==================== pipelined_adder_flat
Fig. 1: pipelined_adder_flat, gate-type map
Scale: 4 px per um.
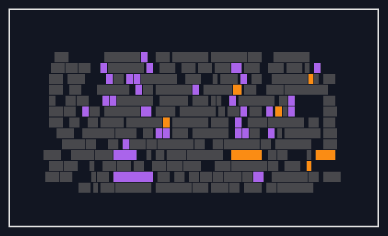

<file path="src/rtl/pipelined_adder_pkg.sv">
// Shared constants and types for the pipelined adder.
// Default geometry plus the result flag bundle.
package pipelined_adder_pkg;

    localparam int unsigned DefaultWidth = 8;
    localparam int unsigned DefaultSlice = 4;

    typedef struct packed {
        logic carry;
        logic overflow;
        logic zero;
        logic negative;
    } flags_t;

endpackage

</file>
<file path="src/rtl/pipelined_adder_if.sv">
// Operand/result handshake bundle for pipelined_adder.
// The master drives operands and consumes results; the slave is the adder.
interface pipelined_adder_if
    import pipelined_adder_pkg::*;
#(
    parameter int unsigned WIDTH = DefaultWidth
);

    logic             in_valid;
    logic             in_ready;
    logic [WIDTH-1:0] a;
    logic [WIDTH-1:0] b;
    logic             carry_in;
    logic             sub;
    logic             out_valid;
    logic             out_ready;
    logic [WIDTH-1:0] sum;
    logic             carry_out;
    logic             overflow;
    logic             zero;
    logic             negative;

    modport master (
        output in_valid, a, b, carry_in, sub, out_ready,
        input  in_ready, out_valid, sum, carry_out, overflow, zero, negative
    );

    modport slave (
        input  in_valid, a, b, carry_in, sub, out_ready,
        output in_ready, out_valid, sum, carry_out, overflow, zero, negative
    );

endinterface

</file>
<file path="src/rtl/adder_slice.sv">
// Combinational SLICE-bit adder with carry in and carry out.
module adder_slice #(
    parameter int unsigned SLICE = 4
) (
    input  logic [SLICE-1:0] a,
    input  logic [SLICE-1:0] b,
    input  logic             cin,
    output logic [SLICE-1:0] sum,
    output logic             cout
);

    assign {cout, sum} = {1'b0, a} + {1'b0, b} + {{SLICE{1'b0}}, cin};

endmodule

</file>
<file path="src/rtl/pipelined_adder.sv">
// Carry-pipelined adder/subtractor: SLICE bits resolved per stage, WIDTH/SLICE stages,
// valid/ready handshake with a global stall when the output is not taken.
module pipelined_adder
    import pipelined_adder_pkg::*;
#(
    parameter int unsigned WIDTH = DefaultWidth,
    parameter int unsigned SLICE = DefaultSlice
) (
    input logic              clk,
    input logic              rst_n,
    pipelined_adder_if.slave bus
);

    localparam int unsigned STAGES = WIDTH / SLICE;
    localparam int unsigned LAST   = STAGES - 1;

    if (WIDTH % SLICE != 0) begin : g_bad_param
        $error("WIDTH must be an integer multiple of SLICE");
    end

    logic [STAGES-1:0]            v_in, v_q, c_in, c_q, c_slice;
    logic [STAGES-1:0][WIDTH-1:0] a_in, b_in, s_in, s_next, a_q, b_q, s_q;
    logic [STAGES-1:0][SLICE-1:0] s_slice;
    logic                         stall;
    flags_t                       flags;

    assign stall = v_q[LAST] & ~bus.out_ready;

    // Stage k consumes the registers of stage k-1; stage 0 consumes the bus directly.
    always_comb begin
        a_in[0] = bus.a;
        b_in[0] = bus.b ^ {WIDTH{bus.sub}};
        s_in[0] = '0;
        c_in[0] = bus.carry_in;
        v_in[0] = bus.in_valid;
        for (int unsigned k = 1; k < STAGES; k++) begin
            a_in[k] = a_q[k-1];
            b_in[k] = b_q[k-1];
            s_in[k] = s_q[k-1];
            c_in[k] = c_q[k-1];
            v_in[k] = v_q[k-1];
        end
    end

    for (genvar k = 0; k < STAGES; k++) begin : g_slice
        adder_slice #(
            .SLICE(SLICE)
        ) u_slice (
            .a   (a_in[k][k*SLICE +: SLICE]),
            .b   (b_in[k][k*SLICE +: SLICE]),
            .cin (c_in[k]),
            .sum (s_slice[k]),
            .cout(c_slice[k])
        );
    end

    always_comb begin
        for (int unsigned k = 0; k < STAGES; k++) begin
            s_next[k]                    = s_in[k];
            s_next[k][k*SLICE +: SLICE]  = s_slice[k];
        end
    end

    // Data only loads behind a valid token, so bubbles leave the payload untouched.
    always_ff @(posedge clk or negedge rst_n) begin
        if (!rst_n) begin
            v_q <= '0;
            c_q <= '0;
            a_q <= '0;
            b_q <= '0;
            s_q <= '0;
        end else if (!stall) begin
            v_q <= v_in;
            for (int unsigned k = 0; k < STAGES; k++) begin
                if (v_in[k]) begin
                    a_q[k] <= a_in[k];
                    b_q[k] <= b_in[k];
                    s_q[k] <= s_next[k];
                    c_q[k] <= c_slice[k];
                end
            end
        end
    end

    // Zero is qualified by valid so the cleared result register does not report zero.
    always_comb begin
        flags.carry    = c_q[LAST];
        flags.overflow = (a_q[LAST][WIDTH-1] == b_q[LAST][WIDTH-1]) &&
                         (s_q[LAST][WIDTH-1] != a_q[LAST][WIDTH-1]);
        flags.zero     = v_q[LAST] && (s_q[LAST] == '0);
        flags.negative = s_q[LAST][WIDTH-1];
    end

    // Consumed operand slices stay in the stage registers but are never read again.
    logic unused_operand_bits;
    assign unused_operand_bits = ^{a_in, b_in, a_q, b_q};

    assign bus.in_ready  = ~stall;
    assign bus.out_valid = v_q[LAST];
    assign bus.sum       = s_q[LAST];
    assign bus.carry_out = flags.carry;
    assign bus.overflow  = flags.overflow;
    assign bus.zero      = flags.zero;
    assign bus.negative  = flags.negative;

endmodule

</file>
<file path="src/flat_wrapper.sv">
// flat-port wrapper written by rule: the top's interface ports become plain ports
module pipelined_adder_flat import pipelined_adder_pkg::*;
#(
    parameter int unsigned WIDTH = DefaultWidth,
    parameter int unsigned SLICE = DefaultSlice
)
  (clk, rst_n, bus_in_valid, bus_a, bus_b, bus_carry_in, bus_sub, bus_out_ready, bus_in_ready, bus_out_valid, bus_sum, bus_carry_out, bus_overflow, bus_zero, bus_negative);
  pipelined_adder_if #(.WIDTH(WIDTH)) bus_i ();
  input logic clk;
  input logic rst_n;
  input wire logic [$bits(bus_i.in_valid)-1:0] bus_in_valid;
  input wire logic [$bits(bus_i.a)-1:0] bus_a;
  input wire logic [$bits(bus_i.b)-1:0] bus_b;
  input wire logic [$bits(bus_i.carry_in)-1:0] bus_carry_in;
  input wire logic [$bits(bus_i.sub)-1:0] bus_sub;
  input wire logic [$bits(bus_i.out_ready)-1:0] bus_out_ready;
  output wire logic [$bits(bus_i.in_ready)-1:0] bus_in_ready;
  output wire logic [$bits(bus_i.out_valid)-1:0] bus_out_valid;
  output wire logic [$bits(bus_i.sum)-1:0] bus_sum;
  output wire logic [$bits(bus_i.carry_out)-1:0] bus_carry_out;
  output wire logic [$bits(bus_i.overflow)-1:0] bus_overflow;
  output wire logic [$bits(bus_i.zero)-1:0] bus_zero;
  output wire logic [$bits(bus_i.negative)-1:0] bus_negative;
  assign bus_i.in_valid = bus_in_valid;
  assign bus_i.a = bus_a;
  assign bus_i.b = bus_b;
  assign bus_i.carry_in = bus_carry_in;
  assign bus_i.sub = bus_sub;
  assign bus_i.out_ready = bus_out_ready;
  assign bus_in_ready = bus_i.in_ready;
  assign bus_out_valid = bus_i.out_valid;
  assign bus_sum = bus_i.sum;
  assign bus_carry_out = bus_i.carry_out;
  assign bus_overflow = bus_i.overflow;
  assign bus_zero = bus_i.zero;
  assign bus_negative = bus_i.negative;
  pipelined_adder #(.WIDTH(WIDTH), .SLICE(SLICE)) u_core (.clk(clk), .rst_n(rst_n), .bus(bus_i));
endmodule
</file>
<file path="config.mk">
export PLATFORM = sky130hd
export DESIGN_NAME = pipelined_adder_flat
export DESIGN_NICKNAME = d
export VERILOG_FILES = /design/src/rtl/pipelined_adder_pkg.sv /design/src/rtl/pipelined_adder_if.sv /design/src/rtl/adder_slice.sv /design/src/rtl/pipelined_adder.sv /design/src/flat_wrapper.sv
export SDC_FILE = /design/constraint.sdc
export NUM_CORES = 1
export LEC_CHECK = 0
export ABC_CLOCK_PERIOD_IN_PS = 1700
export CAP_MARGIN = 0
export CORE_ASPECT_RATIO = 0.5
export CORE_MARGIN = 8
export CORE_UTILIZATION = 48
export CTS_CLUSTER_DIAMETER = 200
export DETAILED_ROUTE_END_ITERATION = 8
export MAX_ROUTING_LAYER = met4
export PLACE_DENSITY = 0.79
export SYNTH_ARGS = -nofsm -noshare
export SYNTH_HDL_FRONTEND = slang
export SYNTH_SLANG_ARGS = --single-unit
</file>
<file path="constraint.sdc">
create_clock -name clk -period 1.7 [get_ports clk]
set_input_delay 0.34 -clock clk [delete_from_list [all_inputs] [get_ports clk]]
set_output_delay 0.34 -clock clk [all_outputs]
set_load 0.02 [all_outputs]
</file>
==================== wb_write_arbiter
## config.mk

```make
export PLATFORM = sky130hd
export DESIGN_NAME = wb_write_arbiter
export DESIGN_NICKNAME = d
export VERILOG_FILES = /design/src/rtl/wb_arb_pkg.sv /design/src/rtl/wb_ll_fifo.sv /design/src/rtl/wb_write_arbiter.sv
export SDC_FILE = /design/constraint.sdc
export NUM_CORES = 1
export LEC_CHECK = 0
export CAP_MARGIN = 10
export CORE_MARGIN = 5
export CORE_UTILIZATION = 43
export DETAILED_ROUTE_END_ITERATION = 6
export GPL_TIMING_DRIVEN = 1
export PLACE_DENSITY_LB_ADDON = 0.05
export SETUP_SLACK_MARGIN = 0.15
export SYNTH_ARGS = -nofsm -noshare
export SYNTH_HDL_FRONTEND = slang
export SYNTH_SLANG_ARGS = --single-unit
```

## constraint.sdc

```tcl
create_clock -name i_clk -period 2.2 [get_ports i_clk]
set_input_delay 0.44 -clock i_clk [delete_from_list [all_inputs] [get_ports i_clk]]
set_output_delay 0.44 -clock i_clk [all_outputs]
set_load 0.03 [all_outputs]
```

## src/rtl/wb_arb_pkg.sv

```systemverilog
// wb_arb_pkg: shared types and constants for the write-back port arbiter
//   state_t  : arbiter FSM states
//   entry_t  : long-latency buffer entry {valid, rd, data} at default widths
//   REG_ZERO : the hard-wired zero register index
package wb_arb_pkg;
  localparam int DATA_W = 32;
  localparam int REG_W = 5;
  localparam logic [REG_W-1:0] REG_ZERO = '0;
  typedef enum logic [1:0] {IDLE, DRAIN, FORCE} state_t;
  typedef struct packed {
    logic valid;
    logic [REG_W-1:0] rd;
    logic [DATA_W-1:0] data;
  } entry_t;
endpackage

```

## src/rtl/wb_ll_fifo.sv

```systemverilog
// wb_ll_fifo: circular buffer of long-latency results with per-entry valid bits
//   clk, rst_n            : clock, asynchronous active-low reset
//   push, push_valid      : write an entry; push_valid is its initial valid tag
//   push_reg, push_data   : destination register and result of the pushed entry
//   pop                   : retire the head entry
//   squash, squash_reg    : invalidate every entry (incl. the one being pushed) targeting squash_reg
//   head_valid/reg/data   : head entry (head_valid is 0 when empty)
//   empty, full, count    : occupancy
module wb_ll_fifo import wb_arb_pkg::*; #(
  parameter int DATA_WIDTH = 32,
  parameter int REG_ADDR_WIDTH = 5,
  parameter int FIFO_DEPTH = 2
) (
  input  logic                          clk,
  input  logic                          rst_n,
  input  logic                          push,
  input  logic                          push_valid,
  input  logic [REG_ADDR_WIDTH-1:0]     push_reg,
  input  logic [DATA_WIDTH-1:0]         push_data,
  input  logic                          pop,
  input  logic                          squash,
  input  logic [REG_ADDR_WIDTH-1:0]     squash_reg,
  output logic                          head_valid,
  output logic [REG_ADDR_WIDTH-1:0]     head_reg,
  output logic [DATA_WIDTH-1:0]         head_data,
  output logic                          empty,
  output logic                          full,
  output logic [$clog2(FIFO_DEPTH):0]   count
);
  localparam int PW = $clog2(FIFO_DEPTH);
  localparam int CW = PW + 1;
  logic [PW-1:0] wr_ptr, rd_ptr;
  logic [FIFO_DEPTH-1:0] valid;
  logic [REG_ADDR_WIDTH-1:0] regs [FIFO_DEPTH];
  logic [DATA_WIDTH-1:0] data [FIFO_DEPTH];
  logic push_keep;
  // the pipeline instruction is the younger writer, so an entry arriving in the
  // same cycle as a write to the same register is dead on arrival
  assign push_keep = push_valid && !(squash && push_reg == squash_reg);
  assign empty = count == '0;
  assign full = count == CW'(FIFO_DEPTH);
  assign head_valid = !empty && valid[rd_ptr];
  assign head_reg = regs[rd_ptr];
  assign head_data = data[rd_ptr];
  always_ff @(posedge clk or negedge rst_n)
    if (!rst_n) begin
      wr_ptr <= '0;
      rd_ptr <= '0;
      count <= '0;
      valid <= '0;
    end else begin
      for (int i = 0; i < FIFO_DEPTH; i++)
        if (squash && regs[i] == squash_reg) valid[i] <= 1'b0;
      if (push) valid[wr_ptr] <= push_keep;
      wr_ptr <= wr_ptr + PW'(push);
      rd_ptr <= rd_ptr + PW'(pop);
      count <= count + CW'(push) - CW'(pop);
    end
  always_ff @(posedge clk)
    if (push) begin
      regs[wr_ptr] <= push_reg;
      data[wr_ptr] <= push_data;
    end
endmodule

```

## src/rtl/wb_write_arbiter.sv

```systemverilog
// wb_write_arbiter: shares the register-file write port between write-back and long-latency results
//   i_clk, i_rst_n                        : clock, asynchronous active-low reset
//   i_RegWriteW, i_WriteRegW, i_ResultW   : write-back stage write (always has priority)
//   i_LLValid, i_LLWriteReg, i_LLData     : long-latency result, held by producer until accepted
//   o_LLReady                             : buffer can accept a long-latency result
//   o_RegWrite, o_WriteReg, o_WriteData   : register-file write port
//   o_StallW                              : hold the write-back stage this cycle
module wb_write_arbiter import wb_arb_pkg::*; #(
  parameter int DATA_WIDTH = 32,
  parameter int REG_ADDR_WIDTH = 5,
  parameter int FIFO_DEPTH = 2,
  parameter int STARVE_LIMIT = 8
) (
  input  logic                      i_clk,
  input  logic                      i_rst_n,
  input  logic                      i_RegWriteW,
  input  logic [REG_ADDR_WIDTH-1:0] i_WriteRegW,
  input  logic [DATA_WIDTH-1:0]     i_ResultW,
  input  logic                      i_LLValid,
  input  logic [REG_ADDR_WIDTH-1:0] i_LLWriteReg,
  input  logic [DATA_WIDTH-1:0]     i_LLData,
  output logic                      o_LLReady,
  output logic                      o_RegWrite,
  output logic [REG_ADDR_WIDTH-1:0] o_WriteReg,
  output logic [DATA_WIDTH-1:0]     o_WriteData,
  output logic                      o_StallW
);
  localparam int CW = $clog2(FIFO_DEPTH) + 1;
  localparam int SW = $clog2(STARVE_LIMIT + 1);
  state_t state, state_nx;
  logic [SW-1:0] starve, starve_nx;
  logic [CW-1:0] count, count_nx;
  logic rdy, busy, push, pop, grant, force_hit, head_squash;
  logic head_valid, empty, full;
  logic [REG_ADDR_WIDTH-1:0] head_reg;
  logic [DATA_WIDTH-1:0] head_data;
  assign busy = i_RegWriteW && i_WriteRegW != REG_ADDR_WIDTH'(REG_ZERO);
  assign o_LLReady = rdy && !full;
  assign push = i_LLValid && o_LLReady;
  assign grant = head_valid && (state == FORCE || (state == DRAIN && !busy));
  // invalid heads retire without touching the write port
  assign pop = !empty && (grant || !head_valid);
  assign count_nx = count + CW'(push) - CW'(pop);
  assign head_squash = busy && head_reg == i_WriteRegW;
  // force once the counter is about to reach STARVE_LIMIT-1, unless the head is
  // being killed this cycle (it will then retire silently next cycle)
  assign force_hit = state == DRAIN && head_valid && !grant && !head_squash &&
                     int'(starve) + 1 >= STARVE_LIMIT - 1;
  wb_ll_fifo #(
    .DATA_WIDTH(DATA_WIDTH),
    .REG_ADDR_WIDTH(REG_ADDR_WIDTH),
    .FIFO_DEPTH(FIFO_DEPTH)
  ) u_fifo (
    .clk(i_clk),
    .rst_n(i_rst_n),
    .push(push),
    .push_valid(i_LLWriteReg != REG_ADDR_WIDTH'(REG_ZERO)),
    .push_reg(i_LLWriteReg),
    .push_data(i_LLData),
    .pop(pop),
    .squash(busy),
    .squash_reg(i_WriteRegW),
    .head_valid(head_valid),
    .head_reg(head_reg),
    .head_data(head_data),
    .empty(empty),
    .full(full),
    .count(count)
  );
  // rdy keeps o_LLReady low throughout reset and until the first edge after release
  always_ff @(posedge i_clk or negedge i_rst_n)
    if (!i_rst_n) begin
      state <= IDLE;
      starve <= '0;
      rdy <= 1'b0;
    end else begin
      state <= state_nx;
      starve <= starve_nx;
      rdy <= 1'b1;
    end
  always_comb begin
    state_nx = (state == IDLE) ? (push ? DRAIN : IDLE)
             : (state == DRAIN && force_hit) ? FORCE
             : (count_nx == '0) ? IDLE : DRAIN;
    starve_nx = (pop || empty) ? '0
              : (state == DRAIN && head_valid && int'(starve) < STARVE_LIMIT) ? starve + 1'b1
              : starve;
  end
  // during FORCE the held pipeline write is dropped; it is presented again next cycle
  always_comb begin
    o_StallW = state == FORCE;
    o_RegWrite = grant || (busy && state != FORCE);
    o_WriteReg = grant ? head_reg : i_WriteRegW;
    o_WriteData = grant ? head_data : i_ResultW;
  end
endmodule
```

==================== px_stream_framer
==> src/rtl/px_stream_pkg.sv <==
// Shared types and constants for the pixel stream framer.
// Holds the default pixel width, the line/column counter width, the framer
// state enum and the per-pixel FIFO entry layout {data, sof, eol, eof}.
package px_stream_pkg;

   localparam int unsigned PX_SIZE_DEF = 8;
   localparam int unsigned CNT_W       = 12;
   localparam int unsigned DROP_CNT_W  = 16;

   typedef enum logic [1:0] {
      ST_IDLE   = 2'd0,
      ST_ACTIVE = 2'd1,
      ST_DONE   = 2'd2
   } px_state_t;

   // Position tags that travel with each pixel.
   typedef struct packed {
      logic sof;
      logic eol;
      logic eof;
   } px_tags_t;

   // Full FIFO entry at the default pixel width.
   typedef struct packed {
      logic [PX_SIZE_DEF-1:0] data;
      logic                   sof;
      logic                   eol;
      logic                   eof;
   } px_entry_t;

endpackage

==> src/rtl/px_fifo.sv <==
// Synchronous FIFO with registered full/empty flags.
// Ports: clk, rst_n (async active-low), clear (sync), push/wdata, pop/rdata,
// full, empty. A push while full is accepted only when a pop happens in the
// same cycle; rdata is the head entry and is valid whenever empty is 0.
module px_fifo #(
   parameter int unsigned WIDTH = 11,
   parameter int unsigned DEPTH = 4
) (
   input  logic             clk,
   input  logic             rst_n,
   input  logic             clear,
   input  logic             push,
   input  logic [WIDTH-1:0] wdata,
   input  logic             pop,
   output logic [WIDTH-1:0] rdata,
   output logic             full,
   output logic             empty
);

   localparam int unsigned AW = (DEPTH > 1) ? $clog2(DEPTH) : 1;

   logic [WIDTH-1:0] mem [DEPTH];
   logic [AW-1:0]    wr_ptr;
   logic [AW-1:0]    rd_ptr;
   logic [AW:0]      count;
   logic [AW:0]      count_nxt;
   logic             do_push;
   logic             do_pop;

   assign do_pop  = pop && !empty;
   assign do_push = push && (!full || do_pop);
   assign rdata   = mem[rd_ptr];

   // Occupancy after this cycle's push/pop.
   always_comb begin
      count_nxt = count;
      if (do_push && !do_pop) count_nxt = count + (AW+1)'(1);
      if (do_pop && !do_push) count_nxt = count - (AW+1)'(1);
   end

   // Storage, pointers and flags.
   always_ff @(posedge clk or negedge rst_n) begin
      if (!rst_n) begin
         for (int unsigned i = 0; i < DEPTH; i++) mem[i] <= '0;
         wr_ptr <= '0;
         rd_ptr <= '0;
         count  <= '0;
         full   <= 1'b0;
         empty  <= 1'b1;
      end else if (clear) begin
         for (int unsigned i = 0; i < DEPTH; i++) mem[i] <= '0;
         wr_ptr <= '0;
         rd_ptr <= '0;
         count  <= '0;
         full   <= 1'b0;
         empty  <= 1'b1;
      end else begin
         if (do_push) begin
            mem[wr_ptr] <= wdata;
            wr_ptr      <= wr_ptr + AW'(1);
         end
         if (do_pop) rd_ptr <= rd_ptr + AW'(1);
         count <= count_nxt;
         full  <= (count_nxt == (AW+1)'(DEPTH));
         empty <= (count_nxt == '0);
      end
   end

endmodule

==> src/rtl/px_stream_framer.sv <==
// Pixel stream framer: tags an unthrottled pixel stream with sof/eol/eof from
// column/line counters and buffers it in a small FIFO for a ready/valid sink.
// Ports: clk, resetn (async active-low), clear (sync soft clear),
//   in_data/in_valid (push-only input), out_data/out_sof/out_eol/out_eof/
//   out_valid/out_ready (output stream), frame_done (drain pulse),
//   overflow and extra_px (sticky drop flags),
//   drop_cnt (only when PX_FRAMER_DROP_CNT_EN is defined).
module px_stream_framer
   import px_stream_pkg::*;
#(
   parameter int unsigned PX_SIZE      = PX_SIZE_DEF,
   parameter int unsigned IMAGE_WIDTH  = 640,
   parameter int unsigned IMAGE_HEIGHT = 480,
   parameter int unsigned FIFO_DEPTH   = 4
) (
   input  logic                  clk,
   input  logic                  resetn,
   input  logic                  clear,
   input  logic [PX_SIZE-1:0]    in_data,
   input  logic                  in_valid,
   output logic [PX_SIZE-1:0]    out_data,
   output logic                  out_sof,
   output logic                  out_eol,
   output logic                  out_eof,
   output logic                  out_valid,
   input  logic                  out_ready,
   output logic                  frame_done,
   output logic                  overflow,
`ifdef PX_FRAMER_DROP_CNT_EN
   output logic [DROP_CNT_W-1:0] drop_cnt,
`endif
   output logic                  extra_px
);

   localparam int unsigned TAG_W   = $bits(px_tags_t);
   localparam int unsigned ENTRY_W = PX_SIZE + TAG_W;

   px_state_t          state;
   px_state_t          state_nxt;
   logic [CNT_W-1:0]   col;
   logic [CNT_W-1:0]   line;
   px_tags_t           tags_in;
   px_tags_t           tags_out;
   logic [ENTRY_W-1:0] fifo_wdata;
   logic [ENTRY_W-1:0] fifo_rdata;
   logic               fifo_full;
   logic               fifo_empty;
   logic               pop;
   logic               count_px;
   logic               drop_ovf;
   logic               drop_done;

   // Tags for the pixel arriving this cycle.
   assign tags_in.sof = (col == '0) && (line == '0);
   assign tags_in.eol = (col == CNT_W'(IMAGE_WIDTH - 1));
   assign tags_in.eof = tags_in.eol && (line == CNT_W'(IMAGE_HEIGHT - 1));

   // A pixel counts toward the frame geometry even if the FIFO drops it.
   assign pop       = !fifo_empty && out_ready;
   assign count_px  = in_valid && !clear && (state != ST_DONE);
   assign drop_ovf  = count_px && fifo_full && !pop;
   assign drop_done = in_valid && !clear && (state == ST_DONE);

   assign fifo_wdata = {in_data, tags_in};

   px_fifo #(
      .WIDTH (ENTRY_W),
      .DEPTH (FIFO_DEPTH)
   ) u_fifo (
      .clk   (clk),
      .rst_n (resetn),
      .clear (clear),
      .push  (count_px),
      .wdata (fifo_wdata),
      .pop   (pop),
      .rdata (fifo_rdata),
      .full  (fifo_full),
      .empty (fifo_empty)
   );

   assign out_valid = !fifo_empty;
   assign out_data  = fifo_rdata[ENTRY_W-1 -: PX_SIZE];
   assign tags_out  = px_tags_t'(fifo_rdata[TAG_W-1:0]);
   assign out_sof   = tags_out.sof;
   assign out_eol   = tags_out.eol;
   assign out_eof   = tags_out.eof;

   // Next-state logic.
   always_comb begin
      state_nxt = state;
      case (state)
         ST_IDLE:   if (count_px) state_nxt = tags_in.eof ? ST_DONE : ST_ACTIVE;
         ST_ACTIVE: if (count_px && tags_in.eof) state_nxt = ST_DONE;
         ST_DONE:   if (fifo_empty) state_nxt = ST_IDLE;
         default:   state_nxt = ST_IDLE;
      endcase
   end

   // State register.
   always_ff @(posedge clk or negedge resetn) begin
      if (!resetn)    state <= ST_IDLE;
      else if (clear) state <= ST_IDLE;
      else            state <= state_nxt;
   end

   // Column/line counters; both return to zero after the eof pixel.
   always_ff @(posedge clk or negedge resetn) begin
      if (!resetn) begin
         col  <= '0;
         line <= '0;
      end else if (clear) begin
         col  <= '0;
         line <= '0;
      end else if (count_px) begin
         if (tags_in.eof) begin
            col  <= '0;
            line <= '0;
         end else if (tags_in.eol) begin
            col  <= '0;
            line <= line + CNT_W'(1);
         end else begin
            col  <= col + CNT_W'(1);
         end
      end
   end

   // Status flags: frame_done marks the DONE->IDLE transition.
   always_ff @(posedge clk or negedge resetn) begin
      if (!resetn) begin
         frame_done <= 1'b0;
         overflow   <= 1'b0;
         extra_px   <= 1'b0;
      end else if (clear) begin
         frame_done <= 1'b0;
         overflow   <= 1'b0;
         extra_px   <= 1'b0;
      end else begin
         frame_done <= (state == ST_DONE) && fifo_empty;
         if (drop_ovf)  overflow <= 1'b1;
         if (drop_done) extra_px <= 1'b1;
      end
   end

`ifdef PX_FRAMER_DROP_CNT_EN
   // Saturating count of every dropped pixel.
   always_ff @(posedge clk or negedge resetn) begin
      if (!resetn)    drop_cnt <= '0;
      else if (clear) drop_cnt <= '0;
      else if ((drop_ovf || drop_done) && (drop_cnt != '1))
         drop_cnt <= drop_cnt + DROP_CNT_W'(1);
   end
`endif

endmodule

==> config.mk <==
export PLATFORM = sky130hd
export DESIGN_NAME = px_stream_framer
export DESIGN_NICKNAME = d
export VERILOG_FILES = /design/src/rtl/px_stream_pkg.sv /design/src/rtl/px_fifo.sv /design/src/rtl/px_stream_framer.sv
export SDC_FILE = /design/constraint.sdc
export NUM_CORES = 1
export LEC_CHECK = 0
export CAP_MARGIN = 10
export CORE_ASPECT_RATIO = 2
export CORE_MARGIN = 5
export CORE_UTILIZATION = 50
export DETAILED_ROUTE_END_ITERATION = 6
export PLACE_DENSITY_LB_ADDON = 0.05
export SLEW_MARGIN = 15
export SYNTH_ARGS = -nofsm -noshare
export SYNTH_HDL_FRONTEND = slang
export SYNTH_SLANG_ARGS = --single-unit
==> constraint.sdc <==
create_clock -name clk -period 5.2 [get_ports clk]
set_clock_uncertainty 0.2 [all_clocks]
set_input_delay 1.04 -clock clk [delete_from_list [all_inputs] [get_ports clk]]
set_output_delay 1.04 -clock clk [all_outputs]
set_load 0.01 [all_outputs]
Fig. 2: pipelined_adder_flat, clock wiring as the flow saved it
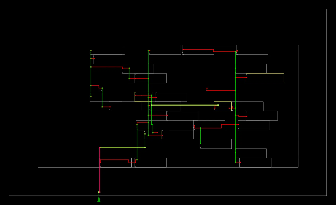
worst-case clock skew: 0.00533 ns
power consumed by the clock network: 0.506 mW
count of clock-net buffers in the final layout: 3
Worst-Skew Late Latency: 0.27 ns
sink count of the clock tree: 26

Notes on Fig. 1 above:
Key: purple = inverting AOI/OAI gates [cells 30, most used o21ai_0]; orange = NOR gates [cells 7]
most common cell after layout, fill and taps aside: dfrtp_1
Comb area share: 36.1%

==> run summary, pipelined_adder_flat <==
impl run done, here's what came out: leading cell types in the layout, fill and taps excluded=dfrtp_1 (26), buf_4 (24), o21ai_0 (18), clkdlybuf4s50_1 (18), mux2_2 (11), number of enable-type register cells in the synthesized netlist=0, Seq. cell area=651 um^2, depth of the worst register-to-register path=4, share of cells above drive strength 1=32.4%, count of filler cells inserted in the layout=199, vias in the first global route=1171, busiest layer in global routing=met2, clk root buf=clkbuf_8, largest combinational cell category by area=AND-OR/OR-AND gates, run status=finished, violations left, Simple-Gate Fraction of Synth Area=8.05%, Setup Slack @ Placement=-0.551 ns, die height=54.0 um, classification of the worst-slack hold path=primary input to asynchronous set/reset pin, cell family contributing the most delay on the critical path=simple AND/OR/NAND/NOR gates, top-count cell post-synth=dfrtp_1, power of the sequential group=0.954 mW, violations in the final reports=negative setup slack, fraction of the yosys area taken by sequential cells=a little under half, synthesized area per cell=11.4 um^2, top cells by area, synth=dfrtp_1 (47%), mux2_2 (9.8%), o21ai_0 (7.2%), worst-path cell chain=or4_4, nor4_4, buf_4, Final setup viols=1, number of I/O port buffers=35, Std-Cell Rows=13, most instantiated cells after synthesis=dfrtp_1 (26), o21ai_0 (20), mux2_2 (12), inv_1 (8), final worst-path setup slack=-0.184 ns, placed cells=between 200 and 250, XOR/XNOR Fraction of Synth Area=6.33%, maximum capacitance violations=0, gate count of the mapped netlist=121, fa+ha+maj area frac=11.2%, global-route wire length before repair=5.42 mm, tool warnings=29, ys async rst share=100%, Max rail drop VDD=0.000709 V, Top Ports=36, fraction of power spent switching nets=34.1%, final-layout setup total negative slack=-0.184 ns, Yosys chip area=approximately 1400 um^2, cts bufs inserted=3, clock tree from TritonCTS=built, CP peak stage delay=0.55 ns, via count=1117
pipelined_adder_flat: worst reg2reg max path, cell delays in order (launching register included):
cell,delay [ns]
dfrtp_1,0.41
fa_1,0.46
inv_1,0.08
fa_1,0.41
o21ai_0,0.20
pipelined_adder_flat: layout make-up:
| class | instances | share of cell area [%] |
|---|---|---|
| multi-input combinational | 82 | 36.1 |
| sequential | 26 | 31.4 |
| timing repair buffer | 58 | 25.1 |
| tap | 37 | 2.23 |
| clock buffer | 3 | 1.99 |
| inverter | 9 | 1.75 |
| clock inverter | 1 | 1.45 |
pipelined_adder_flat: repair_timing:
action | in CTS | in global routing
gates resized | 23 | 15
pin swaps | 5 | 8
hold buffers | 0 | 0
setup buffers | 0 | 4
setup endpoints to repair | 11 | 11
pipelined_adder_flat: routing by layer:
| layer | part of all wire (%) | up-vias |
|---|---|---|
| li1 | - | 534 |
| met1 | 43 | 554 |
| met2 | 52 | 27 |
| met3 | 4.8 | 2 |
| met4 | 0.36 | 0 |
| met5 | 0 | - |
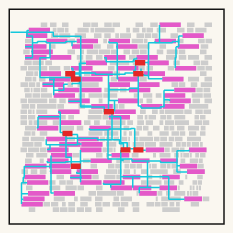
Fig. 3. Clock wires, drivers and flops (wb_write_arbiter).
Scale: 2 px per um.
Key: red = clock drivers [count 9]; magenta = flip-flops [count 87]; cyan = clock wires [length 1040 um]
Position of the flops: all over the die. There are 10 routed clock nets.
worst-case clock skew: 0.0162 ns
Worst-Skew Late Latency: 0.35 ns
power consumed by the clock network: 1.15 mW

==> run summary, wb_write_arbiter <==
impl run done, here's what came out: leading cell types in the layout, fill and taps excluded=edfxtp_1 (74), clkdlybuf4s50_1 (71), buf_6 (42), Top cell area share=a little under three fifths, gate count of the mapped netlist=302, non-clock inverter count in the final layout=7, cts bufs inserted=9, top-count cell post-synth=edfxtp_1, Max Freq=0.398 GHz, num sequential=87, fraction of the yosys area taken by sequential cells=63.4%, quantity of gates resized following cts=between 70 and 80, final worst-path setup slack=-0.314 ns, highest metal layer with signal wires=met4, number of enable-type register cells in the synthesized netlist=between 70 and 80, Buffers excl. clock=approximately 170, Yosys chip area=4020 um^2, inserted tap cell count=111, cell type contributing the most total cell area after synthesis=edfxtp_1, Post-CTS Setup Bufs=14, Seq cells post-synth=~87, Sw Pwr=between 2 and 3 mW, flop share of the area=approximately 37%, power of the sequential group=2.19 mW, met1 track demand over resource in global routing=23.0%, overall fraction of global-route tracks in use=18.8%, Std-Cell Rows=35, number of antenna-violating nets in the routed design=0, die outline area=11400 um^2, final design utilization=between 70% and 80%, # Cells Yosys=302, maximum clock insertion buffer count=2, leakage power summed over all cells=2.68 nW, Top power group=combinational logic, count of filler cells inserted in the layout=615, met3 GRT Util=5.48%, clock-pin slew on the worst setup and hold paths=~0.10 ns, run status=finished, violations left, Final setup viols=40, most common cell after layout, fill and taps aside=edfxtp_1, top cell class by occupied area=sequential cells, violations in the final reports=negative setup slack, overall power=7.43 mW, busiest layer in global routing=met2
wb_write_arbiter: cells by family (layout without fill, tap and decap cells):
family / after synthesis / in the layout / share of synthesized area [%]
simple gates: 65 / 66 / 7.20
compound gates: 52 / 52 / 7.51
xor+xnor: 26 / 26 / 5.67
other cells: 1 / 2 / 0.0934
buf+inv: 24 / 190 / 3.89
mux: 41 / 41 / 10.3
fa+ha+maj: 6 / 6 / 1.87
flops: 87 / 87 / 63.4
wb_write_arbiter: worst paths after layout:
check | from | end | slack (ns) | depth (start not counted)
max | state[1]$_DFF_PN0_ | o_WriteData[10] | -0.31 | 8
min | i_rst_n | rdy$_DFF_PN0_ | 0.46 | 1
max reg2reg | state[1]$_DFF_PN0_ | u_fifo.count[1]$_DFF_PN0_ | -0.30 | 14
min reg2reg | u_fifo.valid[1]$_DFF_PN0_ | u_fifo.valid[1]$_DFF_PN0_ | 0.56 | 2
max in group asynchronous | i_rst_n | u_fifo.rd_ptr$_DFF_PN0_ | 1.31 | 1
min in group i_clk | u_fifo.valid[1]$_DFF_PN0_ | u_fifo.valid[1]$_DFF_PN0_ | 0.56 | 2
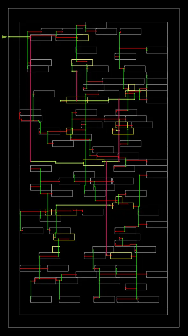
Fig. 4. Clock wiring as the flow saved it (px_stream_framer).
cts bufs inserted: 9
count of clock-net buffers in the final layout: 11
Worst-Skew Late Latency: 0.33 ns

==> run summary, px_stream_framer <==
impl run done, here's what came out: run status=completed, top cell class by occupied area=sequential cells, top-count cell post-synth=nand2_1, die height=139 um, required time at the endpoint of the critical path=5.19 ns, fraction of power consumed by combinational cells=13.5%, initial antenna violation count=0, stages on the worst setup path=6, maximum clock insertion buffer count=2, Comb power=just over 0.2 mW, final hold vios=0, most instantiated cells after synthesis=nand2_1 (84), dfrtp_1 (81), a21oi_1 (56), nor2_1 (20), o21ai_0 (19), number of vias per cell=5.83, multiplexer fraction of the synthesized cell area=approximately 6.2%, sum of net half-perimeters after detailed placement=6.77 mm, count of antenna diodes in the layout=0, gate count of the mapped netlist=about 440, Top power group=sequential cells, Congestion Overflow GR=0, Setup Slack @ Placement=1.20 ns, count of routing violations after the opening detailed-route iteration=193, average detailed-routed wire length per instance=roughly 17 um, final wirelength=9.65 mm, inserted tap cell count=98, non-clock inverter count in the final layout=13
px_stream_framer: cells in the final DEF, fill, tap and decap left out, types with 6 or more instances in the layout:
cell type / netlist / routed
inv_1: 13 / 13
or3_1: 10 / 10
and3_1: 6 / 6
nand2_1: 84 / 84
clkdlybuf4s50_1: 0 / 25
o21ai_1: 10 / 10
clkbuf_16: 0 / 9
nor2_1: 20 / 20
dfrtp_1: 81 / 81
or4_1: 7 / 7
o21ai_0: 19 / 19
and2_1: 7 / 7
ha_1: 10 / 10
mux4_2: 11 / 11
a21oi_1: 56 / 56
nand3b_1: 13 / 13
xnor2_1: 7 / 7
nand3_1: 12 / 12
px_stream_framer: registers in the layout (all words and copies together) (netlist names):
register / flops
line: 12
col: 12
u_fifo.wr_ptr: 2
state: 2
extra_px: 1
u_fifo.count: 3
u_fifo.mem: 44
frame_done: 1
u_fifo.full: 1
overflow: 1
u_fifo.rd_ptr: 2
u_fifo.empty: 1
px_stream_framer: worst reg2reg max path, stage by stage (launching register included):
cell,delay [ns]
dfstp_2,0.39
nand2b_1,0.19
a211oi_1,0.83
nand2_1,0.60
nand3b_1,0.24
o21ai_0,0.10

==> screenshots <==
PDN straps and rails.
shot_01.png
Scale: 4 px per um. Pins as bars on the die edge.
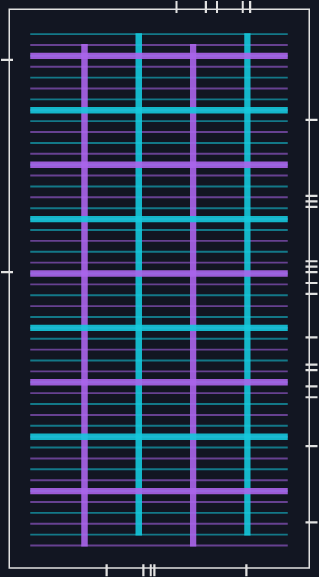
shot_02.png
Scale: 6 px per um. Pins as bars on the die edge.
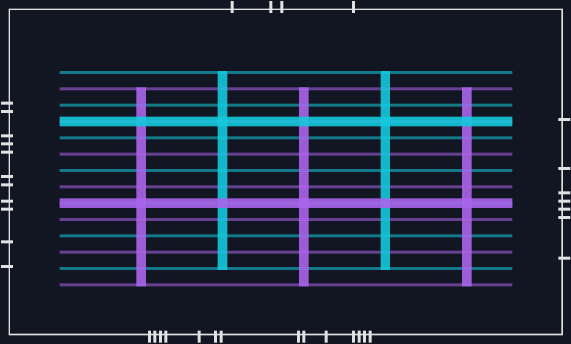
shot_03.png
Scale: 4 px per um. Pins as bars on the die edge.
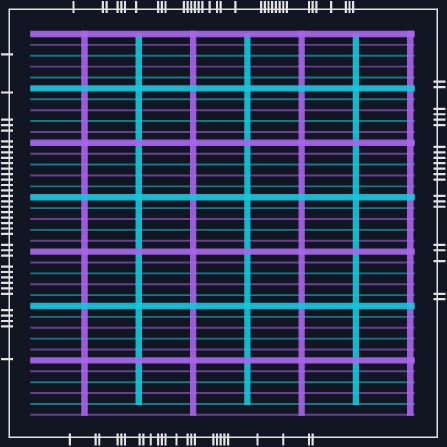
shot_02.png -> pipelined_adder_flat
shot_01.png -> px_stream_framer
shot_03.png -> wb_write_arbiter


==================== dmem_arbiter_flat
Fig. 5: dmem_arbiter_flat, clock wires, drivers and flops
Scale: 2 px per um.
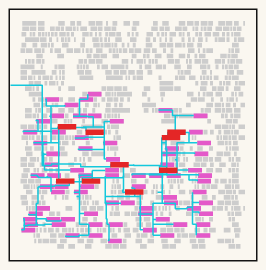

File: src/rtl/cotm32_pkg.sv
// cotm32_pkg: shared widths, arbiter state encoding and address helpers.
package cotm32_pkg;
    localparam int XLEN = 32;
    localparam int BYTE_WIDTH = 8;
    localparam int STRB_W = XLEN / BYTE_WIDTH;

    typedef enum logic [1:0] {ARB, OWN0, OWN1} arb_state_t;

    function automatic logic misaligned(input logic [1:0] lo);
        return lo != 2'b00;
    endfunction
endpackage

File: src/rtl/dmem_arbiter_if.sv
// dmem_arbiter_if: two master request/response channels plus the data_mem port.
interface dmem_arbiter_if;
    import cotm32_pkg::*;
    logic              i_m0_req, i_m0_lock, i_m0_we;
    logic [XLEN-1:0]   i_m0_addr, i_m0_wdata;
    logic [STRB_W-1:0] i_m0_wstrb;
    logic              o_m0_gnt, o_m0_rvalid, o_m0_err;
    logic [XLEN-1:0]   o_m0_rdata;
    logic              i_m1_req, i_m1_lock, i_m1_we;
    logic [XLEN-1:0]   i_m1_addr, i_m1_wdata;
    logic [STRB_W-1:0] i_m1_wstrb;
    logic              o_m1_gnt, o_m1_rvalid, o_m1_err;
    logic [XLEN-1:0]   o_m1_rdata;
    logic              o_mem_we;
    logic [XLEN-1:0]   o_mem_addr, o_mem_wdata, i_mem_rdata;
    logic [STRB_W-1:0] o_mem_wstrb;

    modport slave (
        input  i_m0_req, i_m0_lock, i_m0_we, i_m0_addr, i_m0_wdata, i_m0_wstrb,
        input  i_m1_req, i_m1_lock, i_m1_we, i_m1_addr, i_m1_wdata, i_m1_wstrb,
        input  i_mem_rdata,
        output o_m0_gnt, o_m0_rvalid, o_m0_err, o_m0_rdata,
        output o_m1_gnt, o_m1_rvalid, o_m1_err, o_m1_rdata,
        output o_mem_we, o_mem_addr, o_mem_wdata, o_mem_wstrb
    );
    modport master (
        output i_m0_req, i_m0_lock, i_m0_we, i_m0_addr, i_m0_wdata, i_m0_wstrb,
        output i_m1_req, i_m1_lock, i_m1_we, i_m1_addr, i_m1_wdata, i_m1_wstrb,
        output i_mem_rdata,
        input  o_m0_gnt, o_m0_rvalid, o_m0_err, o_m0_rdata,
        input  o_m1_gnt, o_m1_rvalid, o_m1_err, o_m1_rdata,
        input  o_mem_we, o_mem_addr, o_mem_wdata, o_mem_wstrb
    );
endinterface

File: src/rtl/rr_pick2.sv
// rr_pick2: two-way round-robin picker; ptr names the master granted last.
module rr_pick2 (
    input  logic [1:0] req,
    input  logic       ptr,
    output logic [1:0] gnt
);
    assign gnt = {req[1] & (~req[0] | ~ptr), req[0] & (~req[1] | ptr)};
endmodule

File: src/rtl/dmem_arbiter.sv
// dmem_arbiter: two-master data memory arbiter with round-robin, bounded lock
// bursts, misalignment errors and a one-cycle registered response.
module dmem_arbiter import cotm32_pkg::*; #(
    parameter int MAX_BURST = 4
) (
    input  logic i_clk,
    input  logic i_rst,
    dmem_arbiter_if.slave bus
);
    localparam int CW = $clog2(MAX_BURST + 1);
    localparam logic [CW-1:0] BMAX = CW'(MAX_BURST);

    arb_state_t        state_q, state_d;
    logic [CW-1:0]     burst_q, burst_d;
    logic              last_q, last_d;
    logic [1:0]        rvalid_q, rvalid_d, err_q, err_d;
    logic [XLEN-1:0]   rdata_q [2];
    logic [XLEN-1:0]   rdata_d [2];
    logic [1:0]        req, lock, we, mis, pick, gnt;
    logic [XLEN-1:0]   addr [2];
    logic [XLEN-1:0]   wdata [2];
    logic [STRB_W-1:0] wstrb [2];
    logic              force_off, ptr, sel, hit, owner_keeps;

    assign req = {bus.i_m1_req, bus.i_m0_req};
    assign lock = {bus.i_m1_lock, bus.i_m0_lock};
    assign we = {bus.i_m1_we, bus.i_m0_we};
    assign addr = '{bus.i_m0_addr, bus.i_m1_addr};
    assign wdata = '{bus.i_m0_wdata, bus.i_m1_wdata};
    assign wstrb = '{bus.i_m0_wstrb, bus.i_m1_wstrb};
    assign mis = {misaligned(bus.i_m1_addr[1:0]), misaligned(bus.i_m0_addr[1:0])};

    // The owner is favoured by steering the picker pointer at the other master,
    // flipped once the owner has used its full burst and the other is waiting.
    assign force_off = state_q != ARB && burst_q == BMAX && (state_q == OWN0 ? req[1] : req[0]);
    assign ptr = state_q == ARB ? last_q : (state_q == OWN0) ^ force_off;

    rr_pick2 u_pick (.req(req), .ptr(ptr), .gnt(pick));

    assign gnt = i_rst ? 2'b00 : pick;
    assign sel = gnt[1];
    assign hit = |gnt & ~mis[sel];
    assign owner_keeps = state_q == ARB || state_q == (sel ? OWN1 : OWN0);

    assign bus.o_m0_gnt = gnt[0];
    assign bus.o_m1_gnt = gnt[1];
    assign bus.o_mem_we = hit & we[sel];
    assign bus.o_mem_addr = hit ? addr[sel] : '0;
    assign bus.o_mem_wdata = hit ? wdata[sel] : '0;
    assign bus.o_mem_wstrb = hit ? wstrb[sel] : '0;
    assign bus.o_m0_rvalid = rvalid_q[0] & ~i_rst;
    assign bus.o_m1_rvalid = rvalid_q[1] & ~i_rst;
    assign bus.o_m0_err = err_q[0] & ~i_rst;
    assign bus.o_m1_err = err_q[1] & ~i_rst;
    assign bus.o_m0_rdata = i_rst ? '0 : rdata_q[0];
    assign bus.o_m1_rdata = i_rst ? '0 : rdata_q[1];

    always_comb begin
        state_d = ARB;
        burst_d = '0;
        last_d = |gnt ? sel : last_q;
        rvalid_d = gnt;
        err_d = gnt & mis;
        rdata_d[0] = gnt[0] ? ((we[0] | mis[0]) ? '0 : bus.i_mem_rdata) : rdata_q[0];
        rdata_d[1] = gnt[1] ? ((we[1] | mis[1]) ? '0 : bus.i_mem_rdata) : rdata_q[1];
        if (|gnt && lock[sel] && owner_keeps) begin
            state_d = sel ? OWN1 : OWN0;
            burst_d = state_q == ARB ? CW'(1) : (burst_q == BMAX ? BMAX : burst_q + CW'(1));
        end
    end

    always_ff @(posedge i_clk) begin
        if (i_rst) begin
            state_q <= ARB;
            burst_q <= '0;
            last_q <= 1'b1;
            rvalid_q <= '0;
            err_q <= '0;
            rdata_q <= '{default: '0};
        end else begin
            state_q <= state_d;
            burst_q <= burst_d;
            last_q <= last_d;
            rvalid_q <= rvalid_d;
            err_q <= err_d;
            rdata_q <= rdata_d;
        end
    end
endmodule
File: src/flat_wrapper.sv
// flat-port wrapper written by rule: the top's interface ports become plain ports
module dmem_arbiter_flat import cotm32_pkg::*;
#(
    parameter int MAX_BURST = 4
)
  (i_clk, i_rst, bus_i_m0_req, bus_i_m0_lock, bus_i_m0_we, bus_i_m0_addr, bus_i_m0_wdata, bus_i_m0_wstrb, bus_i_m1_req, bus_i_m1_lock, bus_i_m1_we, bus_i_m1_addr, bus_i_m1_wdata, bus_i_m1_wstrb, bus_i_mem_rdata, bus_o_m0_gnt, bus_o_m0_rvalid, bus_o_m0_err, bus_o_m0_rdata, bus_o_m1_gnt, bus_o_m1_rvalid, bus_o_m1_err, bus_o_m1_rdata, bus_o_mem_we, bus_o_mem_addr, bus_o_mem_wdata, bus_o_mem_wstrb);
  dmem_arbiter_if bus_i ();
  input  logic i_clk;
  input  logic i_rst;
  input wire logic [$bits(bus_i.i_m0_req)-1:0] bus_i_m0_req;
  input wire logic [$bits(bus_i.i_m0_lock)-1:0] bus_i_m0_lock;
  input wire logic [$bits(bus_i.i_m0_we)-1:0] bus_i_m0_we;
  input wire logic [$bits(bus_i.i_m0_addr)-1:0] bus_i_m0_addr;
  input wire logic [$bits(bus_i.i_m0_wdata)-1:0] bus_i_m0_wdata;
  input wire logic [$bits(bus_i.i_m0_wstrb)-1:0] bus_i_m0_wstrb;
  input wire logic [$bits(bus_i.i_m1_req)-1:0] bus_i_m1_req;
  input wire logic [$bits(bus_i.i_m1_lock)-1:0] bus_i_m1_lock;
  input wire logic [$bits(bus_i.i_m1_we)-1:0] bus_i_m1_we;
  input wire logic [$bits(bus_i.i_m1_addr)-1:0] bus_i_m1_addr;
  input wire logic [$bits(bus_i.i_m1_wdata)-1:0] bus_i_m1_wdata;
  input wire logic [$bits(bus_i.i_m1_wstrb)-1:0] bus_i_m1_wstrb;
  input wire logic [$bits(bus_i.i_mem_rdata)-1:0] bus_i_mem_rdata;
  output wire logic [$bits(bus_i.o_m0_gnt)-1:0] bus_o_m0_gnt;
  output wire logic [$bits(bus_i.o_m0_rvalid)-1:0] bus_o_m0_rvalid;
  output wire logic [$bits(bus_i.o_m0_err)-1:0] bus_o_m0_err;
  output wire logic [$bits(bus_i.o_m0_rdata)-1:0] bus_o_m0_rdata;
  output wire logic [$bits(bus_i.o_m1_gnt)-1:0] bus_o_m1_gnt;
  output wire logic [$bits(bus_i.o_m1_rvalid)-1:0] bus_o_m1_rvalid;
  output wire logic [$bits(bus_i.o_m1_err)-1:0] bus_o_m1_err;
  output wire logic [$bits(bus_i.o_m1_rdata)-1:0] bus_o_m1_rdata;
  output wire logic [$bits(bus_i.o_mem_we)-1:0] bus_o_mem_we;
  output wire logic [$bits(bus_i.o_mem_addr)-1:0] bus_o_mem_addr;
  output wire logic [$bits(bus_i.o_mem_wdata)-1:0] bus_o_mem_wdata;
  output wire logic [$bits(bus_i.o_mem_wstrb)-1:0] bus_o_mem_wstrb;
  assign bus_i.i_m0_req = bus_i_m0_req;
  assign bus_i.i_m0_lock = bus_i_m0_lock;
  assign bus_i.i_m0_we = bus_i_m0_we;
  assign bus_i.i_m0_addr = bus_i_m0_addr;
  assign bus_i.i_m0_wdata = bus_i_m0_wdata;
  assign bus_i.i_m0_wstrb = bus_i_m0_wstrb;
  assign bus_i.i_m1_req = bus_i_m1_req;
  assign bus_i.i_m1_lock = bus_i_m1_lock;
  assign bus_i.i_m1_we = bus_i_m1_we;
  assign bus_i.i_m1_addr = bus_i_m1_addr;
  assign bus_i.i_m1_wdata = bus_i_m1_wdata;
  assign bus_i.i_m1_wstrb = bus_i_m1_wstrb;
  assign bus_i.i_mem_rdata = bus_i_mem_rdata;
  assign bus_o_m0_gnt = bus_i.o_m0_gnt;
  assign bus_o_m0_rvalid = bus_i.o_m0_rvalid;
  assign bus_o_m0_err = bus_i.o_m0_err;
  assign bus_o_m0_rdata = bus_i.o_m0_rdata;
  assign bus_o_m1_gnt = bus_i.o_m1_gnt;
  assign bus_o_m1_rvalid = bus_i.o_m1_rvalid;
  assign bus_o_m1_err = bus_i.o_m1_err;
  assign bus_o_m1_rdata = bus_i.o_m1_rdata;
  assign bus_o_mem_we = bus_i.o_mem_we;
  assign bus_o_mem_addr = bus_i.o_mem_addr;
  assign bus_o_mem_wdata = bus_i.o_mem_wdata;
  assign bus_o_mem_wstrb = bus_i.o_mem_wstrb;
  dmem_arbiter #(.MAX_BURST(MAX_BURST)) u_core (.i_clk(i_clk), .i_rst(i_rst), .bus(bus_i));
endmodule
File: config.mk
export PLATFORM = sky130hd
export DESIGN_NAME = dmem_arbiter_flat
export DESIGN_NICKNAME = d
export VERILOG_FILES = /design/src/rtl/cotm32_pkg.sv /design/src/rtl/dmem_arbiter_if.sv /design/src/rtl/rr_pick2.sv /design/src/rtl/dmem_arbiter.sv /design/src/flat_wrapper.sv
export SDC_FILE = /design/constraint.sdc
export NUM_CORES = 1
export LEC_CHECK = 0
export CAP_MARGIN = 20
export CORE_AREA = 5 5 118 120
export DETAILED_ROUTE_END_ITERATION = 8
export DIE_AREA = 0 0 123 125
export PLACE_DENSITY_LB_ADDON = 0.1
export SLEW_MARGIN = 30
export SYNTH_ARGS = -nofsm -noshare
export SYNTH_HDL_FRONTEND = slang
export SYNTH_SLANG_ARGS = --single-unit
File: constraint.sdc
create_clock -name i_clk -period 3.9 [get_ports i_clk]
set_input_delay 0.78 -clock i_clk [delete_from_list [all_inputs] [get_ports i_clk]]
set_output_delay 0.78 -clock i_clk [all_outputs]
set_load 0.03 [all_outputs]
==================== fr_stage
<file path="src/rtl/fr_stage_pkg.sv">
// Shared definitions for the fr_stage pipeline register:
// occupancy encoding, default address width and per-stage payload widths.
package fr_stage_pkg;

  typedef enum logic [1:0] {
    FR_EMPTY = 2'd0,
    FR_ONE   = 2'd1,
    FR_FULL  = 2'd2
  } fr_state_e;

  localparam int FR_ADDR_W = 32;

  localparam int FR_FD_W = 64;
  localparam int FR_DE_W = 118;
  localparam int FR_EM_W = 76;
  // alu result + mem rdata + rd + reg_we + mem_to_reg
  localparam int FR_MW_W = 32 + 32 + 5 + 1 + 1;

endpackage

</file>
<file path="src/rtl/fr_stage_slot.sv">
// Single valid + payload + address register with load and clear.
// Clearing zeroes the payload only when CLEAR_BUBBLE is set.
module fr_stage_slot #(
  parameter int WIDTH        = 64,
  parameter int ADDR_WIDTH   = 32,
  parameter bit CLEAR_BUBBLE = 1'b1
) (
  input  logic                  clk,
  input  logic                  rst_n,
  input  logic                  ld_i,
  input  logic                  clr_i,
  input  logic [WIDTH-1:0]      data_i,
  input  logic [ADDR_WIDTH-1:0] addr_i,
  output logic                  valid_o,
  output logic [WIDTH-1:0]      data_o,
  output logic [ADDR_WIDTH-1:0] addr_o
);

  logic                  valid_q;
  logic [WIDTH-1:0]      data_q;
  logic [ADDR_WIDTH-1:0] addr_q;

  always_ff @(posedge clk or negedge rst_n) begin
    if (!rst_n) begin
      valid_q <= 1'b0;
      data_q  <= '0;
      addr_q  <= '0;
    end else if (clr_i) begin
      valid_q <= 1'b0;
      if (CLEAR_BUBBLE) begin
        data_q <= '0;
        addr_q <= '0;
      end
    end else if (ld_i) begin
      valid_q <= 1'b1;
      data_q  <= data_i;
      addr_q  <= addr_i;
    end
  end

  assign valid_o = valid_q;
  assign data_o  = data_q;
  assign addr_o  = addr_q;

endmodule

</file>
<file path="src/rtl/fr_stage.sv">
// Valid/ready pipeline stage register with two-entry skid and flush.
// Optional FR_STAGE_PERF_EN adds stall/bubble counters.
module fr_stage
  import fr_stage_pkg::*;
#(
  parameter int WIDTH        = 64,
  parameter int ADDR_WIDTH   = FR_ADDR_W,
  parameter bit CLEAR_BUBBLE = 1'b1
) (
  input  logic                  clk,
  input  logic                  RESET_N,
  input  logic                  FLUSH,
  input  logic                  D_valid,
  output logic                  D_ready,
  input  logic [WIDTH-1:0]      D_data,
  input  logic [ADDR_WIDTH-1:0] D_Exam_InstrAddr,
  output logic                  Q_valid,
  input  logic                  Q_ready,
  output logic [WIDTH-1:0]      Q_data,
  output logic [ADDR_WIDTH-1:0] Q_Exam_InstrAddr
`ifdef FR_STAGE_PERF_EN
  ,
  output logic [31:0]           Q_stall_cnt,
  output logic [31:0]           Q_bubble_cnt
`endif
);

  fr_state_e state, state_d;

  logic                  skid_v;
  logic [WIDTH-1:0]      skid_data;
  logic [ADDR_WIDTH-1:0] skid_addr;

  logic                  main_ld, main_clr, from_skid;
  logic                  skid_ld, skid_clr;
  logic [WIDTH-1:0]      main_data_d;
  logic [ADDR_WIDTH-1:0] main_addr_d;
  logic                  in_hs, out_hs;
  logic                  ready_q, ready_d;

  // occupancy lives in the two slot valid flops
  assign state = skid_v  ? FR_FULL :
                 Q_valid ? FR_ONE  : FR_EMPTY;

  assign in_hs  = D_valid & ready_q;
  assign out_hs = Q_valid & Q_ready;

  always_comb begin
    state_d   = state;
    main_ld   = 1'b0;
    main_clr  = 1'b0;
    from_skid = 1'b0;
    skid_ld   = 1'b0;
    skid_clr  = 1'b0;
    if (FLUSH) begin
      state_d  = FR_EMPTY;
      main_clr = 1'b1;
      skid_clr = 1'b1;
    end else begin
      unique case (state)
        FR_EMPTY: begin
          if (in_hs) begin
            state_d = FR_ONE;
            main_ld = 1'b1;
          end
        end
        FR_ONE: begin
          if (in_hs && out_hs) begin
            main_ld = 1'b1;
          end else if (in_hs) begin
            state_d = FR_FULL;
            skid_ld = 1'b1;
          end else if (out_hs) begin
            state_d  = FR_EMPTY;
            main_clr = 1'b1;
          end
        end
        FR_FULL: begin
          if (out_hs) begin
            state_d   = FR_ONE;
            main_ld   = 1'b1;
            from_skid = 1'b1;
            skid_clr  = 1'b1;
          end
        end
        default: begin
          state_d  = FR_EMPTY;
          main_clr = 1'b1;
          skid_clr = 1'b1;
        end
      endcase
    end
  end

  assign main_data_d = from_skid ? skid_data : D_data;
  assign main_addr_d = from_skid ? skid_addr : D_Exam_InstrAddr;
  assign ready_d     = (state_d != FR_FULL);

  always_ff @(posedge clk or negedge RESET_N) begin
    if (!RESET_N) ready_q <= 1'b0;
    else          ready_q <= ready_d;
  end

  assign D_ready = ready_q;

  fr_stage_slot #(
    .WIDTH       (WIDTH),
    .ADDR_WIDTH  (ADDR_WIDTH),
    .CLEAR_BUBBLE(CLEAR_BUBBLE)
  ) u_main (
    .clk    (clk),
    .rst_n  (RESET_N),
    .ld_i   (main_ld),
    .clr_i  (main_clr),
    .data_i (main_data_d),
    .addr_i (main_addr_d),
    .valid_o(Q_valid),
    .data_o (Q_data),
    .addr_o (Q_Exam_InstrAddr)
  );

  fr_stage_slot #(
    .WIDTH       (WIDTH),
    .ADDR_WIDTH  (ADDR_WIDTH),
    .CLEAR_BUBBLE(CLEAR_BUBBLE)
  ) u_skid (
    .clk    (clk),
    .rst_n  (RESET_N),
    .ld_i   (skid_ld),
    .clr_i  (skid_clr),
    .data_i (D_data),
    .addr_i (D_Exam_InstrAddr),
    .valid_o(skid_v),
    .data_o (skid_data),
    .addr_o (skid_addr)
  );

`ifdef FR_STAGE_PERF_EN
  logic [31:0] stall_q, bubble_q;

  always_ff @(posedge clk or negedge RESET_N) begin
    if (!RESET_N) begin
      stall_q  <= '0;
      bubble_q <= '0;
    end else begin
      if (Q_valid && !Q_ready && stall_q != 32'hFFFF_FFFF)
        stall_q <= stall_q + 32'd1;
      if (!Q_valid && bubble_q != 32'hFFFF_FFFF)
        bubble_q <= bubble_q + 32'd1;
    end
  end

  assign Q_stall_cnt  = stall_q;
  assign Q_bubble_cnt = bubble_q;
`endif

endmodule

</file>
<file path="config.mk">
export PLATFORM = sky130hd
export DESIGN_NAME = fr_stage
export DESIGN_NICKNAME = d
export VERILOG_FILES = /design/src/rtl/fr_stage_pkg.sv /design/src/rtl/fr_stage_slot.sv /design/src/rtl/fr_stage.sv
export SDC_FILE = /design/constraint.sdc
export NUM_CORES = 1
export LEC_CHECK = 0
export CAP_MARGIN = 20
export CORE_UTILIZATION = 45
export CTS_CLUSTER_SIZE = 28
export DETAILED_ROUTE_END_ITERATION = 10
export GPL_ROUTABILITY_DRIVEN = 0
export PLACE_DENSITY = 0.88
export SYNTH_ARGS = -nofsm -noshare
export SYNTH_HDL_FRONTEND = slang
export SYNTH_SLANG_ARGS = --single-unit
</file>
<file path="constraint.sdc">
create_clock -name clk -period 1.7 [get_ports clk]
set_input_delay 0.34 -clock clk [delete_from_list [all_inputs] [get_ports clk]]
set_output_delay 0.34 -clock clk [all_outputs]
set_load 0.05 [all_outputs]
</file>
==================== led_shift_tx
<file path="src/rtl/led_shift_tx.sv">
// rtl/led_shift_tx.sv - MSB-first serial driver for a 74HC595 LED chain with latch pulse.
// Optional LED_SHIFT_SKIP_SAME_EN: words equal to the last latched frame are accepted without a frame.
module led_shift_tx #(
    parameter int DATA_W  = 16,
    parameter int CLK_DIV = 4
) (
    input  logic              i_clk,
    input  logic              i_rst,
    input  logic [DATA_W-1:0] i_data,
    input  logic              i_valid,
    output logic              o_ready,
    output logic              o_ser,
    output logic              o_srclk,
    output logic              o_rclk,
    output logic              o_busy
);

    localparam int PW = $clog2(CLK_DIV) + 1;
    localparam int IW = $clog2(DATA_W) + 1;
    localparam logic [PW-1:0] PH_LAST = PW'(CLK_DIV - 1);
    localparam logic [IW-1:0] IDX_MSB = IW'(DATA_W - 1);

    typedef enum logic [2:0] {
        ST_IDLE,
        ST_SHIFT_LO,
        ST_SHIFT_HI,
        ST_LATCH,
        ST_GAP
    } state_t;

    state_t            state;
    state_t            state_next;
    logic [PW-1:0]     phase;
    logic [PW-1:0]     phase_next;
    logic [IW-1:0]     idx;
    logic [IW-1:0]     idx_next;
    logic [DATA_W-1:0] shreg;
    logic [DATA_W-1:0] shreg_next;
    logic              ser_next;
    logic              phase_done;
    logic              start;
`ifdef LED_SHIFT_SKIP_SAME_EN
    logic [DATA_W-1:0] last_word;
    logic [DATA_W-1:0] last_next;
`endif

    always_comb begin
        state_next = state;
        phase_next = phase + PW'(1);
        idx_next   = idx;
        shreg_next = shreg;
        ser_next   = o_ser;
        start      = 1'b0;
        phase_done = (phase == PH_LAST);
`ifdef LED_SHIFT_SKIP_SAME_EN
        last_next  = last_word;
`endif
        case (state)
            ST_IDLE: begin
                phase_next = '0;
                if (i_valid) begin
`ifdef LED_SHIFT_SKIP_SAME_EN
                    start = (i_data != last_word);
`else
                    start = 1'b1;
`endif
                end
                if (start) begin
                    state_next = ST_SHIFT_LO;
                    shreg_next = i_data;
                    idx_next   = IDX_MSB;
                    ser_next   = i_data[DATA_W-1];
                end
            end
            ST_SHIFT_LO: begin
                if (phase_done) begin
                    state_next = ST_SHIFT_HI;
                    phase_next = '0;
                end
            end
            ST_SHIFT_HI: begin
                if (phase_done) begin
                    phase_next = '0;
                    // Rotate rather than shift so the word is intact again after the last bit.
                    shreg_next = DATA_W'({shreg, shreg[DATA_W-1]});
                    if (idx == '0) begin
                        state_next = ST_LATCH;
`ifdef LED_SHIFT_SKIP_SAME_EN
                        last_next  = shreg_next;
`endif
                    end else begin
                        idx_next   = idx - IW'(1);
                        state_next = ST_SHIFT_LO;
                        ser_next   = shreg_next[DATA_W-1];
                    end
                end
            end
            ST_LATCH: begin
                if (phase_done) begin
                    state_next = ST_GAP;
                    phase_next = '0;
                end
            end
            ST_GAP: begin
                if (phase_done) begin
                    state_next = ST_IDLE;
                    phase_next = '0;
                end
            end
            default: begin
                state_next = ST_IDLE;
                phase_next = '0;
            end
        endcase
    end

    // Outputs are registered from the next state so they align with the state register.
    always_ff @(posedge i_clk) begin
        if (i_rst) begin
            state   <= ST_IDLE;
            phase   <= '0;
            idx     <= '0;
            shreg   <= '0;
            o_ser   <= 1'b0;
            o_srclk <= 1'b0;
            o_rclk  <= 1'b0;
            o_ready <= 1'b1;
            o_busy  <= 1'b0;
`ifdef LED_SHIFT_SKIP_SAME_EN
            last_word <= '0;
`endif
        end else begin
            state   <= state_next;
            phase   <= phase_next;
            idx     <= idx_next;
            shreg   <= shreg_next;
            o_ser   <= ser_next;
            o_srclk <= (state_next == ST_SHIFT_HI);
            o_rclk  <= (state_next == ST_LATCH);
            o_ready <= (state_next == ST_IDLE);
            o_busy  <= (state_next != ST_IDLE);
`ifdef LED_SHIFT_SKIP_SAME_EN
            last_word <= last_next;
`endif
        end
    end

endmodule

</file>
<file path="config.mk">
export PLATFORM = sky130hd
export DESIGN_NAME = led_shift_tx
export DESIGN_NICKNAME = d
export VERILOG_FILES = /design/src/rtl/led_shift_tx.sv
export SDC_FILE = /design/constraint.sdc
export NUM_CORES = 1
export LEC_CHECK = 0
export CORE_MARGIN = 10
export CORE_UTILIZATION = 41
export CTS_BUF_LIST = sky130_fd_sc_hd__clkbuf_16
export CTS_CLUSTER_DIAMETER = 50
export DETAILED_ROUTE_END_ITERATION = 16
export MAX_ROUTING_LAYER = met4
export REMOVE_ABC_BUFFERS = 1
export SLEW_MARGIN = 20
export SYNTH_ARGS = -nofsm -noshare
export SYNTH_HDL_FRONTEND = slang
export SYNTH_SLANG_ARGS = --single-unit
</file>
<file path="constraint.sdc">
create_clock -name i_clk -period 1.95 [get_ports i_clk]
set_input_delay 0.39 -clock i_clk [delete_from_list [all_inputs] [get_ports i_clk]]
set_output_delay 0.39 -clock i_clk [all_outputs]
set_load 0.02 [all_outputs]
</file>

==> screenshots <==
Routed metal, one color a layer.
image #1
Scale: 6 px per um.
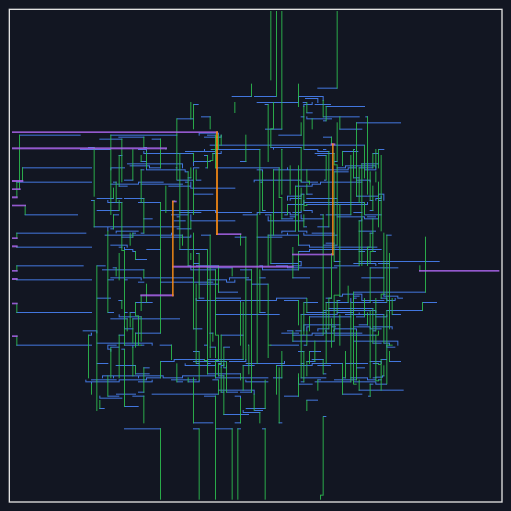
image #2
Scale: 3 px per um.
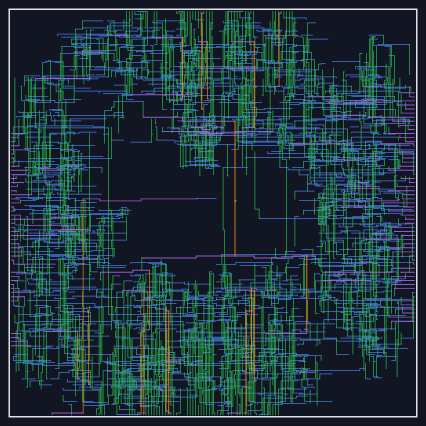
image #3
Scale: 4 px per um.
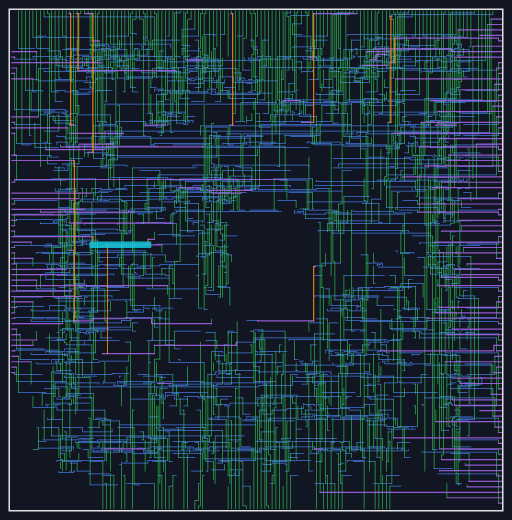
- image #2 = fr_stage
- image #3 = dmem_arbiter_flat
- image #1 = led_shift_tx
- smallest die: image #1

Key to image #3:
Key: cyan = metal 5 [wire length 13.8 um]; blue = metal 1 [wire length 7340 um]; orange = metal 4 [wire length 249 um]; purple = metal 3 [wire length 1680 um]; green = metal 2 [wire length 9320 um]

Fig. 6: led_shift_tx, PDN straps and rails
Scale: 4 px per um. Pins as bars on the die edge.
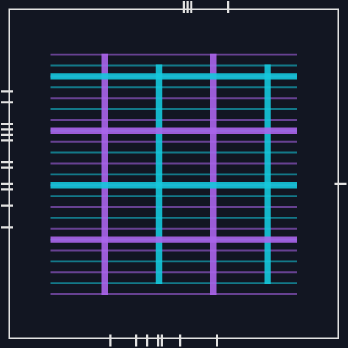
Key: cyan = VDD; purple = VSS
The core has 22 rows. 4 straps on met5. 4 straps on met4.
die height: 81.9 um
Max rail drop VDD: 0.000507 V

==> run summary, led_shift_tx <==
impl run done, here's what came out: top cells by area, synth=dfxtp_1 (41%), mux2i_1 (11%), a211oi_2 (8.0%), WL met2=1.46 mm, proportion of final cell area spent on non-clock buffers=14.8%, Post-CTS Setup Bufs=0, quantity of gates resized following cts=0, cell type contributing the most total cell area after synthesis=dfxtp_1, Buffers excl. clock=30, Sw Pwr=roughly 0.38 mW, run status=completed, Comb area share=42.3%, Seq cells post-synth=32, source of the worst register-to-register timing path=phase[0]$_SDFF_PP0_, sum of net half-perimeters after detailed placement=2.23 mm, XOR/XNOR Fraction of Synth Area=approximately 1.7%, buffer and inverter count on the worst path=1, Congestion Overflow GR=0, initial antenna violation count=0, area of the core=about 3700 um^2, starting utilization of the core area=42.6%, num sequential=32, met3 GRT Util=3.38%, top-count cell post-synth=dfxtp_1, sink count of the clock tree=32
-- led_shift_tx: power by group through the flow --
stage / combinational (mW) / sequential, mW / clock [mW]
after floorplan: 0.119 / 0.738 / 0
after global placement: 0.209 / 0.737 / 0
after detailed placement: 0.214 / 0.739 / 0
after CTS: 0.215 / 0.727 / 0.730
after global routing: 0.235 / 0.732 / 0.755
final: 0.211 / 0.727 / 0.710
-- led_shift_tx: sequential cells by signal (all words and copies together) (netlist names) --
signal and cells:
shreg 16, idx 5, phase 3, state 3
o_busy 1, o_rclk 1, o_ready 1, o_ser 1
o_srclk 1
-- led_shift_tx: worst max path at each step --
| stage | cells past startpoint | end |
|---|---|---|
| 2_1_floorplan | 6 | shreg[15]$_SDFFE_PP0P_ |
| 3_3_place_gp | 6 | shreg[8]$_SDFFE_PP0P_ |
| 3_5_place_dp | 6 | shreg[11]$_SDFFE_PP0P_ |
| 4_1_cts | 7 | o_srclk$_SDFF_PP0_ |
| 5_1_grt | 7 | o_srclk$_SDFF_PP0_ |
| 6_report | 7 | o_srclk$_SDFF_PP0_ |
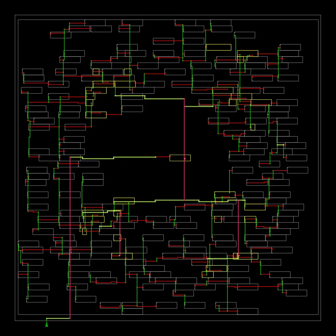
Fig. 7. Clock wiring as the flow saved it (fr_stage).
Worst-Skew Late Latency: 0.42 ns
num sequential: 195
cts bufs inserted: 17
sink count of the clock tree: 195
count of clock-net buffers in the final layout: 19

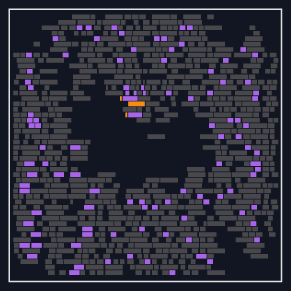
Fig. 8. Gate-type map (fr_stage).
Scale: 2 px per um.
Key: purple = inverting AOI/OAI gates [cells 102, most used o2bb2ai_1, where all over the die]; orange = NOR gates [cells 3, most used nor2_1]
Comb area share: 27.1%
number of cells in the finished layout apart from fillers: 994
most common cell after layout, fill and taps aside: dfrtp_1

==> run summary, fr_stage <==
impl run done, here's what came out: run status=completed, average detailed-routed wire length per instance=around 21 um, PD cells=1030 nW/um^2, count of antenna diodes in the layout=0, number of I/O port buffers=about 200, final wirelength=20.5 mm, leakage power summed over all cells=~5.7 nW, busiest layer in global routing=met2, depth of the worst register-to-register path=4, met1 track demand over resource in global routing=about 30%, highest metal layer with signal wires=met4, quantity of gates resized following cts=0, worst-case clock skew=0.00878 ns, Worst setup SP type=primary input, tool warnings=27, number of antenna-violating nets in the routed design=0, clock-pin slew on the worst setup and hold paths=0.07 ns, synthesis-to-layout area growth=36.3%, count of routing violations after the opening detailed-route iteration=344, source of the worst register-to-register timing path=u_main.valid_o$_DFFE_PN0P_, Seq cells post-synth=195, met2 demand-to-capacity share in global routing=38.2%, ratio of final minimum period to clock period=96.6%, # Cells Yosys=557, number of vias per cell=between 5 and 6, cell type of the slowest stage on the worst timing path=clkdlybuf4s50_1
## fr_stage: stage by stage
step                      setup slack (ns)  power, mW  hold slack (ns)  util, %
after detailed placement            -0.363       7.41            0.357     59.4
after CTS                           0.0703       11.3            0.466     62.8
after floorplan                    -0.0202       6.43           0.0444        -
after global placement              -0.284       7.32            0.349     59.4
final                               0.0583       11.2            0.448     62.8
after global routing               0.00694       11.6            0.487     62.8
## fr_stage: report_power, final
group	total (mW)	leakage, nW	internal [mW]	switching [mW]
clock	3.90	0.282	2.13	1.78
combinational	2.19	2.72	0.806	1.39
sequential	5.12	2.65	4.92	0.205
## fr_stage: logic make-up after synthesis
kind of cell           Yosys count  synth area share [%]
AND-OR/OR-AND                  201                  22.0
flip-flops                     195                  61.0
buffers and inverters           57                  4.00
multiplexers                    96                  12.0
AND/OR/NAND/NOR                  8                  1.03
## fr_stage: layout make-up
cell class | count | area, um^2 | area share, %
Inverter | 2 | 7.51 | 0.0688
Clock buffer | 19 | 453 | 4.15
Clock inverter | 13 | 124 | 1.14
Timing Repair Buffer | 235 | 2200 | 20.2
Sequential cell | 195 | 4880 | 44.8
Tap cell | 225 | 282 | 2.58
Multi-Input combinational cell | 305 | 2960 | 27.1
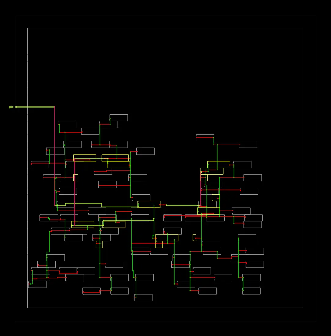
Fig. 9. Clock wiring as the flow saved it (dmem_arbiter_flat).
count of clock-net buffers in the final layout: 10
worst-case clock skew: 0.00528 ns
cts bufs inserted: 9
power consumed by the clock network: 0.815 mW

## Picture notes: Fig. 5
Key: red = clock drivers [count 9]; cyan = clock wires [length 967 um]; magenta = flip-flops [count 74]
There are 10 routed clock nets.
Worst-Skew Late Latency: 0.32 ns
clock network fraction of design power: 39.6%

==> run summary, dmem_arbiter_flat <==
impl run done, here's what came out: run status=completed, placed cells=1025, Synth Cell Area=4110 um^2, maximum capacitance violations=0, Top Ports=~320, tool warnings=27, Most used DFF post-synth=dfxtp_1, Yosys chip area=4110 um^2, r2r setup slk=1.80 ns, ratio of final minimum period to clock period=~91%, ys async rst share=0%, clk root buf=clkbuf_16, synthesis-to-layout area growth=85.6%, XOR/XNOR Fraction of Synth Area=0%, final hold vios=0, source of the worst register-to-register timing path=u_core.burst_q[0]$_SDFF_PP0_, multiplexer fraction of the synthesized cell area=0%, maximum clock insertion buffer count=2, leakage power summed over all cells=3.34 nW, number of vias per cell=just under 5, PD cells=270 nW/um^2, timing startpoint of the critical path=bus_i_m0_req, Hold Worst Slack=~0.55 ns, transition time at the pin with the least slew margin=0.515 ns, sum of net half-perimeters after detailed placement=14.2 mm, chip width=~120 um, path type of the worst setup path=primary input to output port, average detailed-routed wire length per instance=17.9 um, overall fraction of global-route tracks in use=22.5%, Worst setup SP type=primary input, RSZ-0062 raised after global routing=false, required time at the endpoint of the critical path=3.12 ns, Crit Path Max Fanout=approximately 46, category of the worst setup path capture point=output port, detailed-route DRC error count=0, terminating pin of the worst hold path=u_core.last_q$_SDFFE_PP1P_, # Cells Yosys=between 500 and 600
-- dmem_arbiter_flat: worst max-delay path, stage by stage --
cell	delay, ns
clkdlybuf4s50_1	0.60
nand2b_1	0.16
o311ai_4	0.30
buf_4	0.48
nand3_1	0.13
nand2_1	0.17
buf_12	0.14
-- dmem_arbiter_flat: where the power goes --
group / leakage, nW / internal (mW) / switching [mW] / total [mW]
Sequential: 0.599 / 0.770 / 0.00424 / 0.774
Clock: 0.135 / 0.497 / 0.319 / 0.815
Combinational: 2.61 / 0.244 / 0.228 / 0.471
-- dmem_arbiter_flat: routing by layer --
metal / wire (um) / global-route usage (%) / up-vias
met1: 7340 / 26.5 / 2411
met2: 9320 / 40.2 / 205
met3: 1680 / 6.96 / 22
met4: 248 / 4.10 / 2
met5: 13 / 0 / -
li1: - / - / 2515
-- dmem_arbiter_flat: sequential cells by signal (all words and copies together) (netlist names) --
signal / cells
u_core.burst_q: 3
u_core.err_q: 2
u_core.last_q: 1
u_core.rdata_q: 64
u_core.rvalid_q: 2
u_core.state_q: 2

==================== prefetch_buffer_flat
==> config.mk <==
export PLATFORM = sky130hd
export DESIGN_NAME = prefetch_buffer_flat
export DESIGN_NICKNAME = d
export VERILOG_FILES = /design/src/rtl/prefetch_buffer_if.sv /design/src/rtl/prefetch_buffer.sv /design/src/flat_wrapper.sv
export SDC_FILE = /design/constraint.sdc
export NUM_CORES = 1
export LEC_CHECK = 0
export CAP_MARGIN = 40
export CORE_AREA = 2 2 242 244
export DETAILED_ROUTE_END_ITERATION = 8
export DIE_AREA = 0 0 244 246
export PLACE_DENSITY = 0.49
export SYNTH_ARGS = -nofsm -noshare
export SYNTH_HDL_FRONTEND = slang
export SYNTH_SLANG_ARGS = --single-unit
==> constraint.sdc <==
create_clock -name clk -period 24.4 [get_ports clk]
set_input_delay 4.88 -clock clk [delete_from_list [all_inputs] [get_ports clk]]
set_output_delay 4.88 -clock clk [all_outputs]
set_load 0.02 [all_outputs]
==> src/rtl/prefetch_buffer_if.sv <==
// Bus bundle for prefetch_buffer: cache-side line read, write-path invalidate,
// and physical-memory line read.
interface prefetch_buffer_if;
  logic         mem_read;
  logic [31:0]  mem_address;
  logic [255:0] mem_rdata;
  logic         mem_resp;
  logic         inv;
  logic [31:0]  inv_address;
  logic         pmem_read;
  logic [31:0]  pmem_address;
  logic [255:0] pmem_rdata;
  logic         pmem_resp;

  modport slave (
    input  mem_read, mem_address, inv, inv_address, pmem_rdata, pmem_resp,
    output mem_rdata, mem_resp, pmem_read, pmem_address
  );

  modport master (
    output mem_read, mem_address, inv, inv_address, pmem_rdata, pmem_resp,
    input  mem_rdata, mem_resp, pmem_read, pmem_address
  );
endinterface

==> src/rtl/prefetch_buffer.sv <==
// Single-line next-line prefetch buffer between a cache and physical memory.
// Hits are answered combinationally; misses pass pmem data straight through.
module prefetch_buffer #(
  parameter bit PREFETCH_EN = 1'b1
) (
  input logic              clk,
  input logic              rst,
  prefetch_buffer_if.slave bus
);

  typedef enum logic [1:0] {
    IDLE     = 2'd0,
    DEMAND   = 2'd1,
    PREFETCH = 2'd2
  } state_e;

  state_e         state_q, state_d;
  logic           valid_q, valid_d;
  logic           drop_q, drop_d;
  logic [26:0]    tag_q, tag_d;
  logic [26:0]    pf_tag_q, pf_tag_d;
  logic [255:0]   data_q, data_d;

  logic [26:0]    req_line;
  logic [26:0]    inv_line;
  logic           inv_hits_buf;
  logic           inv_hits_pf;
  logic           hit;
  logic [9:0]     unused_low_bits;

  assign req_line        = bus.mem_address[31:5];
  assign inv_line        = bus.inv_address[31:5];
  assign unused_low_bits = {bus.mem_address[4:0], bus.inv_address[4:0]};

  assign inv_hits_buf = bus.inv & valid_q & (tag_q == inv_line);
  assign inv_hits_pf  = bus.inv & (pf_tag_q == inv_line);
  // An invalidate of the buffered line turns a same-cycle hit into a miss.
  assign hit = (state_q == IDLE) & bus.mem_read & valid_q
             & (tag_q == req_line) & ~inv_hits_buf;

  // NOTE: every output and next-state value gets a default before the case
  // so no path through this block leaves a signal unassigned (no latches).
  always_comb begin
    state_d          = state_q;
    valid_d          = valid_q;
    drop_d           = drop_q;
    tag_d            = tag_q;
    pf_tag_d         = pf_tag_q;
    data_d           = data_q;
    bus.mem_resp     = 1'b0;
    bus.mem_rdata    = '0;
    bus.pmem_read    = 1'b0;
    bus.pmem_address = '0;

    if (inv_hits_buf) valid_d = 1'b0;

    unique case (state_q)
      IDLE: begin
        if (hit) begin
          bus.mem_resp  = 1'b1;
          bus.mem_rdata = data_q;
          valid_d       = 1'b0;
          pf_tag_d      = req_line + 27'd1;
          state_d       = PREFETCH_EN ? PREFETCH : IDLE;
        end else if (bus.mem_read) begin
          state_d = DEMAND;
        end
      end

      DEMAND: begin
        bus.pmem_read    = 1'b1;
        bus.pmem_address = {req_line, 5'b0};
        if (bus.pmem_resp) begin
          bus.mem_resp  = 1'b1;
          bus.mem_rdata = bus.pmem_rdata;
          pf_tag_d      = req_line + 27'd1;
          state_d       = PREFETCH_EN ? PREFETCH : IDLE;
        end
      end

      PREFETCH: begin
        bus.pmem_read    = 1'b1;
        bus.pmem_address = {pf_tag_q, 5'b0};
        if (inv_hits_pf) drop_d = 1'b1;
        // A line invalidated while in flight (or on the fill edge) lands invalid.
        if (bus.pmem_resp) begin
          data_d  = bus.pmem_rdata;
          tag_d   = pf_tag_q;
          valid_d = ~(drop_q | inv_hits_pf);
          drop_d  = 1'b0;
          state_d = IDLE;
        end
      end

      default: state_d = IDLE;
    endcase

    if (rst) begin
      bus.mem_resp     = 1'b0;
      bus.mem_rdata    = '0;
      bus.pmem_read    = 1'b0;
      bus.pmem_address = '0;
    end
  end

  // NOTE: state flops use non-blocking assignments so every register samples
  // the pre-edge values computed above, independent of statement order.
  always_ff @(posedge clk) begin
    if (rst) begin
      state_q  <= IDLE;
      valid_q  <= 1'b0;
      drop_q   <= 1'b0;
      tag_q    <= '0;
      pf_tag_q <= '0;
    end else begin
      state_q  <= state_d;
      valid_q  <= valid_d;
      drop_q   <= drop_d;
      tag_q    <= tag_d;
      pf_tag_q <= pf_tag_d;
    end
  end

  // NOTE: the line data is deliberately not reset; valid_q guards every use,
  // so clearing 256 bits of storage would buy nothing.
  always_ff @(posedge clk) begin
    data_q <= data_d;
  end

endmodule

==> src/flat_wrapper.sv <==
// flat-port wrapper written by rule: the top's interface ports become plain ports
module prefetch_buffer_flat 
#(
  parameter bit PREFETCH_EN = 1'b1
)
  (clk, rst, bus_mem_read, bus_mem_address, bus_inv, bus_inv_address, bus_pmem_rdata, bus_pmem_resp, bus_mem_rdata, bus_mem_resp, bus_pmem_read, bus_pmem_address);
  prefetch_buffer_if bus_i ();
  input logic clk;
  input logic rst;
  input wire logic [$bits(bus_i.mem_read)-1:0] bus_mem_read;
  input wire logic [$bits(bus_i.mem_address)-1:0] bus_mem_address;
  input wire logic [$bits(bus_i.inv)-1:0] bus_inv;
  input wire logic [$bits(bus_i.inv_address)-1:0] bus_inv_address;
  input wire logic [$bits(bus_i.pmem_rdata)-1:0] bus_pmem_rdata;
  input wire logic [$bits(bus_i.pmem_resp)-1:0] bus_pmem_resp;
  output wire logic [$bits(bus_i.mem_rdata)-1:0] bus_mem_rdata;
  output wire logic [$bits(bus_i.mem_resp)-1:0] bus_mem_resp;
  output wire logic [$bits(bus_i.pmem_read)-1:0] bus_pmem_read;
  output wire logic [$bits(bus_i.pmem_address)-1:0] bus_pmem_address;
  assign bus_i.mem_read = bus_mem_read;
  assign bus_i.mem_address = bus_mem_address;
  assign bus_i.inv = bus_inv;
  assign bus_i.inv_address = bus_inv_address;
  assign bus_i.pmem_rdata = bus_pmem_rdata;
  assign bus_i.pmem_resp = bus_pmem_resp;
  assign bus_mem_rdata = bus_i.mem_rdata;
  assign bus_mem_resp = bus_i.mem_resp;
  assign bus_pmem_read = bus_i.pmem_read;
  assign bus_pmem_address = bus_i.pmem_address;
  prefetch_buffer #(.PREFETCH_EN(PREFETCH_EN)) u_core (.clk(clk), .rst(rst), .bus(bus_i));
endmodule
==================== dmem_result_streamer
## config.mk

```make
export PLATFORM = sky130hd
export DESIGN_NAME = dmem_result_streamer
export DESIGN_NICKNAME = d
export VERILOG_FILES = /design/src/rtl/streamer_pkg.sv /design/src/rtl/dmem_result_streamer.sv
export SDC_FILE = /design/constraint.sdc
export NUM_CORES = 1
export LEC_CHECK = 0
export ABC_AREA = 0
export CORE_MARGIN = 10
export CORE_UTILIZATION = 35
export CTS_CLUSTER_DIAMETER = 100
export DETAILED_ROUTE_END_ITERATION = 10
export SLEW_MARGIN = 20
export SYNTH_ARGS = -nofsm -noshare
export SYNTH_HDL_FRONTEND = slang
export SYNTH_SLANG_ARGS = --single-unit
```

## constraint.sdc

```tcl
create_clock -name clk -period 2.8 [get_ports clk]
set_input_delay 0.28 -clock clk [delete_from_list [all_inputs] [get_ports clk]]
set_output_delay 0.28 -clock clk [all_outputs]
set_load 0.005 [all_outputs]
```

## src/rtl/streamer_pkg.sv

```systemverilog
// Shared definitions for the result streamer: FSM state encoding and the
// default placement of the downsampled image inside DMem.
package streamer_pkg;

    // Streamer FSM states, fixed 3-bit encoding
    typedef enum logic [2:0] {
        IDLE = 3'd0,
        REQ  = 3'd1,
        WAIT = 3'd2,
        SEND = 3'd3,
        DONE = 3'd4
    } state_t;

    // DMem image layout: the processor leaves its result image here
    localparam logic [15:0] DEFAULT_BASE_ADDR = 16'd0;
    localparam logic [15:0] DEFAULT_LENGTH    = 16'd16384;

endpackage

```

## src/rtl/dmem_result_streamer.sv

```systemverilog
// Reads the result image out of DMem after the processor signals completion
// and hands it, one byte at a time in address order, to a valid/ready sink.
module dmem_result_streamer
    import streamer_pkg::*;
#(
    parameter int                ADDR_W    = 16,
    parameter int                DATA_W    = 8,
    parameter logic [ADDR_W-1:0] BASE_ADDR = ADDR_W'(DEFAULT_BASE_ADDR),
    parameter logic [ADDR_W-1:0] LENGTH    = ADDR_W'(DEFAULT_LENGTH)
) (
    input  logic              clk,
    input  logic              reset,
    input  logic              finish_signal,
    output logic              mem_rd_en,
    output logic [ADDR_W-1:0] mem_addr,
    input  logic [DATA_W-1:0] mem_rd_data,
    output logic [DATA_W-1:0] tx_data,
    output logic              tx_valid,
    input  logic              tx_ready,
    output logic              busy,
    output logic              done,
    output logic [ADDR_W-1:0] byte_count
);

    state_t            state;
    state_t            state_next;
    logic              finish_d;
    logic              start;
    logic              accept;
    logic              last_byte;
    logic [ADDR_W-1:0] count_inc;

    assign start     = finish_signal & ~finish_d;
    assign accept    = tx_valid & tx_ready;
    assign count_inc = byte_count + 1'b1;
    assign last_byte = (count_inc == LENGTH);
    assign mem_rd_en = (state == REQ);

    // Delayed copy of finish_signal for rising-edge detection; it tracks the
    // input during reset too so a level held high across reset cannot start a dump
    always_ff @(posedge clk) begin
        finish_d <= finish_signal;
    end

    // State register
    always_ff @(posedge clk) begin
        if (reset) begin
            state <= IDLE;
        end else begin
            state <= state_next;
        end
    end

    // Next-state logic: start edges are only honoured in IDLE, so edges while busy are ignored
    always_comb begin
        state_next = state;
        unique case (state)
            IDLE: begin
                if (start) begin
                    state_next = (LENGTH == '0) ? DONE : REQ;
                end
            end
            REQ:  state_next = WAIT;
            WAIT: state_next = SEND;
            SEND: begin
                if (accept) begin
                    state_next = last_byte ? DONE : REQ;
                end
            end
            DONE:    state_next = IDLE;
            default: state_next = IDLE;
        endcase
    end

    // Datapath: address/byte counters, stream register, status flags
    always_ff @(posedge clk) begin
        if (reset) begin
            mem_addr   <= BASE_ADDR;
            tx_data    <= '0;
            tx_valid   <= 1'b0;
            busy       <= 1'b0;
            done       <= 1'b0;
            byte_count <= '0;
        end else begin
            done <= 1'b0;
            unique case (state)
                IDLE: begin
                    if (start) begin
                        byte_count <= '0;
                        mem_addr   <= BASE_ADDR;
                        busy       <= (LENGTH != '0);
                    end
                end
                WAIT: begin
                    tx_data  <= mem_rd_data;
                    tx_valid <= 1'b1;
                end
                SEND: begin
                    if (accept) begin
                        tx_valid   <= 1'b0;
                        byte_count <= count_inc;
                        mem_addr   <= mem_addr + 1'b1;
                        if (last_byte) begin
                            busy <= 1'b0;
                        end
                    end
                end
                DONE: begin
                    done <= 1'b1;
                    busy <= 1'b0;
                end
                default: ;
            endcase
        end
    end

endmodule

```

==================== spi_arbiter
<file path="src/rtl/spi_arb_pkg.sv">
// Shared types and constants for the SPI engine arbiter and its clients.
package spi_arb_pkg;
  localparam int SPI_ADDR_W = 8;
  localparam int SPI_DATA_W = 8;

  // Register map entries also used by the IMU poller.
  localparam logic [SPI_ADDR_W-1:0] WHO_AM_I   = 8'h0F;
  localparam logic [SPI_ADDR_W-1:0] STATUS_REG = 8'h1E;

  typedef enum logic [1:0] {IDLE, ISSUE, BUSY, GAP} state_t;
endpackage

</file>
<file path="src/rtl/rr_pick.sv">
// Combinational round-robin pick: first set req bit after rr_ptr, wrapping.
module rr_pick #(
  parameter int N_REQ = 2,
  parameter int IDX_W = $clog2(N_REQ)
) (
  input  logic [N_REQ-1:0] req,
  input  logic [IDX_W-1:0] rr_ptr,
  output logic [IDX_W-1:0] winner,
  output logic             valid
);

  always_comb begin
    int cand;
    cand   = 0;
    winner = '0;
    valid  = 1'b0;
    for (int i = 1; i <= N_REQ; i++) begin
      cand = (int'(rr_ptr) + i) % N_REQ;
      if (!valid && req[IDX_W'(cand)]) begin
        valid  = 1'b1;
        winner = IDX_W'(cand);
      end
    end
  end

endmodule

</file>
<file path="src/rtl/spi_arbiter.sv">
// Round-robin arbiter sharing one single-byte SPI engine between N_REQ requesters,
// with an enforced inter-transaction gap and a BUSY timeout.
module spi_arbiter
  import spi_arb_pkg::*;
#(
  parameter int N_REQ          = 2,
  parameter int GAP_CYCLES     = 8,
  parameter int TIMEOUT_CYCLES = 4096
) (
  input  logic                        clk,
  input  logic                        reset,
  input  logic [N_REQ-1:0]            req,
  input  logic [N_REQ*SPI_ADDR_W-1:0] req_addr,
  input  logic [N_REQ*SPI_DATA_W-1:0] req_wdata,
  input  logic [N_REQ-1:0]            req_read,
  output logic [N_REQ-1:0]            ack,
  output logic                        err,
  output logic [SPI_DATA_W-1:0]       rdata,
  output logic [$clog2(N_REQ)-1:0]    grant_id,
  output logic                        busy,
  output logic [SPI_ADDR_W-1:0]       spi_addr,
  output logic [SPI_DATA_W-1:0]       spi_wdata,
  output logic                        spi_read,
  output logic                        spi_enable,
  input  logic                        spi_done,
  input  logic [SPI_DATA_W-1:0]       spi_rdata
);

  localparam int IDX_W = $clog2(N_REQ);
  localparam int TMO_W = $clog2(TIMEOUT_CYCLES + 1);
  localparam int GAP_W = $clog2(GAP_CYCLES + 1);
  localparam logic [TMO_W-1:0] TMO_LAST = TMO_W'(TIMEOUT_CYCLES - 1);
  localparam logic [GAP_W-1:0] GAP_LAST = GAP_W'(GAP_CYCLES - 1);

  state_t             state_reg;
  logic [IDX_W-1:0]   rr_ptr_reg;
  logic               done_q_reg;
  logic [TMO_W-1:0]   tmo_cnt_reg;
  logic [GAP_W-1:0]   gap_cnt_reg;
  logic [IDX_W-1:0]   pick_idx;
  logic               pick_valid;
  logic               done_rise;

  logic [SPI_ADDR_W-1:0] slot_addr  [N_REQ];
  logic [SPI_DATA_W-1:0] slot_wdata [N_REQ];

  for (genvar gi = 0; gi < N_REQ; gi++) begin : g_slot
    assign slot_addr[gi]  = req_addr[gi*SPI_ADDR_W +: SPI_ADDR_W];
    assign slot_wdata[gi] = req_wdata[gi*SPI_DATA_W +: SPI_DATA_W];
  end

  rr_pick #(.N_REQ(N_REQ), .IDX_W(IDX_W)) u_pick (
    .req    (req),
    .rr_ptr (rr_ptr_reg),
    .winner (pick_idx),
    .valid  (pick_valid)
  );

  // Only a fresh rising edge completes; a level left over from the last transaction does not.
  assign done_rise = spi_done & ~done_q_reg;
  assign busy      = (state_reg != IDLE);

  always_ff @(posedge clk or posedge reset) begin
    if (reset) begin
      state_reg   <= IDLE;
      rr_ptr_reg  <= IDX_W'(N_REQ - 1);
      done_q_reg  <= 1'b0;
      tmo_cnt_reg <= '0;
      gap_cnt_reg <= '0;
      ack         <= '0;
      err         <= 1'b0;
      rdata       <= '0;
      grant_id    <= '0;
      spi_addr    <= '0;
      spi_wdata   <= '0;
      spi_read    <= 1'b0;
      spi_enable  <= 1'b0;
    end else begin
      ack        <= '0;
      spi_enable <= 1'b0;
      done_q_reg <= spi_done;
      case (state_reg)
        IDLE: begin
          if (pick_valid) begin
            spi_addr   <= slot_addr[pick_idx];
            spi_wdata  <= slot_wdata[pick_idx];
            spi_read   <= req_read[pick_idx];
            grant_id   <= pick_idx;
            rr_ptr_reg <= pick_idx;
            spi_enable <= 1'b1;
            state_reg  <= ISSUE;
          end
        end
        ISSUE: begin
          tmo_cnt_reg <= '0;
          state_reg   <= BUSY;
        end
        BUSY: begin
          if (done_rise) begin
            rdata       <= spi_rdata;
            err         <= 1'b0;
            ack         <= N_REQ'(1) << grant_id;
            gap_cnt_reg <= '0;
            state_reg   <= GAP;
          end else if (tmo_cnt_reg == TMO_LAST) begin
            rdata       <= '0;
            err         <= 1'b1;
            ack         <= N_REQ'(1) << grant_id;
            gap_cnt_reg <= '0;
            state_reg   <= GAP;
          end else begin
            tmo_cnt_reg <= tmo_cnt_reg + 1'b1;
          end
        end
        GAP: begin
          if (gap_cnt_reg == GAP_LAST) begin
            state_reg <= IDLE;
          end else begin
            gap_cnt_reg <= gap_cnt_reg + 1'b1;
          end
        end
        default: state_reg <= IDLE;
      endcase
    end
  end

endmodule

</file>
<file path="config.mk">
export PLATFORM = sky130hd
export DESIGN_NAME = spi_arbiter
export DESIGN_NICKNAME = d
export VERILOG_FILES = /design/src/rtl/spi_arb_pkg.sv /design/src/rtl/rr_pick.sv /design/src/rtl/spi_arbiter.sv
export SDC_FILE = /design/constraint.sdc
export NUM_CORES = 1
export LEC_CHECK = 0
export ABC_AREA = 1
export CAP_MARGIN = 25
export CELL_PAD_IN_SITES_DETAIL_PLACEMENT = 1
export CELL_PAD_IN_SITES_GLOBAL_PLACEMENT = 2
export CORE_MARGIN = 2
export CORE_UTILIZATION = 29
export CTS_CLUSTER_DIAMETER = 60
export CTS_CLUSTER_SIZE = 16
export DETAILED_ROUTE_END_ITERATION = 12
export GPL_ROUTABILITY_DRIVEN = 1
export GPL_TIMING_DRIVEN = 0
export PLACE_DENSITY_LB_ADDON = 0.1
export SLEW_MARGIN = 20
export SYNTH_ARGS = -nofsm -noshare
export SYNTH_HDL_FRONTEND = slang
export SYNTH_SLANG_ARGS = --single-unit
</file>
<file path="constraint.sdc">
create_clock -name clk -period 4.5 [get_ports clk]
set_clock_uncertainty 0.15 [all_clocks]
set_input_delay 1.35 -clock clk [delete_from_list [all_inputs] [get_ports clk]]
set_output_delay 1.35 -clock clk [all_outputs]
set_load 0.005 [all_outputs]
</file>
==================== bit_16_seq_subtractor
File: config.mk
export PLATFORM = sky130hd
export DESIGN_NAME = bit_16_seq_subtractor
export DESIGN_NICKNAME = d
export VERILOG_FILES = /design/src/rtl/bit_16_seq_subtractor_pkg.sv /design/src/rtl/bit_16_seq_subtractor_cla_slice.sv /design/src/rtl/bit_16_seq_subtractor.sv
export SDC_FILE = /design/constraint.sdc
export NUM_CORES = 1
export LEC_CHECK = 0
export CORE_MARGIN = 4
export CORE_UTILIZATION = 30
export CTS_CLUSTER_SIZE = 14
export DETAILED_ROUTE_END_ITERATION = 12
export SYNTH_ARGS = -nofsm -noshare
export SYNTH_HDL_FRONTEND = slang
export SYNTH_HIERARCHICAL = 1
export SYNTH_SLANG_ARGS = --single-unit
File: constraint.sdc
create_clock -name clk -period 7.2 [get_ports clk]
set_input_delay 1.44 -clock clk [delete_from_list [all_inputs] [get_ports clk]]
set_output_delay 1.44 -clock clk [all_outputs]
set_load 0.01 [all_outputs]
File: src/rtl/bit_16_seq_subtractor_pkg.sv
// Shared definitions for the nibble-serial 16-bit subtractor: FSM encoding and slice width.
package bit_16_seq_subtractor_pkg;

  localparam int NIB_W = 4;

  typedef enum logic [1:0] {
    S_IDLE = 2'd0,
    S_CALC = 2'd1,
    S_DONE = 2'd2
  } state_t;

endpackage

File: src/rtl/bit_16_seq_subtractor_cla_slice.sv
// 4-bit carry-lookahead adder slice with group propagate/generate outputs.
module bit_4_cla_slice
  import bit_16_seq_subtractor_pkg::*;
(
  input  logic [NIB_W-1:0] a,
  input  logic [NIB_W-1:0] b,
  input  logic             cin,
  output logic [NIB_W-1:0] s,
  output logic             cout,
  output logic             p,
  output logic             g
);

  logic [NIB_W-1:0] prop;
  logic [NIB_W-1:0] gen;
  logic [NIB_W-1:0] c;

  assign prop = a ^ b;
  assign gen  = a & b;

  // Every internal carry is expanded from cin directly, so there is no ripple path.
  assign c[0] = cin;
  assign c[1] = gen[0] | (prop[0] & cin);
  assign c[2] = gen[1] | (prop[1] & gen[0]) | (prop[1] & prop[0] & cin);
  assign c[3] = gen[2] | (prop[2] & gen[1]) | (prop[2] & prop[1] & gen[0])
              | (prop[2] & prop[1] & prop[0] & cin);

  assign p    = &prop;
  assign g    = gen[3] | (prop[3] & gen[2]) | (prop[3] & prop[2] & gen[1])
              | (prop[3] & prop[2] & prop[1] & gen[0]);
  assign cout = g | (p & cin);
  assign s    = prop ^ c;

endmodule

File: src/rtl/bit_16_seq_subtractor.sv
// Multi-cycle subtractor: D = A - B - bin computed one nibble per clock as A + ~B + ~bin.
module bit_16_seq_subtractor
  import bit_16_seq_subtractor_pkg::*;
#(
  parameter int NIBBLES = 4
) (
  input  logic                     clk,
  input  logic                     rst,
  input  logic                     start,
  input  logic [NIB_W*NIBBLES-1:0] A,
  input  logic [NIB_W*NIBBLES-1:0] B,
  input  logic                     bin,
  output logic                     busy,
  output logic                     done,
  output logic [NIB_W*NIBBLES-1:0] D,
  output logic                     bout
);

  localparam int W     = NIB_W * NIBBLES;
  localparam int CNT_W = (NIBBLES > 1) ? $clog2(NIBBLES) : 1;
  localparam logic [CNT_W-1:0] LAST = CNT_W'(NIBBLES - 1);

  state_t           state;
  logic [W-1:0]     a_r;
  logic [W-1:0]     bn_r;
  logic             c;
  logic [CNT_W-1:0] k;

  logic [NIB_W-1:0] a_nib;
  logic [NIB_W-1:0] b_nib;
  logic [NIB_W-1:0] s;
  logic             c_next;
  logic             slice_p;
  logic             slice_g;
  logic             unused_pg;

  assign a_nib = a_r[k*NIB_W +: NIB_W];
  assign b_nib = bn_r[k*NIB_W +: NIB_W];

  bit_4_cla_slice u_slice (
    .a    (a_nib),
    .b    (b_nib),
    .cin  (c),
    .s    (s),
    .cout (c_next),
    .p    (slice_p),
    .g    (slice_g)
  );

  // Group p/g are kept on the slice for wider lookahead reuse; the serial chain only needs cout.
  assign unused_pg = slice_p & slice_g;

  // NOTE: all state here uses non-blocking assignment so every register samples pre-edge values.
  always_ff @(posedge clk) begin
    if (rst) begin
      // NOTE: operand registers are plain flops, not a memory array, so resetting them is cheap and deterministic.
      state <= S_IDLE;
      busy  <= 1'b0;
      done  <= 1'b0;
      D     <= '0;
      bout  <= 1'b0;
      a_r   <= '0;
      bn_r  <= '0;
      c     <= 1'b0;
      k     <= '0;
    end else begin
      case (state)
        S_IDLE, S_DONE: begin
          done <= 1'b0;
          k    <= '0;
          if (start) begin
            a_r   <= A;
            bn_r  <= ~B;
            c     <= ~bin;
            busy  <= 1'b1;
            state <= S_CALC;
          end else begin
            state <= S_IDLE;
          end
        end
        S_CALC: begin
          D[k*NIB_W +: NIB_W] <= s;
          c <= c_next;
          if (k == LAST) begin
            bout  <= ~c_next;
            busy  <= 1'b0;
            done  <= 1'b1;
            state <= S_DONE;
          end else begin
            k <= k + 1'b1;
          end
        end
        default: begin
          busy  <= 1'b0;
          done  <= 1'b0;
          state <= S_IDLE;
        end
      endcase
    end
  end

endmodule

==================== if_stage
[config.mk]
export PLATFORM = sky130hd
export DESIGN_NAME = if_stage
export DESIGN_NICKNAME = d
export VERILOG_FILES = /design/src/rtl/pipeline_pkg.sv /design/src/rtl/ifid_reg.sv /design/src/rtl/if_stage.sv
export SDC_FILE = /design/constraint.sdc
export NUM_CORES = 1
export LEC_CHECK = 0
export ABC_AREA = 1
export CAP_MARGIN = 10
export CORE_UTILIZATION = 57
export DETAILED_ROUTE_END_ITERATION = 8
export DONT_BUFFER_PORTS = 1
export GPL_ROUTABILITY_DRIVEN = 0
export GPL_TIMING_DRIVEN = 0
export PLACE_DENSITY = 0.75
export RECOVER_POWER = 100
export SYNTH_ARGS = -nofsm -noshare
export SYNTH_HDL_FRONTEND = slang
export SYNTH_SLANG_ARGS = --single-unit
[constraint.sdc]
create_clock -name clk -period 5 [get_ports clk]
set_input_delay 1 -clock clk [delete_from_list [all_inputs] [get_ports clk]]
set_output_delay 1 -clock clk [all_outputs]
set_load 0.05 [all_outputs]
[src/rtl/pipeline_pkg.sv]
// Types and constants shared by the pipeline-register stages of the 5-stage MIPS core.
package pipeline_pkg;

    localparam int          XLEN = 32;
    localparam logic [31:0] NOP  = 32'h0000_0000;

    typedef enum logic [1:0] {
        FETCH   = 2'd0,
        HOLD    = 2'd1,
        DISCARD = 2'd2
    } if_state_t;

    typedef struct packed {
        logic [31:0]     instr;
        logic [XLEN-1:0] pc4;
        logic            valid;
    } ifid_t;

endpackage

[src/rtl/ifid_reg.sv]
// Pipeline register between fetch and decode: write-enable, bubble injection, async reset.
module ifid_reg
    import pipeline_pkg::*;
#(
    parameter logic [31:0] NOP_INSTR = NOP
) (
    input  logic  clk,
    input  logic  rst,
    input  logic  we,
    input  logic  bubble,
    input  ifid_t d,
    output ifid_t q
);

    ifid_t entry_q;
    ifid_t entry_d;

    // NOTE: assigning the held value first makes every path drive entry_d, so no latch is inferred.
    always_comb begin
        entry_d = entry_q;
        if (bubble) begin
            // A bubble keeps pc4 so the hazard unit still sees the last sequential address.
            entry_d.instr = NOP_INSTR;
            entry_d.valid = 1'b0;
        end else if (we) begin
            entry_d = d;
        end
    end

    // NOTE: state registers use non-blocking assignments so every flop samples pre-edge values.
    always_ff @(posedge clk or posedge rst) begin
        if (rst) begin
            entry_q.instr <= NOP_INSTR;
            entry_q.pc4   <= '0;
            entry_q.valid <= 1'b0;
        end else begin
            entry_q <= entry_d;
        end
    end

    assign q = entry_q;

endmodule

[src/rtl/if_stage.sv]
// Instruction-fetch stage: PC register, next-PC selection, imem handshake with a one-word
// skid buffer for stalls, and discard of an in-flight fetch after a late redirect.
module if_stage
    import pipeline_pkg::*;
#(
    parameter int                ADDR_W    = 32,
    parameter logic [ADDR_W-1:0] RESET_PC  = '0,
    parameter logic [31:0]       NOP_INSTR = NOP
) (
    input  logic              clk,
    input  logic              rst,
    input  logic              pc_write,
    input  logic              ifid_write,
    input  logic              redirect,
    input  logic [ADDR_W-1:0] redirect_pc,
    output logic              imem_req,
    output logic [ADDR_W-1:0] imem_addr,
    input  logic              imem_ready,
    input  logic [31:0]       imem_rdata,
    output logic [31:0]       ifid_instr,
    output logic [ADDR_W-1:0] ifid_pc4,
    output logic              ifid_valid
);

    if_state_t         state_q, state_d;
    logic [ADDR_W-1:0] pc_q, pc_d;
    logic [31:0]       skid_q, skid_d;
    logic [ADDR_W-1:0] pending_q, pending_d;

    logic              stall;
    logic              take;
    logic [ADDR_W-1:0] pc_plus4;
    logic              ifid_we;
    logic              ifid_bubble;
    ifid_t             ifid_in;
    ifid_t             ifid_q;

    assign stall    = ~pc_write | ~ifid_write;
    assign take     = redirect & ifid_q.valid & ~stall;
    assign pc_plus4 = pc_q + ADDR_W'(4);

    always_comb begin
        state_d       = state_q;
        pc_d          = pc_q;
        skid_d        = skid_q;
        pending_d     = pending_q;
        imem_req      = 1'b1;
        ifid_we       = 1'b0;
        ifid_bubble   = 1'b0;
        ifid_in.instr = imem_rdata;
        ifid_in.pc4   = XLEN'(pc_plus4);
        ifid_in.valid = 1'b1;

        case (state_q)
            FETCH: begin
                if (imem_ready) begin
                    if (take) begin
                        ifid_bubble = 1'b1;
                        pc_d        = redirect_pc;
                    end else if (stall) begin
                        skid_d  = imem_rdata;
                        state_d = HOLD;
                    end else begin
                        ifid_we = 1'b1;
                        pc_d    = pc_plus4;
                    end
                end else if (take) begin
                    // The request to the old PC must complete before the target can be fetched.
                    ifid_bubble = 1'b1;
                    pending_d   = redirect_pc;
                    state_d     = DISCARD;
                end else if (!stall) begin
                    ifid_bubble = 1'b1;
                end
            end

            HOLD: begin
                imem_req      = 1'b0;
                ifid_in.instr = skid_q;
                if (take) begin
                    ifid_bubble = 1'b1;
                    pc_d        = redirect_pc;
                    state_d     = FETCH;
                end else if (!stall) begin
                    ifid_we = 1'b1;
                    pc_d    = pc_plus4;
                    state_d = FETCH;
                end
            end

            DISCARD: begin
                ifid_bubble = ~stall;
                if (imem_ready) begin
                    pc_d    = pending_q;
                    state_d = FETCH;
                end
            end

            default: state_d = FETCH;
        endcase
    end

    always_ff @(posedge clk or posedge rst) begin
        if (rst) begin
            state_q   <= FETCH;
            pc_q      <= RESET_PC;
            skid_q    <= '0;
            pending_q <= '0;
        end else begin
            state_q   <= state_d;
            pc_q      <= pc_d;
            skid_q    <= skid_d;
            pending_q <= pending_d;
        end
    end

    ifid_reg #(
        .NOP_INSTR(NOP_INSTR)
    ) u_ifid_reg (
        .clk   (clk),
        .rst   (rst),
        .we    (ifid_we),
        .bubble(ifid_bubble),
        .d     (ifid_in),
        .q     (ifid_q)
    );

    assign imem_addr  = pc_q;
    assign ifid_instr = ifid_q.instr;
    assign ifid_pc4   = ifid_q.pc4[ADDR_W-1:0];
    assign ifid_valid = ifid_q.valid;

endmodule

Fig. 10: dmem_result_streamer, routed metal, one color a layer
Scale: 4 px per um.
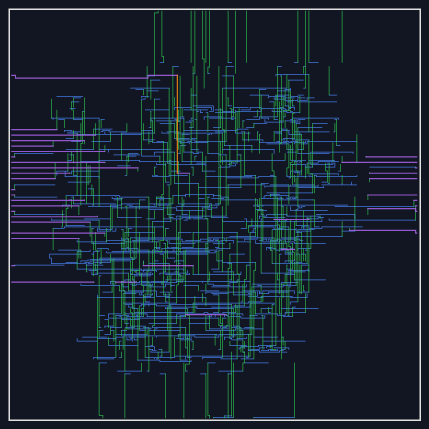
Key: blue = metal 1 [wire length 3000 um]; purple = metal 3 [wire length 488 um]; green = metal 2 [wire length 2780 um]; orange = metal 4 [wire length 24.5 um]
average detailed-routed wire length per instance: 15.1 um
via count: 2226
final wirelength: 6.30 mm
overall fraction of global-route tracks in use: 12.3%

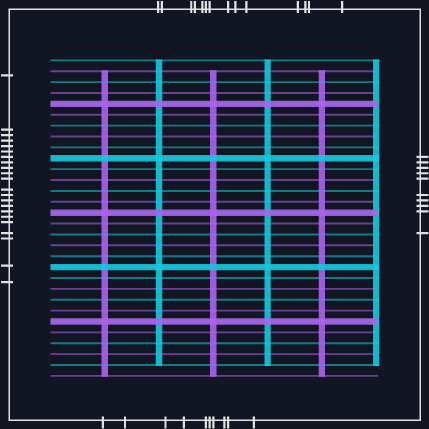
Fig. 11. PDN straps and rails (dmem_result_streamer).
Scale: 4 px per um. Pins as bars on the die edge.
Key: cyan = VDD; purple = VSS
6 straps on met4. 5 straps on met5. The core has 29 rows.
area of the core: 6460 um^2
Max rail drop VDD: 0.000175 V

==> run summary, dmem_result_streamer <==
impl run done, here's what came out: maximum capacitance violations=0, classification of the worst-slack hold path=primary input to flop, clock-pin slew on the worst setup and hold paths=0.09 ns, fa+ha+maj area frac=1.05%, Most used DFF post-synth=dfxtp_1, clk root buf=clkbuf_8, Combinational Area=1340 um^2, Crit Path Max Fanout=6, Yosys chip area=2370 um^2, final design utilization=48.3%, number of multi-input combinational cells=215, most instantiated cells after synthesis=dfxtp_1 (47), nor2_1 (46), a21oi_1 (20), nand2_1 (19), o21ai_0 (14), inserted tap cell count=77, area share of and-or/or-and cells after synthesis=17.1%, run status=completed, XOR/XNOR Fraction of Synth Area=4.80%, Setup Slack @ Placement=between 0.5 and 0.6 ns, fraction of power consumed by combinational cells=a little over a tenth, worst-case headroom to the max-slew limit=52.6%, net count after synthesis=300, detailed-route DRC error count=0
==> dmem_result_streamer: final timing paths <==
path                                    from                 endpoint  slack [ns]  depth (start not counted)
setup reg to reg  byte_count[0]$_SDFFE_PP0P_    state[0]$_SDFFE_PP0P_        0.60                          7
setup / recovery  byte_count[0]$_SDFFE_PP0P_    state[0]$_SDFFE_PP0P_        0.60                          7
hold reg to reg      tx_data[2]$_SDFFE_PP0P_  tx_data[2]$_SDFFE_PP0P_        0.50                          2
hold / removal                 finish_signal         finish_d$_DFF_P_        0.49                          1
==> dmem_result_streamer: routing by layer <==
metal / GRT usage (%) / up-vias / part of all wire (%)
met4: 2.71 / 0 / 0.38
met2: 18.3 / 44 / 44
met5: 0 / - / 0
met1: 15.8 / 1043 / 48
met3: 5.80 / 2 / 7.7
li1: - / 1137 / -
==> dmem_result_streamer: registers in the layout, indices dropped and copies added, names as in the netlist <==
register	cells
state	3
byte_count	16
busy	1
mem_addr	16
done	1
tx_valid	1
finish_d	1
tx_data	8
==> dmem_result_streamer: cell families after synthesis <==
| logic type | Yosys count |
|---|---|
| simple gates | 128 |
| compound gates | 62 |
| flops | 47 |
| buf+inv | 24 |
| xor+xnor | 13 |
| mux | 10 |
| fa+ha+maj | 2 |
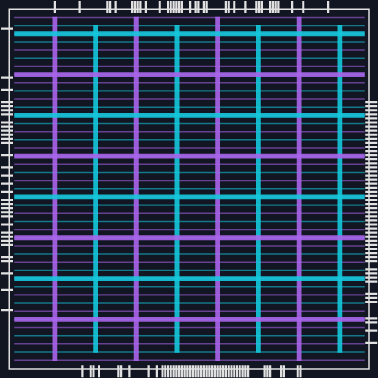
Fig. 12. PDN straps and rails (if_stage).
Scale: 3 px per um. Pins as bars on the die edge.
Key: purple = VSS; cyan = VDD
168 signal pins sit on the boundary. The core has 42 rows. 8 straps on met5.
Max rail drop VDD: 0.000386 V
chip width: 119 um

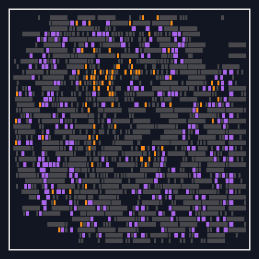
Fig. 13. Gate-type map (if_stage).
Scale: 2 px per um.
Key: purple = inverting AOI/OAI gates [cells 251, most used o21ai_0, where all over the die]; orange = NOR gates [cells 78, most used nor2_1]
most common cell after layout, fill and taps aside: nand2_1
number of cells in the finished layout apart from fillers: 1203

==> run summary, if_stage <==
impl run done, here's what came out: count of pins over their slew limit=roughly 100, count of filler cells inserted in the layout=1161, Seq cells post-synth=around 160, num sequential=163, final hold vios=0, Comb area share=34.3%, Combinational Area=2960 um^2, terminating pin of the worst hold path=skid_q[19]$_DFFE_PP0P_, Yosys chip area=7860 um^2, fa+ha+maj area frac=less than 1%, largest net degree at the start of global routing=roughly 40, fraction of the yosys area taken by sequential cells=51.9%, ratio of final minimum period to clock period=61.0%, number of antenna-violating nets in the routed design=0, Seq. cell area=4080 um^2, Final setup viols=0, count of antenna diodes in the layout=0, run status=finished, violations left, gate count of the mapped netlist=991, WL met2=9.99 mm, met3 GRT Util=9.82%, initial antenna violation count=0, cell type of the slowest stage on the worst timing path=clkbuf_1, Non-Filler Cell Area, Final=8640 um^2, violations in the final reports=max-capacitance violations, max-slew violations, Top Ports=168, fraction of power consumed by combinational cells=21.9%, ys async rst share=100%, worst-path cell chain=inv_1, nor2_1, inv_1, clkbuf_1, transition time at the pin with the least slew margin=around 1.7 ns, leakage power summed over all cells=4.42 nW, source of the worst register-to-register timing path=u_ifid_reg.q[0]$_DFFE_PP0P_, internal cell power=3.08 mW, flop share of the area=47.2%, top-count cell post-synth=nand2_1, met1 track demand over resource in global routing=42.4%, clock tree from TritonCTS=built, maximum capacitance violations=3, non-clock inverter count in the final layout=140, endpoint of the most critical register-to-register path=imem_addr[13]$_DFFE_PP0P_, most instantiated cells after synthesis=nand2_1 (254), dfrtp_1 (163), inv_1 (135), o21ai_0 (104), a21oi_1 (75), Synth Cell Area=7860 um^2
if_stage: critical path, delay by kind of cell (launching register included):
family | cells | cell delay (ns)
and+or+nand+nor | 1 | 0.12
DFF | 1 | 0.44
buffers and inverters | 3 | 1.05
if_stage: cells in the final DEF, fill, tap and decap left out, types with 17 or more instances in the layout:
| cell type | instances |
|---|---|
| o22ai_1 | 33 |
| clkbuf_16 | 17 |
| inv_1 | 136 |
| a21oi_1 | 75 |
| clkbuf_1 | 42 |
| nand2_1 | 258 |
| nand3_1 | 31 |
| o21ai_0 | 105 |
| nor2_1 | 75 |
| dfrtp_1 | 163 |
if_stage: how the worst max path moves through the flow:
stage / startpoint / endpoint / slack, ns / depth (start not counted)
final: state_q[0]$_DFFE_PP0P_ / imem_req / 1.95 / 4
after global routing: rst / u_ifid_reg.q[37]$_DFFE_PP0P_ / 1.38 / 2
after CTS: state_q[0]$_DFFE_PP0P_ / imem_req / 2.05 / 4
after detailed placement: ifid_write / state_q[1]$_DFFE_PP0P_ / 2.44 / 5
after global placement: rst / imem_addr[1]$_DFFE_PP0P_ / 1.05 / 1
after floorplan: rst / imem_addr[0]$_DFFE_PP0P_ / 1.93 / 1
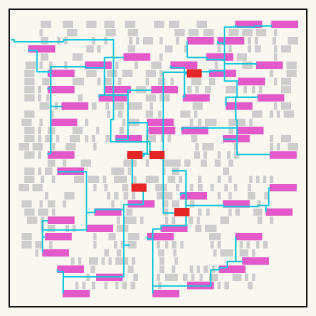
Fig. 14. Clock wires, drivers and flops (spi_arbiter).
Scale: 3 px per um.
Key: magenta = flip-flops [count 51]; red = clock drivers [count 5]; cyan = clock wires [length 779 um]
There are 6 routed clock nets.
clock network fraction of design power: 15.6%
power consumed by the clock network: 0.293 mW

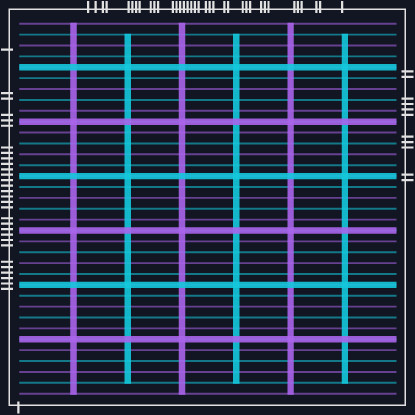
Fig. 15. PDN straps and rails (spi_arbiter).
Scale: 4 px per um. Pins as bars on the die edge.
Key: cyan = VDD; purple = VSS
6 straps on met4. 78 signal pins sit on the boundary. The core has 34 rows. 6 straps on met5. 35 met1 rails follow the rows.
die height: 98.6 um
Max rail drop VDD: 0.000186 V
area of the core: 8720 um^2
chip width: 98.6 um

==> run summary, spi_arbiter <==
impl run done, here's what came out: run status=completed, final wirelength=6.86 mm, fraction of the yosys area taken by sequential cells=49.2%, placed cells=492, Final setup viols=0, depth of the worst register-to-register path=8, worst-case headroom to the max-slew limit=56.0%, met3 GRT Util=3.55%, category of the worst setup path capture point=output port, flip-flop count of the largest register, all copies and words added=13, WL met2=3.39 mm, count of filler cells inserted in the layout=1048, most instantiated cells after synthesis=nand2_1 (84), nor2_1 (61), dfrtp_1 (50), nand3_1 (18), a211oi_1 (16), number of vias per cell=4.57, highest metal layer with signal wires=met4, met2 demand-to-capacity share in global routing=25.5%, terminating pin of the worst hold path=ack[0]$_DFF_PP0_, Yosys chip area=2600 um^2, count of antenna diodes in the layout=0, top cells by area, synth=dfrtp_1 (48%), nand2_1 (12%), nor2_1 (8.8%), tally of unique sky130hd cells used after synthesis=33
[spi_arbiter: worst max-delay path: stages (launching register included)]
cell and delay, ns:
dfrtp_1 0.41, inv_1 0.10, ha_1 0.22, inv_1 0.08
clkdlybuf4s50_1 0.52
[spi_arbiter: layout make-up]
type                            count  share of cell area [%]
Buffer                              9                    2.26
Clock buffer                        6                    2.30
Clock inverter                      2                   0.452
Inverter                           20                    2.23
Multi-Input combinational cell    228                    32.3
Sequential cell                    51                    35.5
Tap cell                          108                    3.76
Timing Repair Buffer               76                    21.2
[spi_arbiter: stage by stage]
| stage | total power, mW | hold WS [ns] |
|---|---|---|
| global placement | 1.60 | 0.301 |
| CTS | 1.92 | 0.320 |
| finish | 1.87 | 0.315 |
| global route | 2.03 | 0.347 |
| floorplan | 1.17 | 0.304 |
| detailed placement | 1.61 | 0.305 |
[spi_arbiter: where the power goes]
part,switching [mW],total [mW],internal (mW)
Clock,0.167,0.293,0.126
Combinational,0.421,0.873,0.452
Sequential,0.0919,0.707,0.615
[spi_arbiter: kinds of logic after synthesis]
group	share of synthesized area [%]
compound gates	7.71
xor+xnor	2.02
fa+ha+maj	3.37
buf+inv	6.12
flops	49.2
simple gates	31.6
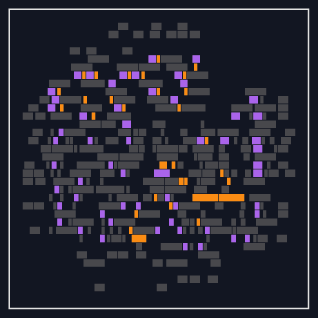
Fig. 16. Gate-type map (bit_16_seq_subtractor).
Scale: 3 px per um.
Key: purple = inverting AOI/OAI gates [cells 57, most used a21oi_1]; orange = NOR gates [cells 31, most used nor2_1]
most common cell after layout, fill and taps aside: dfxtp_1
number of cells in the finished layout apart from fillers: 416
Comb area share: 39.0%

==> run summary, bit_16_seq_subtractor <==
impl run done, here's what came out: starting utilization of the core area=30.6%, Sw Pwr=0.163 mW, CTS Hold Bufs=0, leakage power summed over all cells=1.12 nW, count of clock-net buffers in the final layout=8, synthesis-to-layout area growth=26.7%, category of the worst setup path capture point=flop, Final setup viols=0, run status=completed, Hold Worst Slack=0.458 ns, Worst-Skew Late Latency=0.30 ns, Synth Cell Area=2500 um^2, largest net degree at the start of global routing=60, worst-path cell chain=clkdlybuf4s50_1, nor2b_4, nor3b_1, a2111oi_2, Std-Cell Rows=33, Crit Path Max Fanout=roughly 52, Top Ports=55, Synth Warn #=6
[bit_16_seq_subtractor: per-layer routing]
metal  wire length [um]  vias to the layer above  share of wire [%]  track usage [%]
met5                  0                        -                  0                0
met4                 55                        0               0.99             3.47
met3                246                        7                4.4             2.59
met2               2650                       35                 48             18.8
met1               2620                      888                 47             15.6
li1                   -                     1014                  -                -
[bit_16_seq_subtractor: worst min path at each step]
stage / end / from / cells past startpoint
CTS: a_r[2]$_SDFFE_PP0P_ / a_r[2]$_SDFFE_PP0P_ / 2
global placement: a_r[5]$_SDFFE_PP0P_ / a_r[5]$_SDFFE_PP0P_ / 2
finish: D[10]$_SDFFE_PP0P_ / D[10]$_SDFFE_PP0P_ / 2
floorplan: a_r[5]$_SDFFE_PP0P_ / a_r[5]$_SDFFE_PP0P_ / 2
global route: a_r[2]$_SDFFE_PP0P_ / a_r[2]$_SDFFE_PP0P_ / 2
detailed placement: a_r[2]$_SDFFE_PP0P_ / a_r[2]$_SDFFE_PP0P_ / 2
[bit_16_seq_subtractor: sequential cells by signal, summed over array words and instances (netlist names)]
register  count
done          1
a_r          16
D            16
bn_r         16
bout          1
busy          1
c             1
k             2
state         2
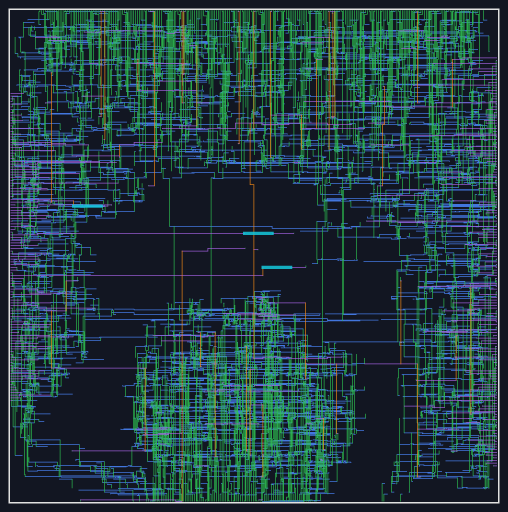
Fig. 17. Routed metal, one color a layer (prefetch_buffer_flat).
Scale: 2 px per um.
Key: green = metal 2 [wire length 29.2 mm]; orange = metal 4 [wire length 1770 um]; purple = metal 3 [wire length 4240 um]; blue = metal 1 [wire length 23.3 mm]; cyan = metal 5 [wire length 41.4 um]
final wirelength: 58.6 mm
overall fraction of global-route tracks in use: 18.6%
via count: 13033
average detailed-routed wire length per instance: 21.8 um

==> run summary, prefetch_buffer_flat <==
impl run done, here's what came out: run status=completed, top cells by area, synth=edfxtp_1 (52%), a22oi_1 (14%), dfxtp_1 (7.9%), CP peak stage delay=roughly 0.67 ns, number of nets in the final layout=2210, endpoint of the worst setup timing path=bus_mem_rdata[30], final critical delay including setup and external delays=14.04 ns, RSZ-0062 raised after global routing=false, largest combinational cell category by area=AND-OR/OR-AND gates, largest net degree at the start of global routing=roughly 180, cell depth of the worst hold path=2, placed cells=2604, number of antenna-violating nets in the routed design=0, count of pins over their slew limit=0, vias in the first global route=about 13000, quantity of gates resized following cts=0, synthesized area per cell=11.1 um^2, leakage power summed over all cells=7.08 nW, highest metal layer with signal wires=met5, power consumed by the clock network=0.607 mW, CTS Hold Bufs=0, area of the core=57400 um^2, Top power group=sequential cells, internal cell power=1.20 mW, fraction of power spent switching nets=31.5%, most instantiated cells after synthesis=nor2_1 (291), a22oi_1 (282), edfxtp_1 (256), clkbuf_1 (73), nand2_1 (71), ys async rst share=0%, count of filler cells inserted in the layout=5564
[prefetch_buffer_flat: per-layer routing]
layer / vias up / global-route usage, %
li1: 6065 / -
met1: 6361 / 22.3
met2: 505 / 32.1
met3: 96 / 4.91
met4: 6 / 6.76
met5: - / 0
[prefetch_buffer_flat: layout make-up]
type                    count  area [um^2]  share of cell area (%)
diodes                      5         12.5                  0.0546
clock buffers              45         1080                    4.70
clock inverters            29          256                    1.12
inverters                   7         33.8                   0.147
multi-input cells         895         5390                    23.5
flip-flops and latches    314         8850                    38.6
well taps                 765          957                    4.18
repair buffers            623         6340                    27.7
[prefetch_buffer_flat: cell families (layout without fill, tap and decap cells)]
kind of cell | Yosys count | count (layout)
xor+xnor | 106 | 106
flops | 314 | 314
buf+inv | 124 | 704
fa+ha+maj | 4 | 4
other cells | 1 | 10
compound gates | 351 | 351
simple gates | 429 | 429
[prefetch_buffer_flat: registers in the layout, indices dropped and copies added (netlist names)]
signal           flops
u_core.tag_q        27
u_core.state_q       2
u_core.pf_tag_q     27
u_core.valid_q       1
u_core.data_q      256
u_core.drop_q        1
[prefetch_buffer_flat: worst min-delay path: stages (launching register included)]
cell and delay, ns:
dfxtp_1 0.31, nand2_1 0.06, o31ai_1 0.07

==> gallery <==
Clock wiring as the flow saved it.
panel A
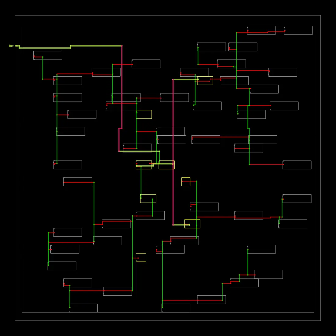
panel B
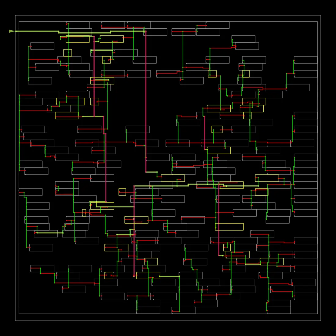
panel C
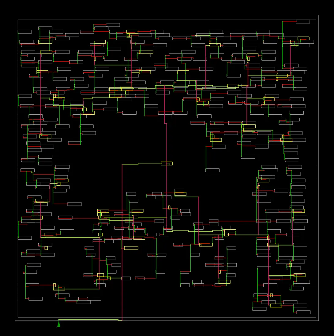
panel D
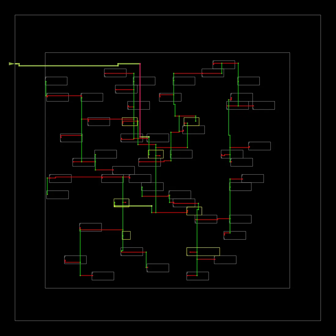
panel E
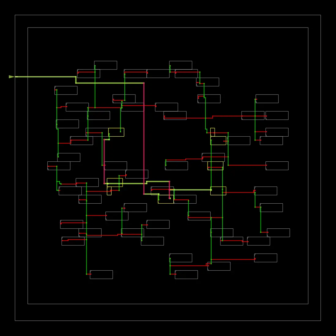
The one with the most clock buffers is panel C.
- dmem_result_streamer = panel D
- bit_16_seq_subtractor = panel E
- prefetch_buffer_flat = panel C
- if_stage = panel B
- spi_arbiter = panel A



==> gallery <==
Gate-type map.
picture 1
Scale: 3 px per um.
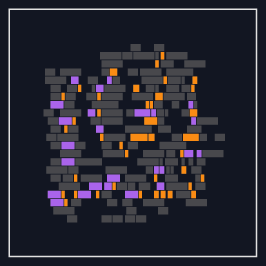
picture 2
Scale: 2 px per um.
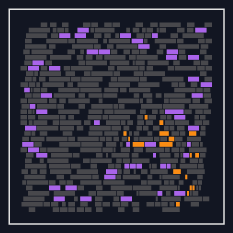
picture 3
Scale: 2 px per um.
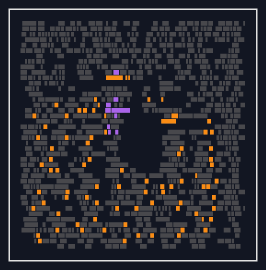
picture 4
Scale: 3 px per um.
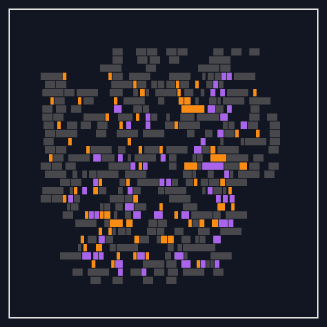
picture 5
Scale: 2 px per um.
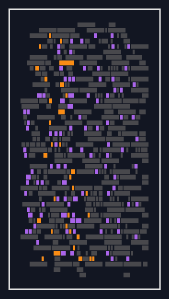
picture 6
Scale: 3 px per um.
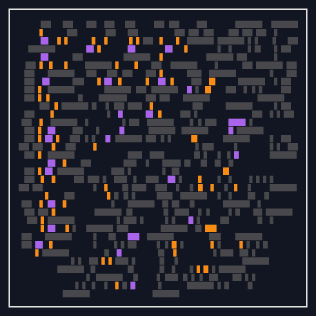
- picture 5 = px_stream_framer
- picture 2 = wb_write_arbiter
- picture 6 = spi_arbiter
- picture 1 = led_shift_tx
- picture 4 = dmem_result_streamer
- picture 3 = dmem_arbiter_flat
- smallest die: picture 1
- fewest cells: picture 1


==> notes/layouts.md <==
Pictures saved along the way, in no particular order.

Clock wires, drivers and flops.
(a)
Scale: 2 px per um.
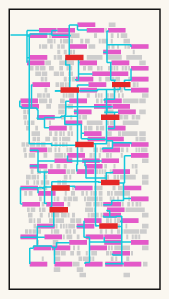
(b)
Scale: 2 px per um.
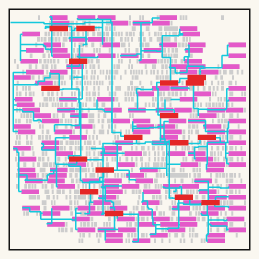
(c)
Scale: 3 px per um.
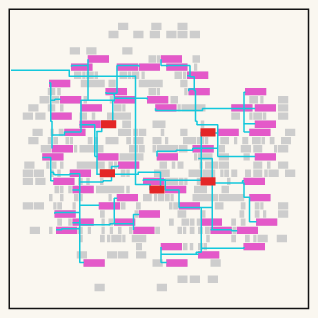
(d)
Scale: 2 px per um.
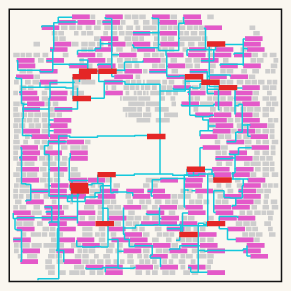
(e)
Scale: 3 px per um.
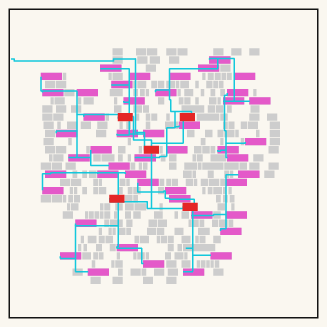
(f)
Scale: 1 px per um.
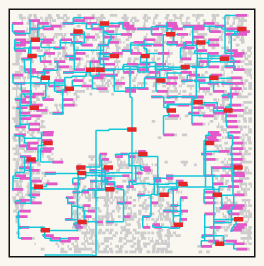
For prefetch_buffer_flat, see (f).
For px_stream_framer, see (a).
For fr_stage, see (d).
For if_stage, see (b).
For bit_16_seq_subtractor, see (c).
For dmem_result_streamer, see (e).
Of these, largest die: (f)
Of these, most sequential cells: (f)

Power is estimated from default activity; no workload was simulated.
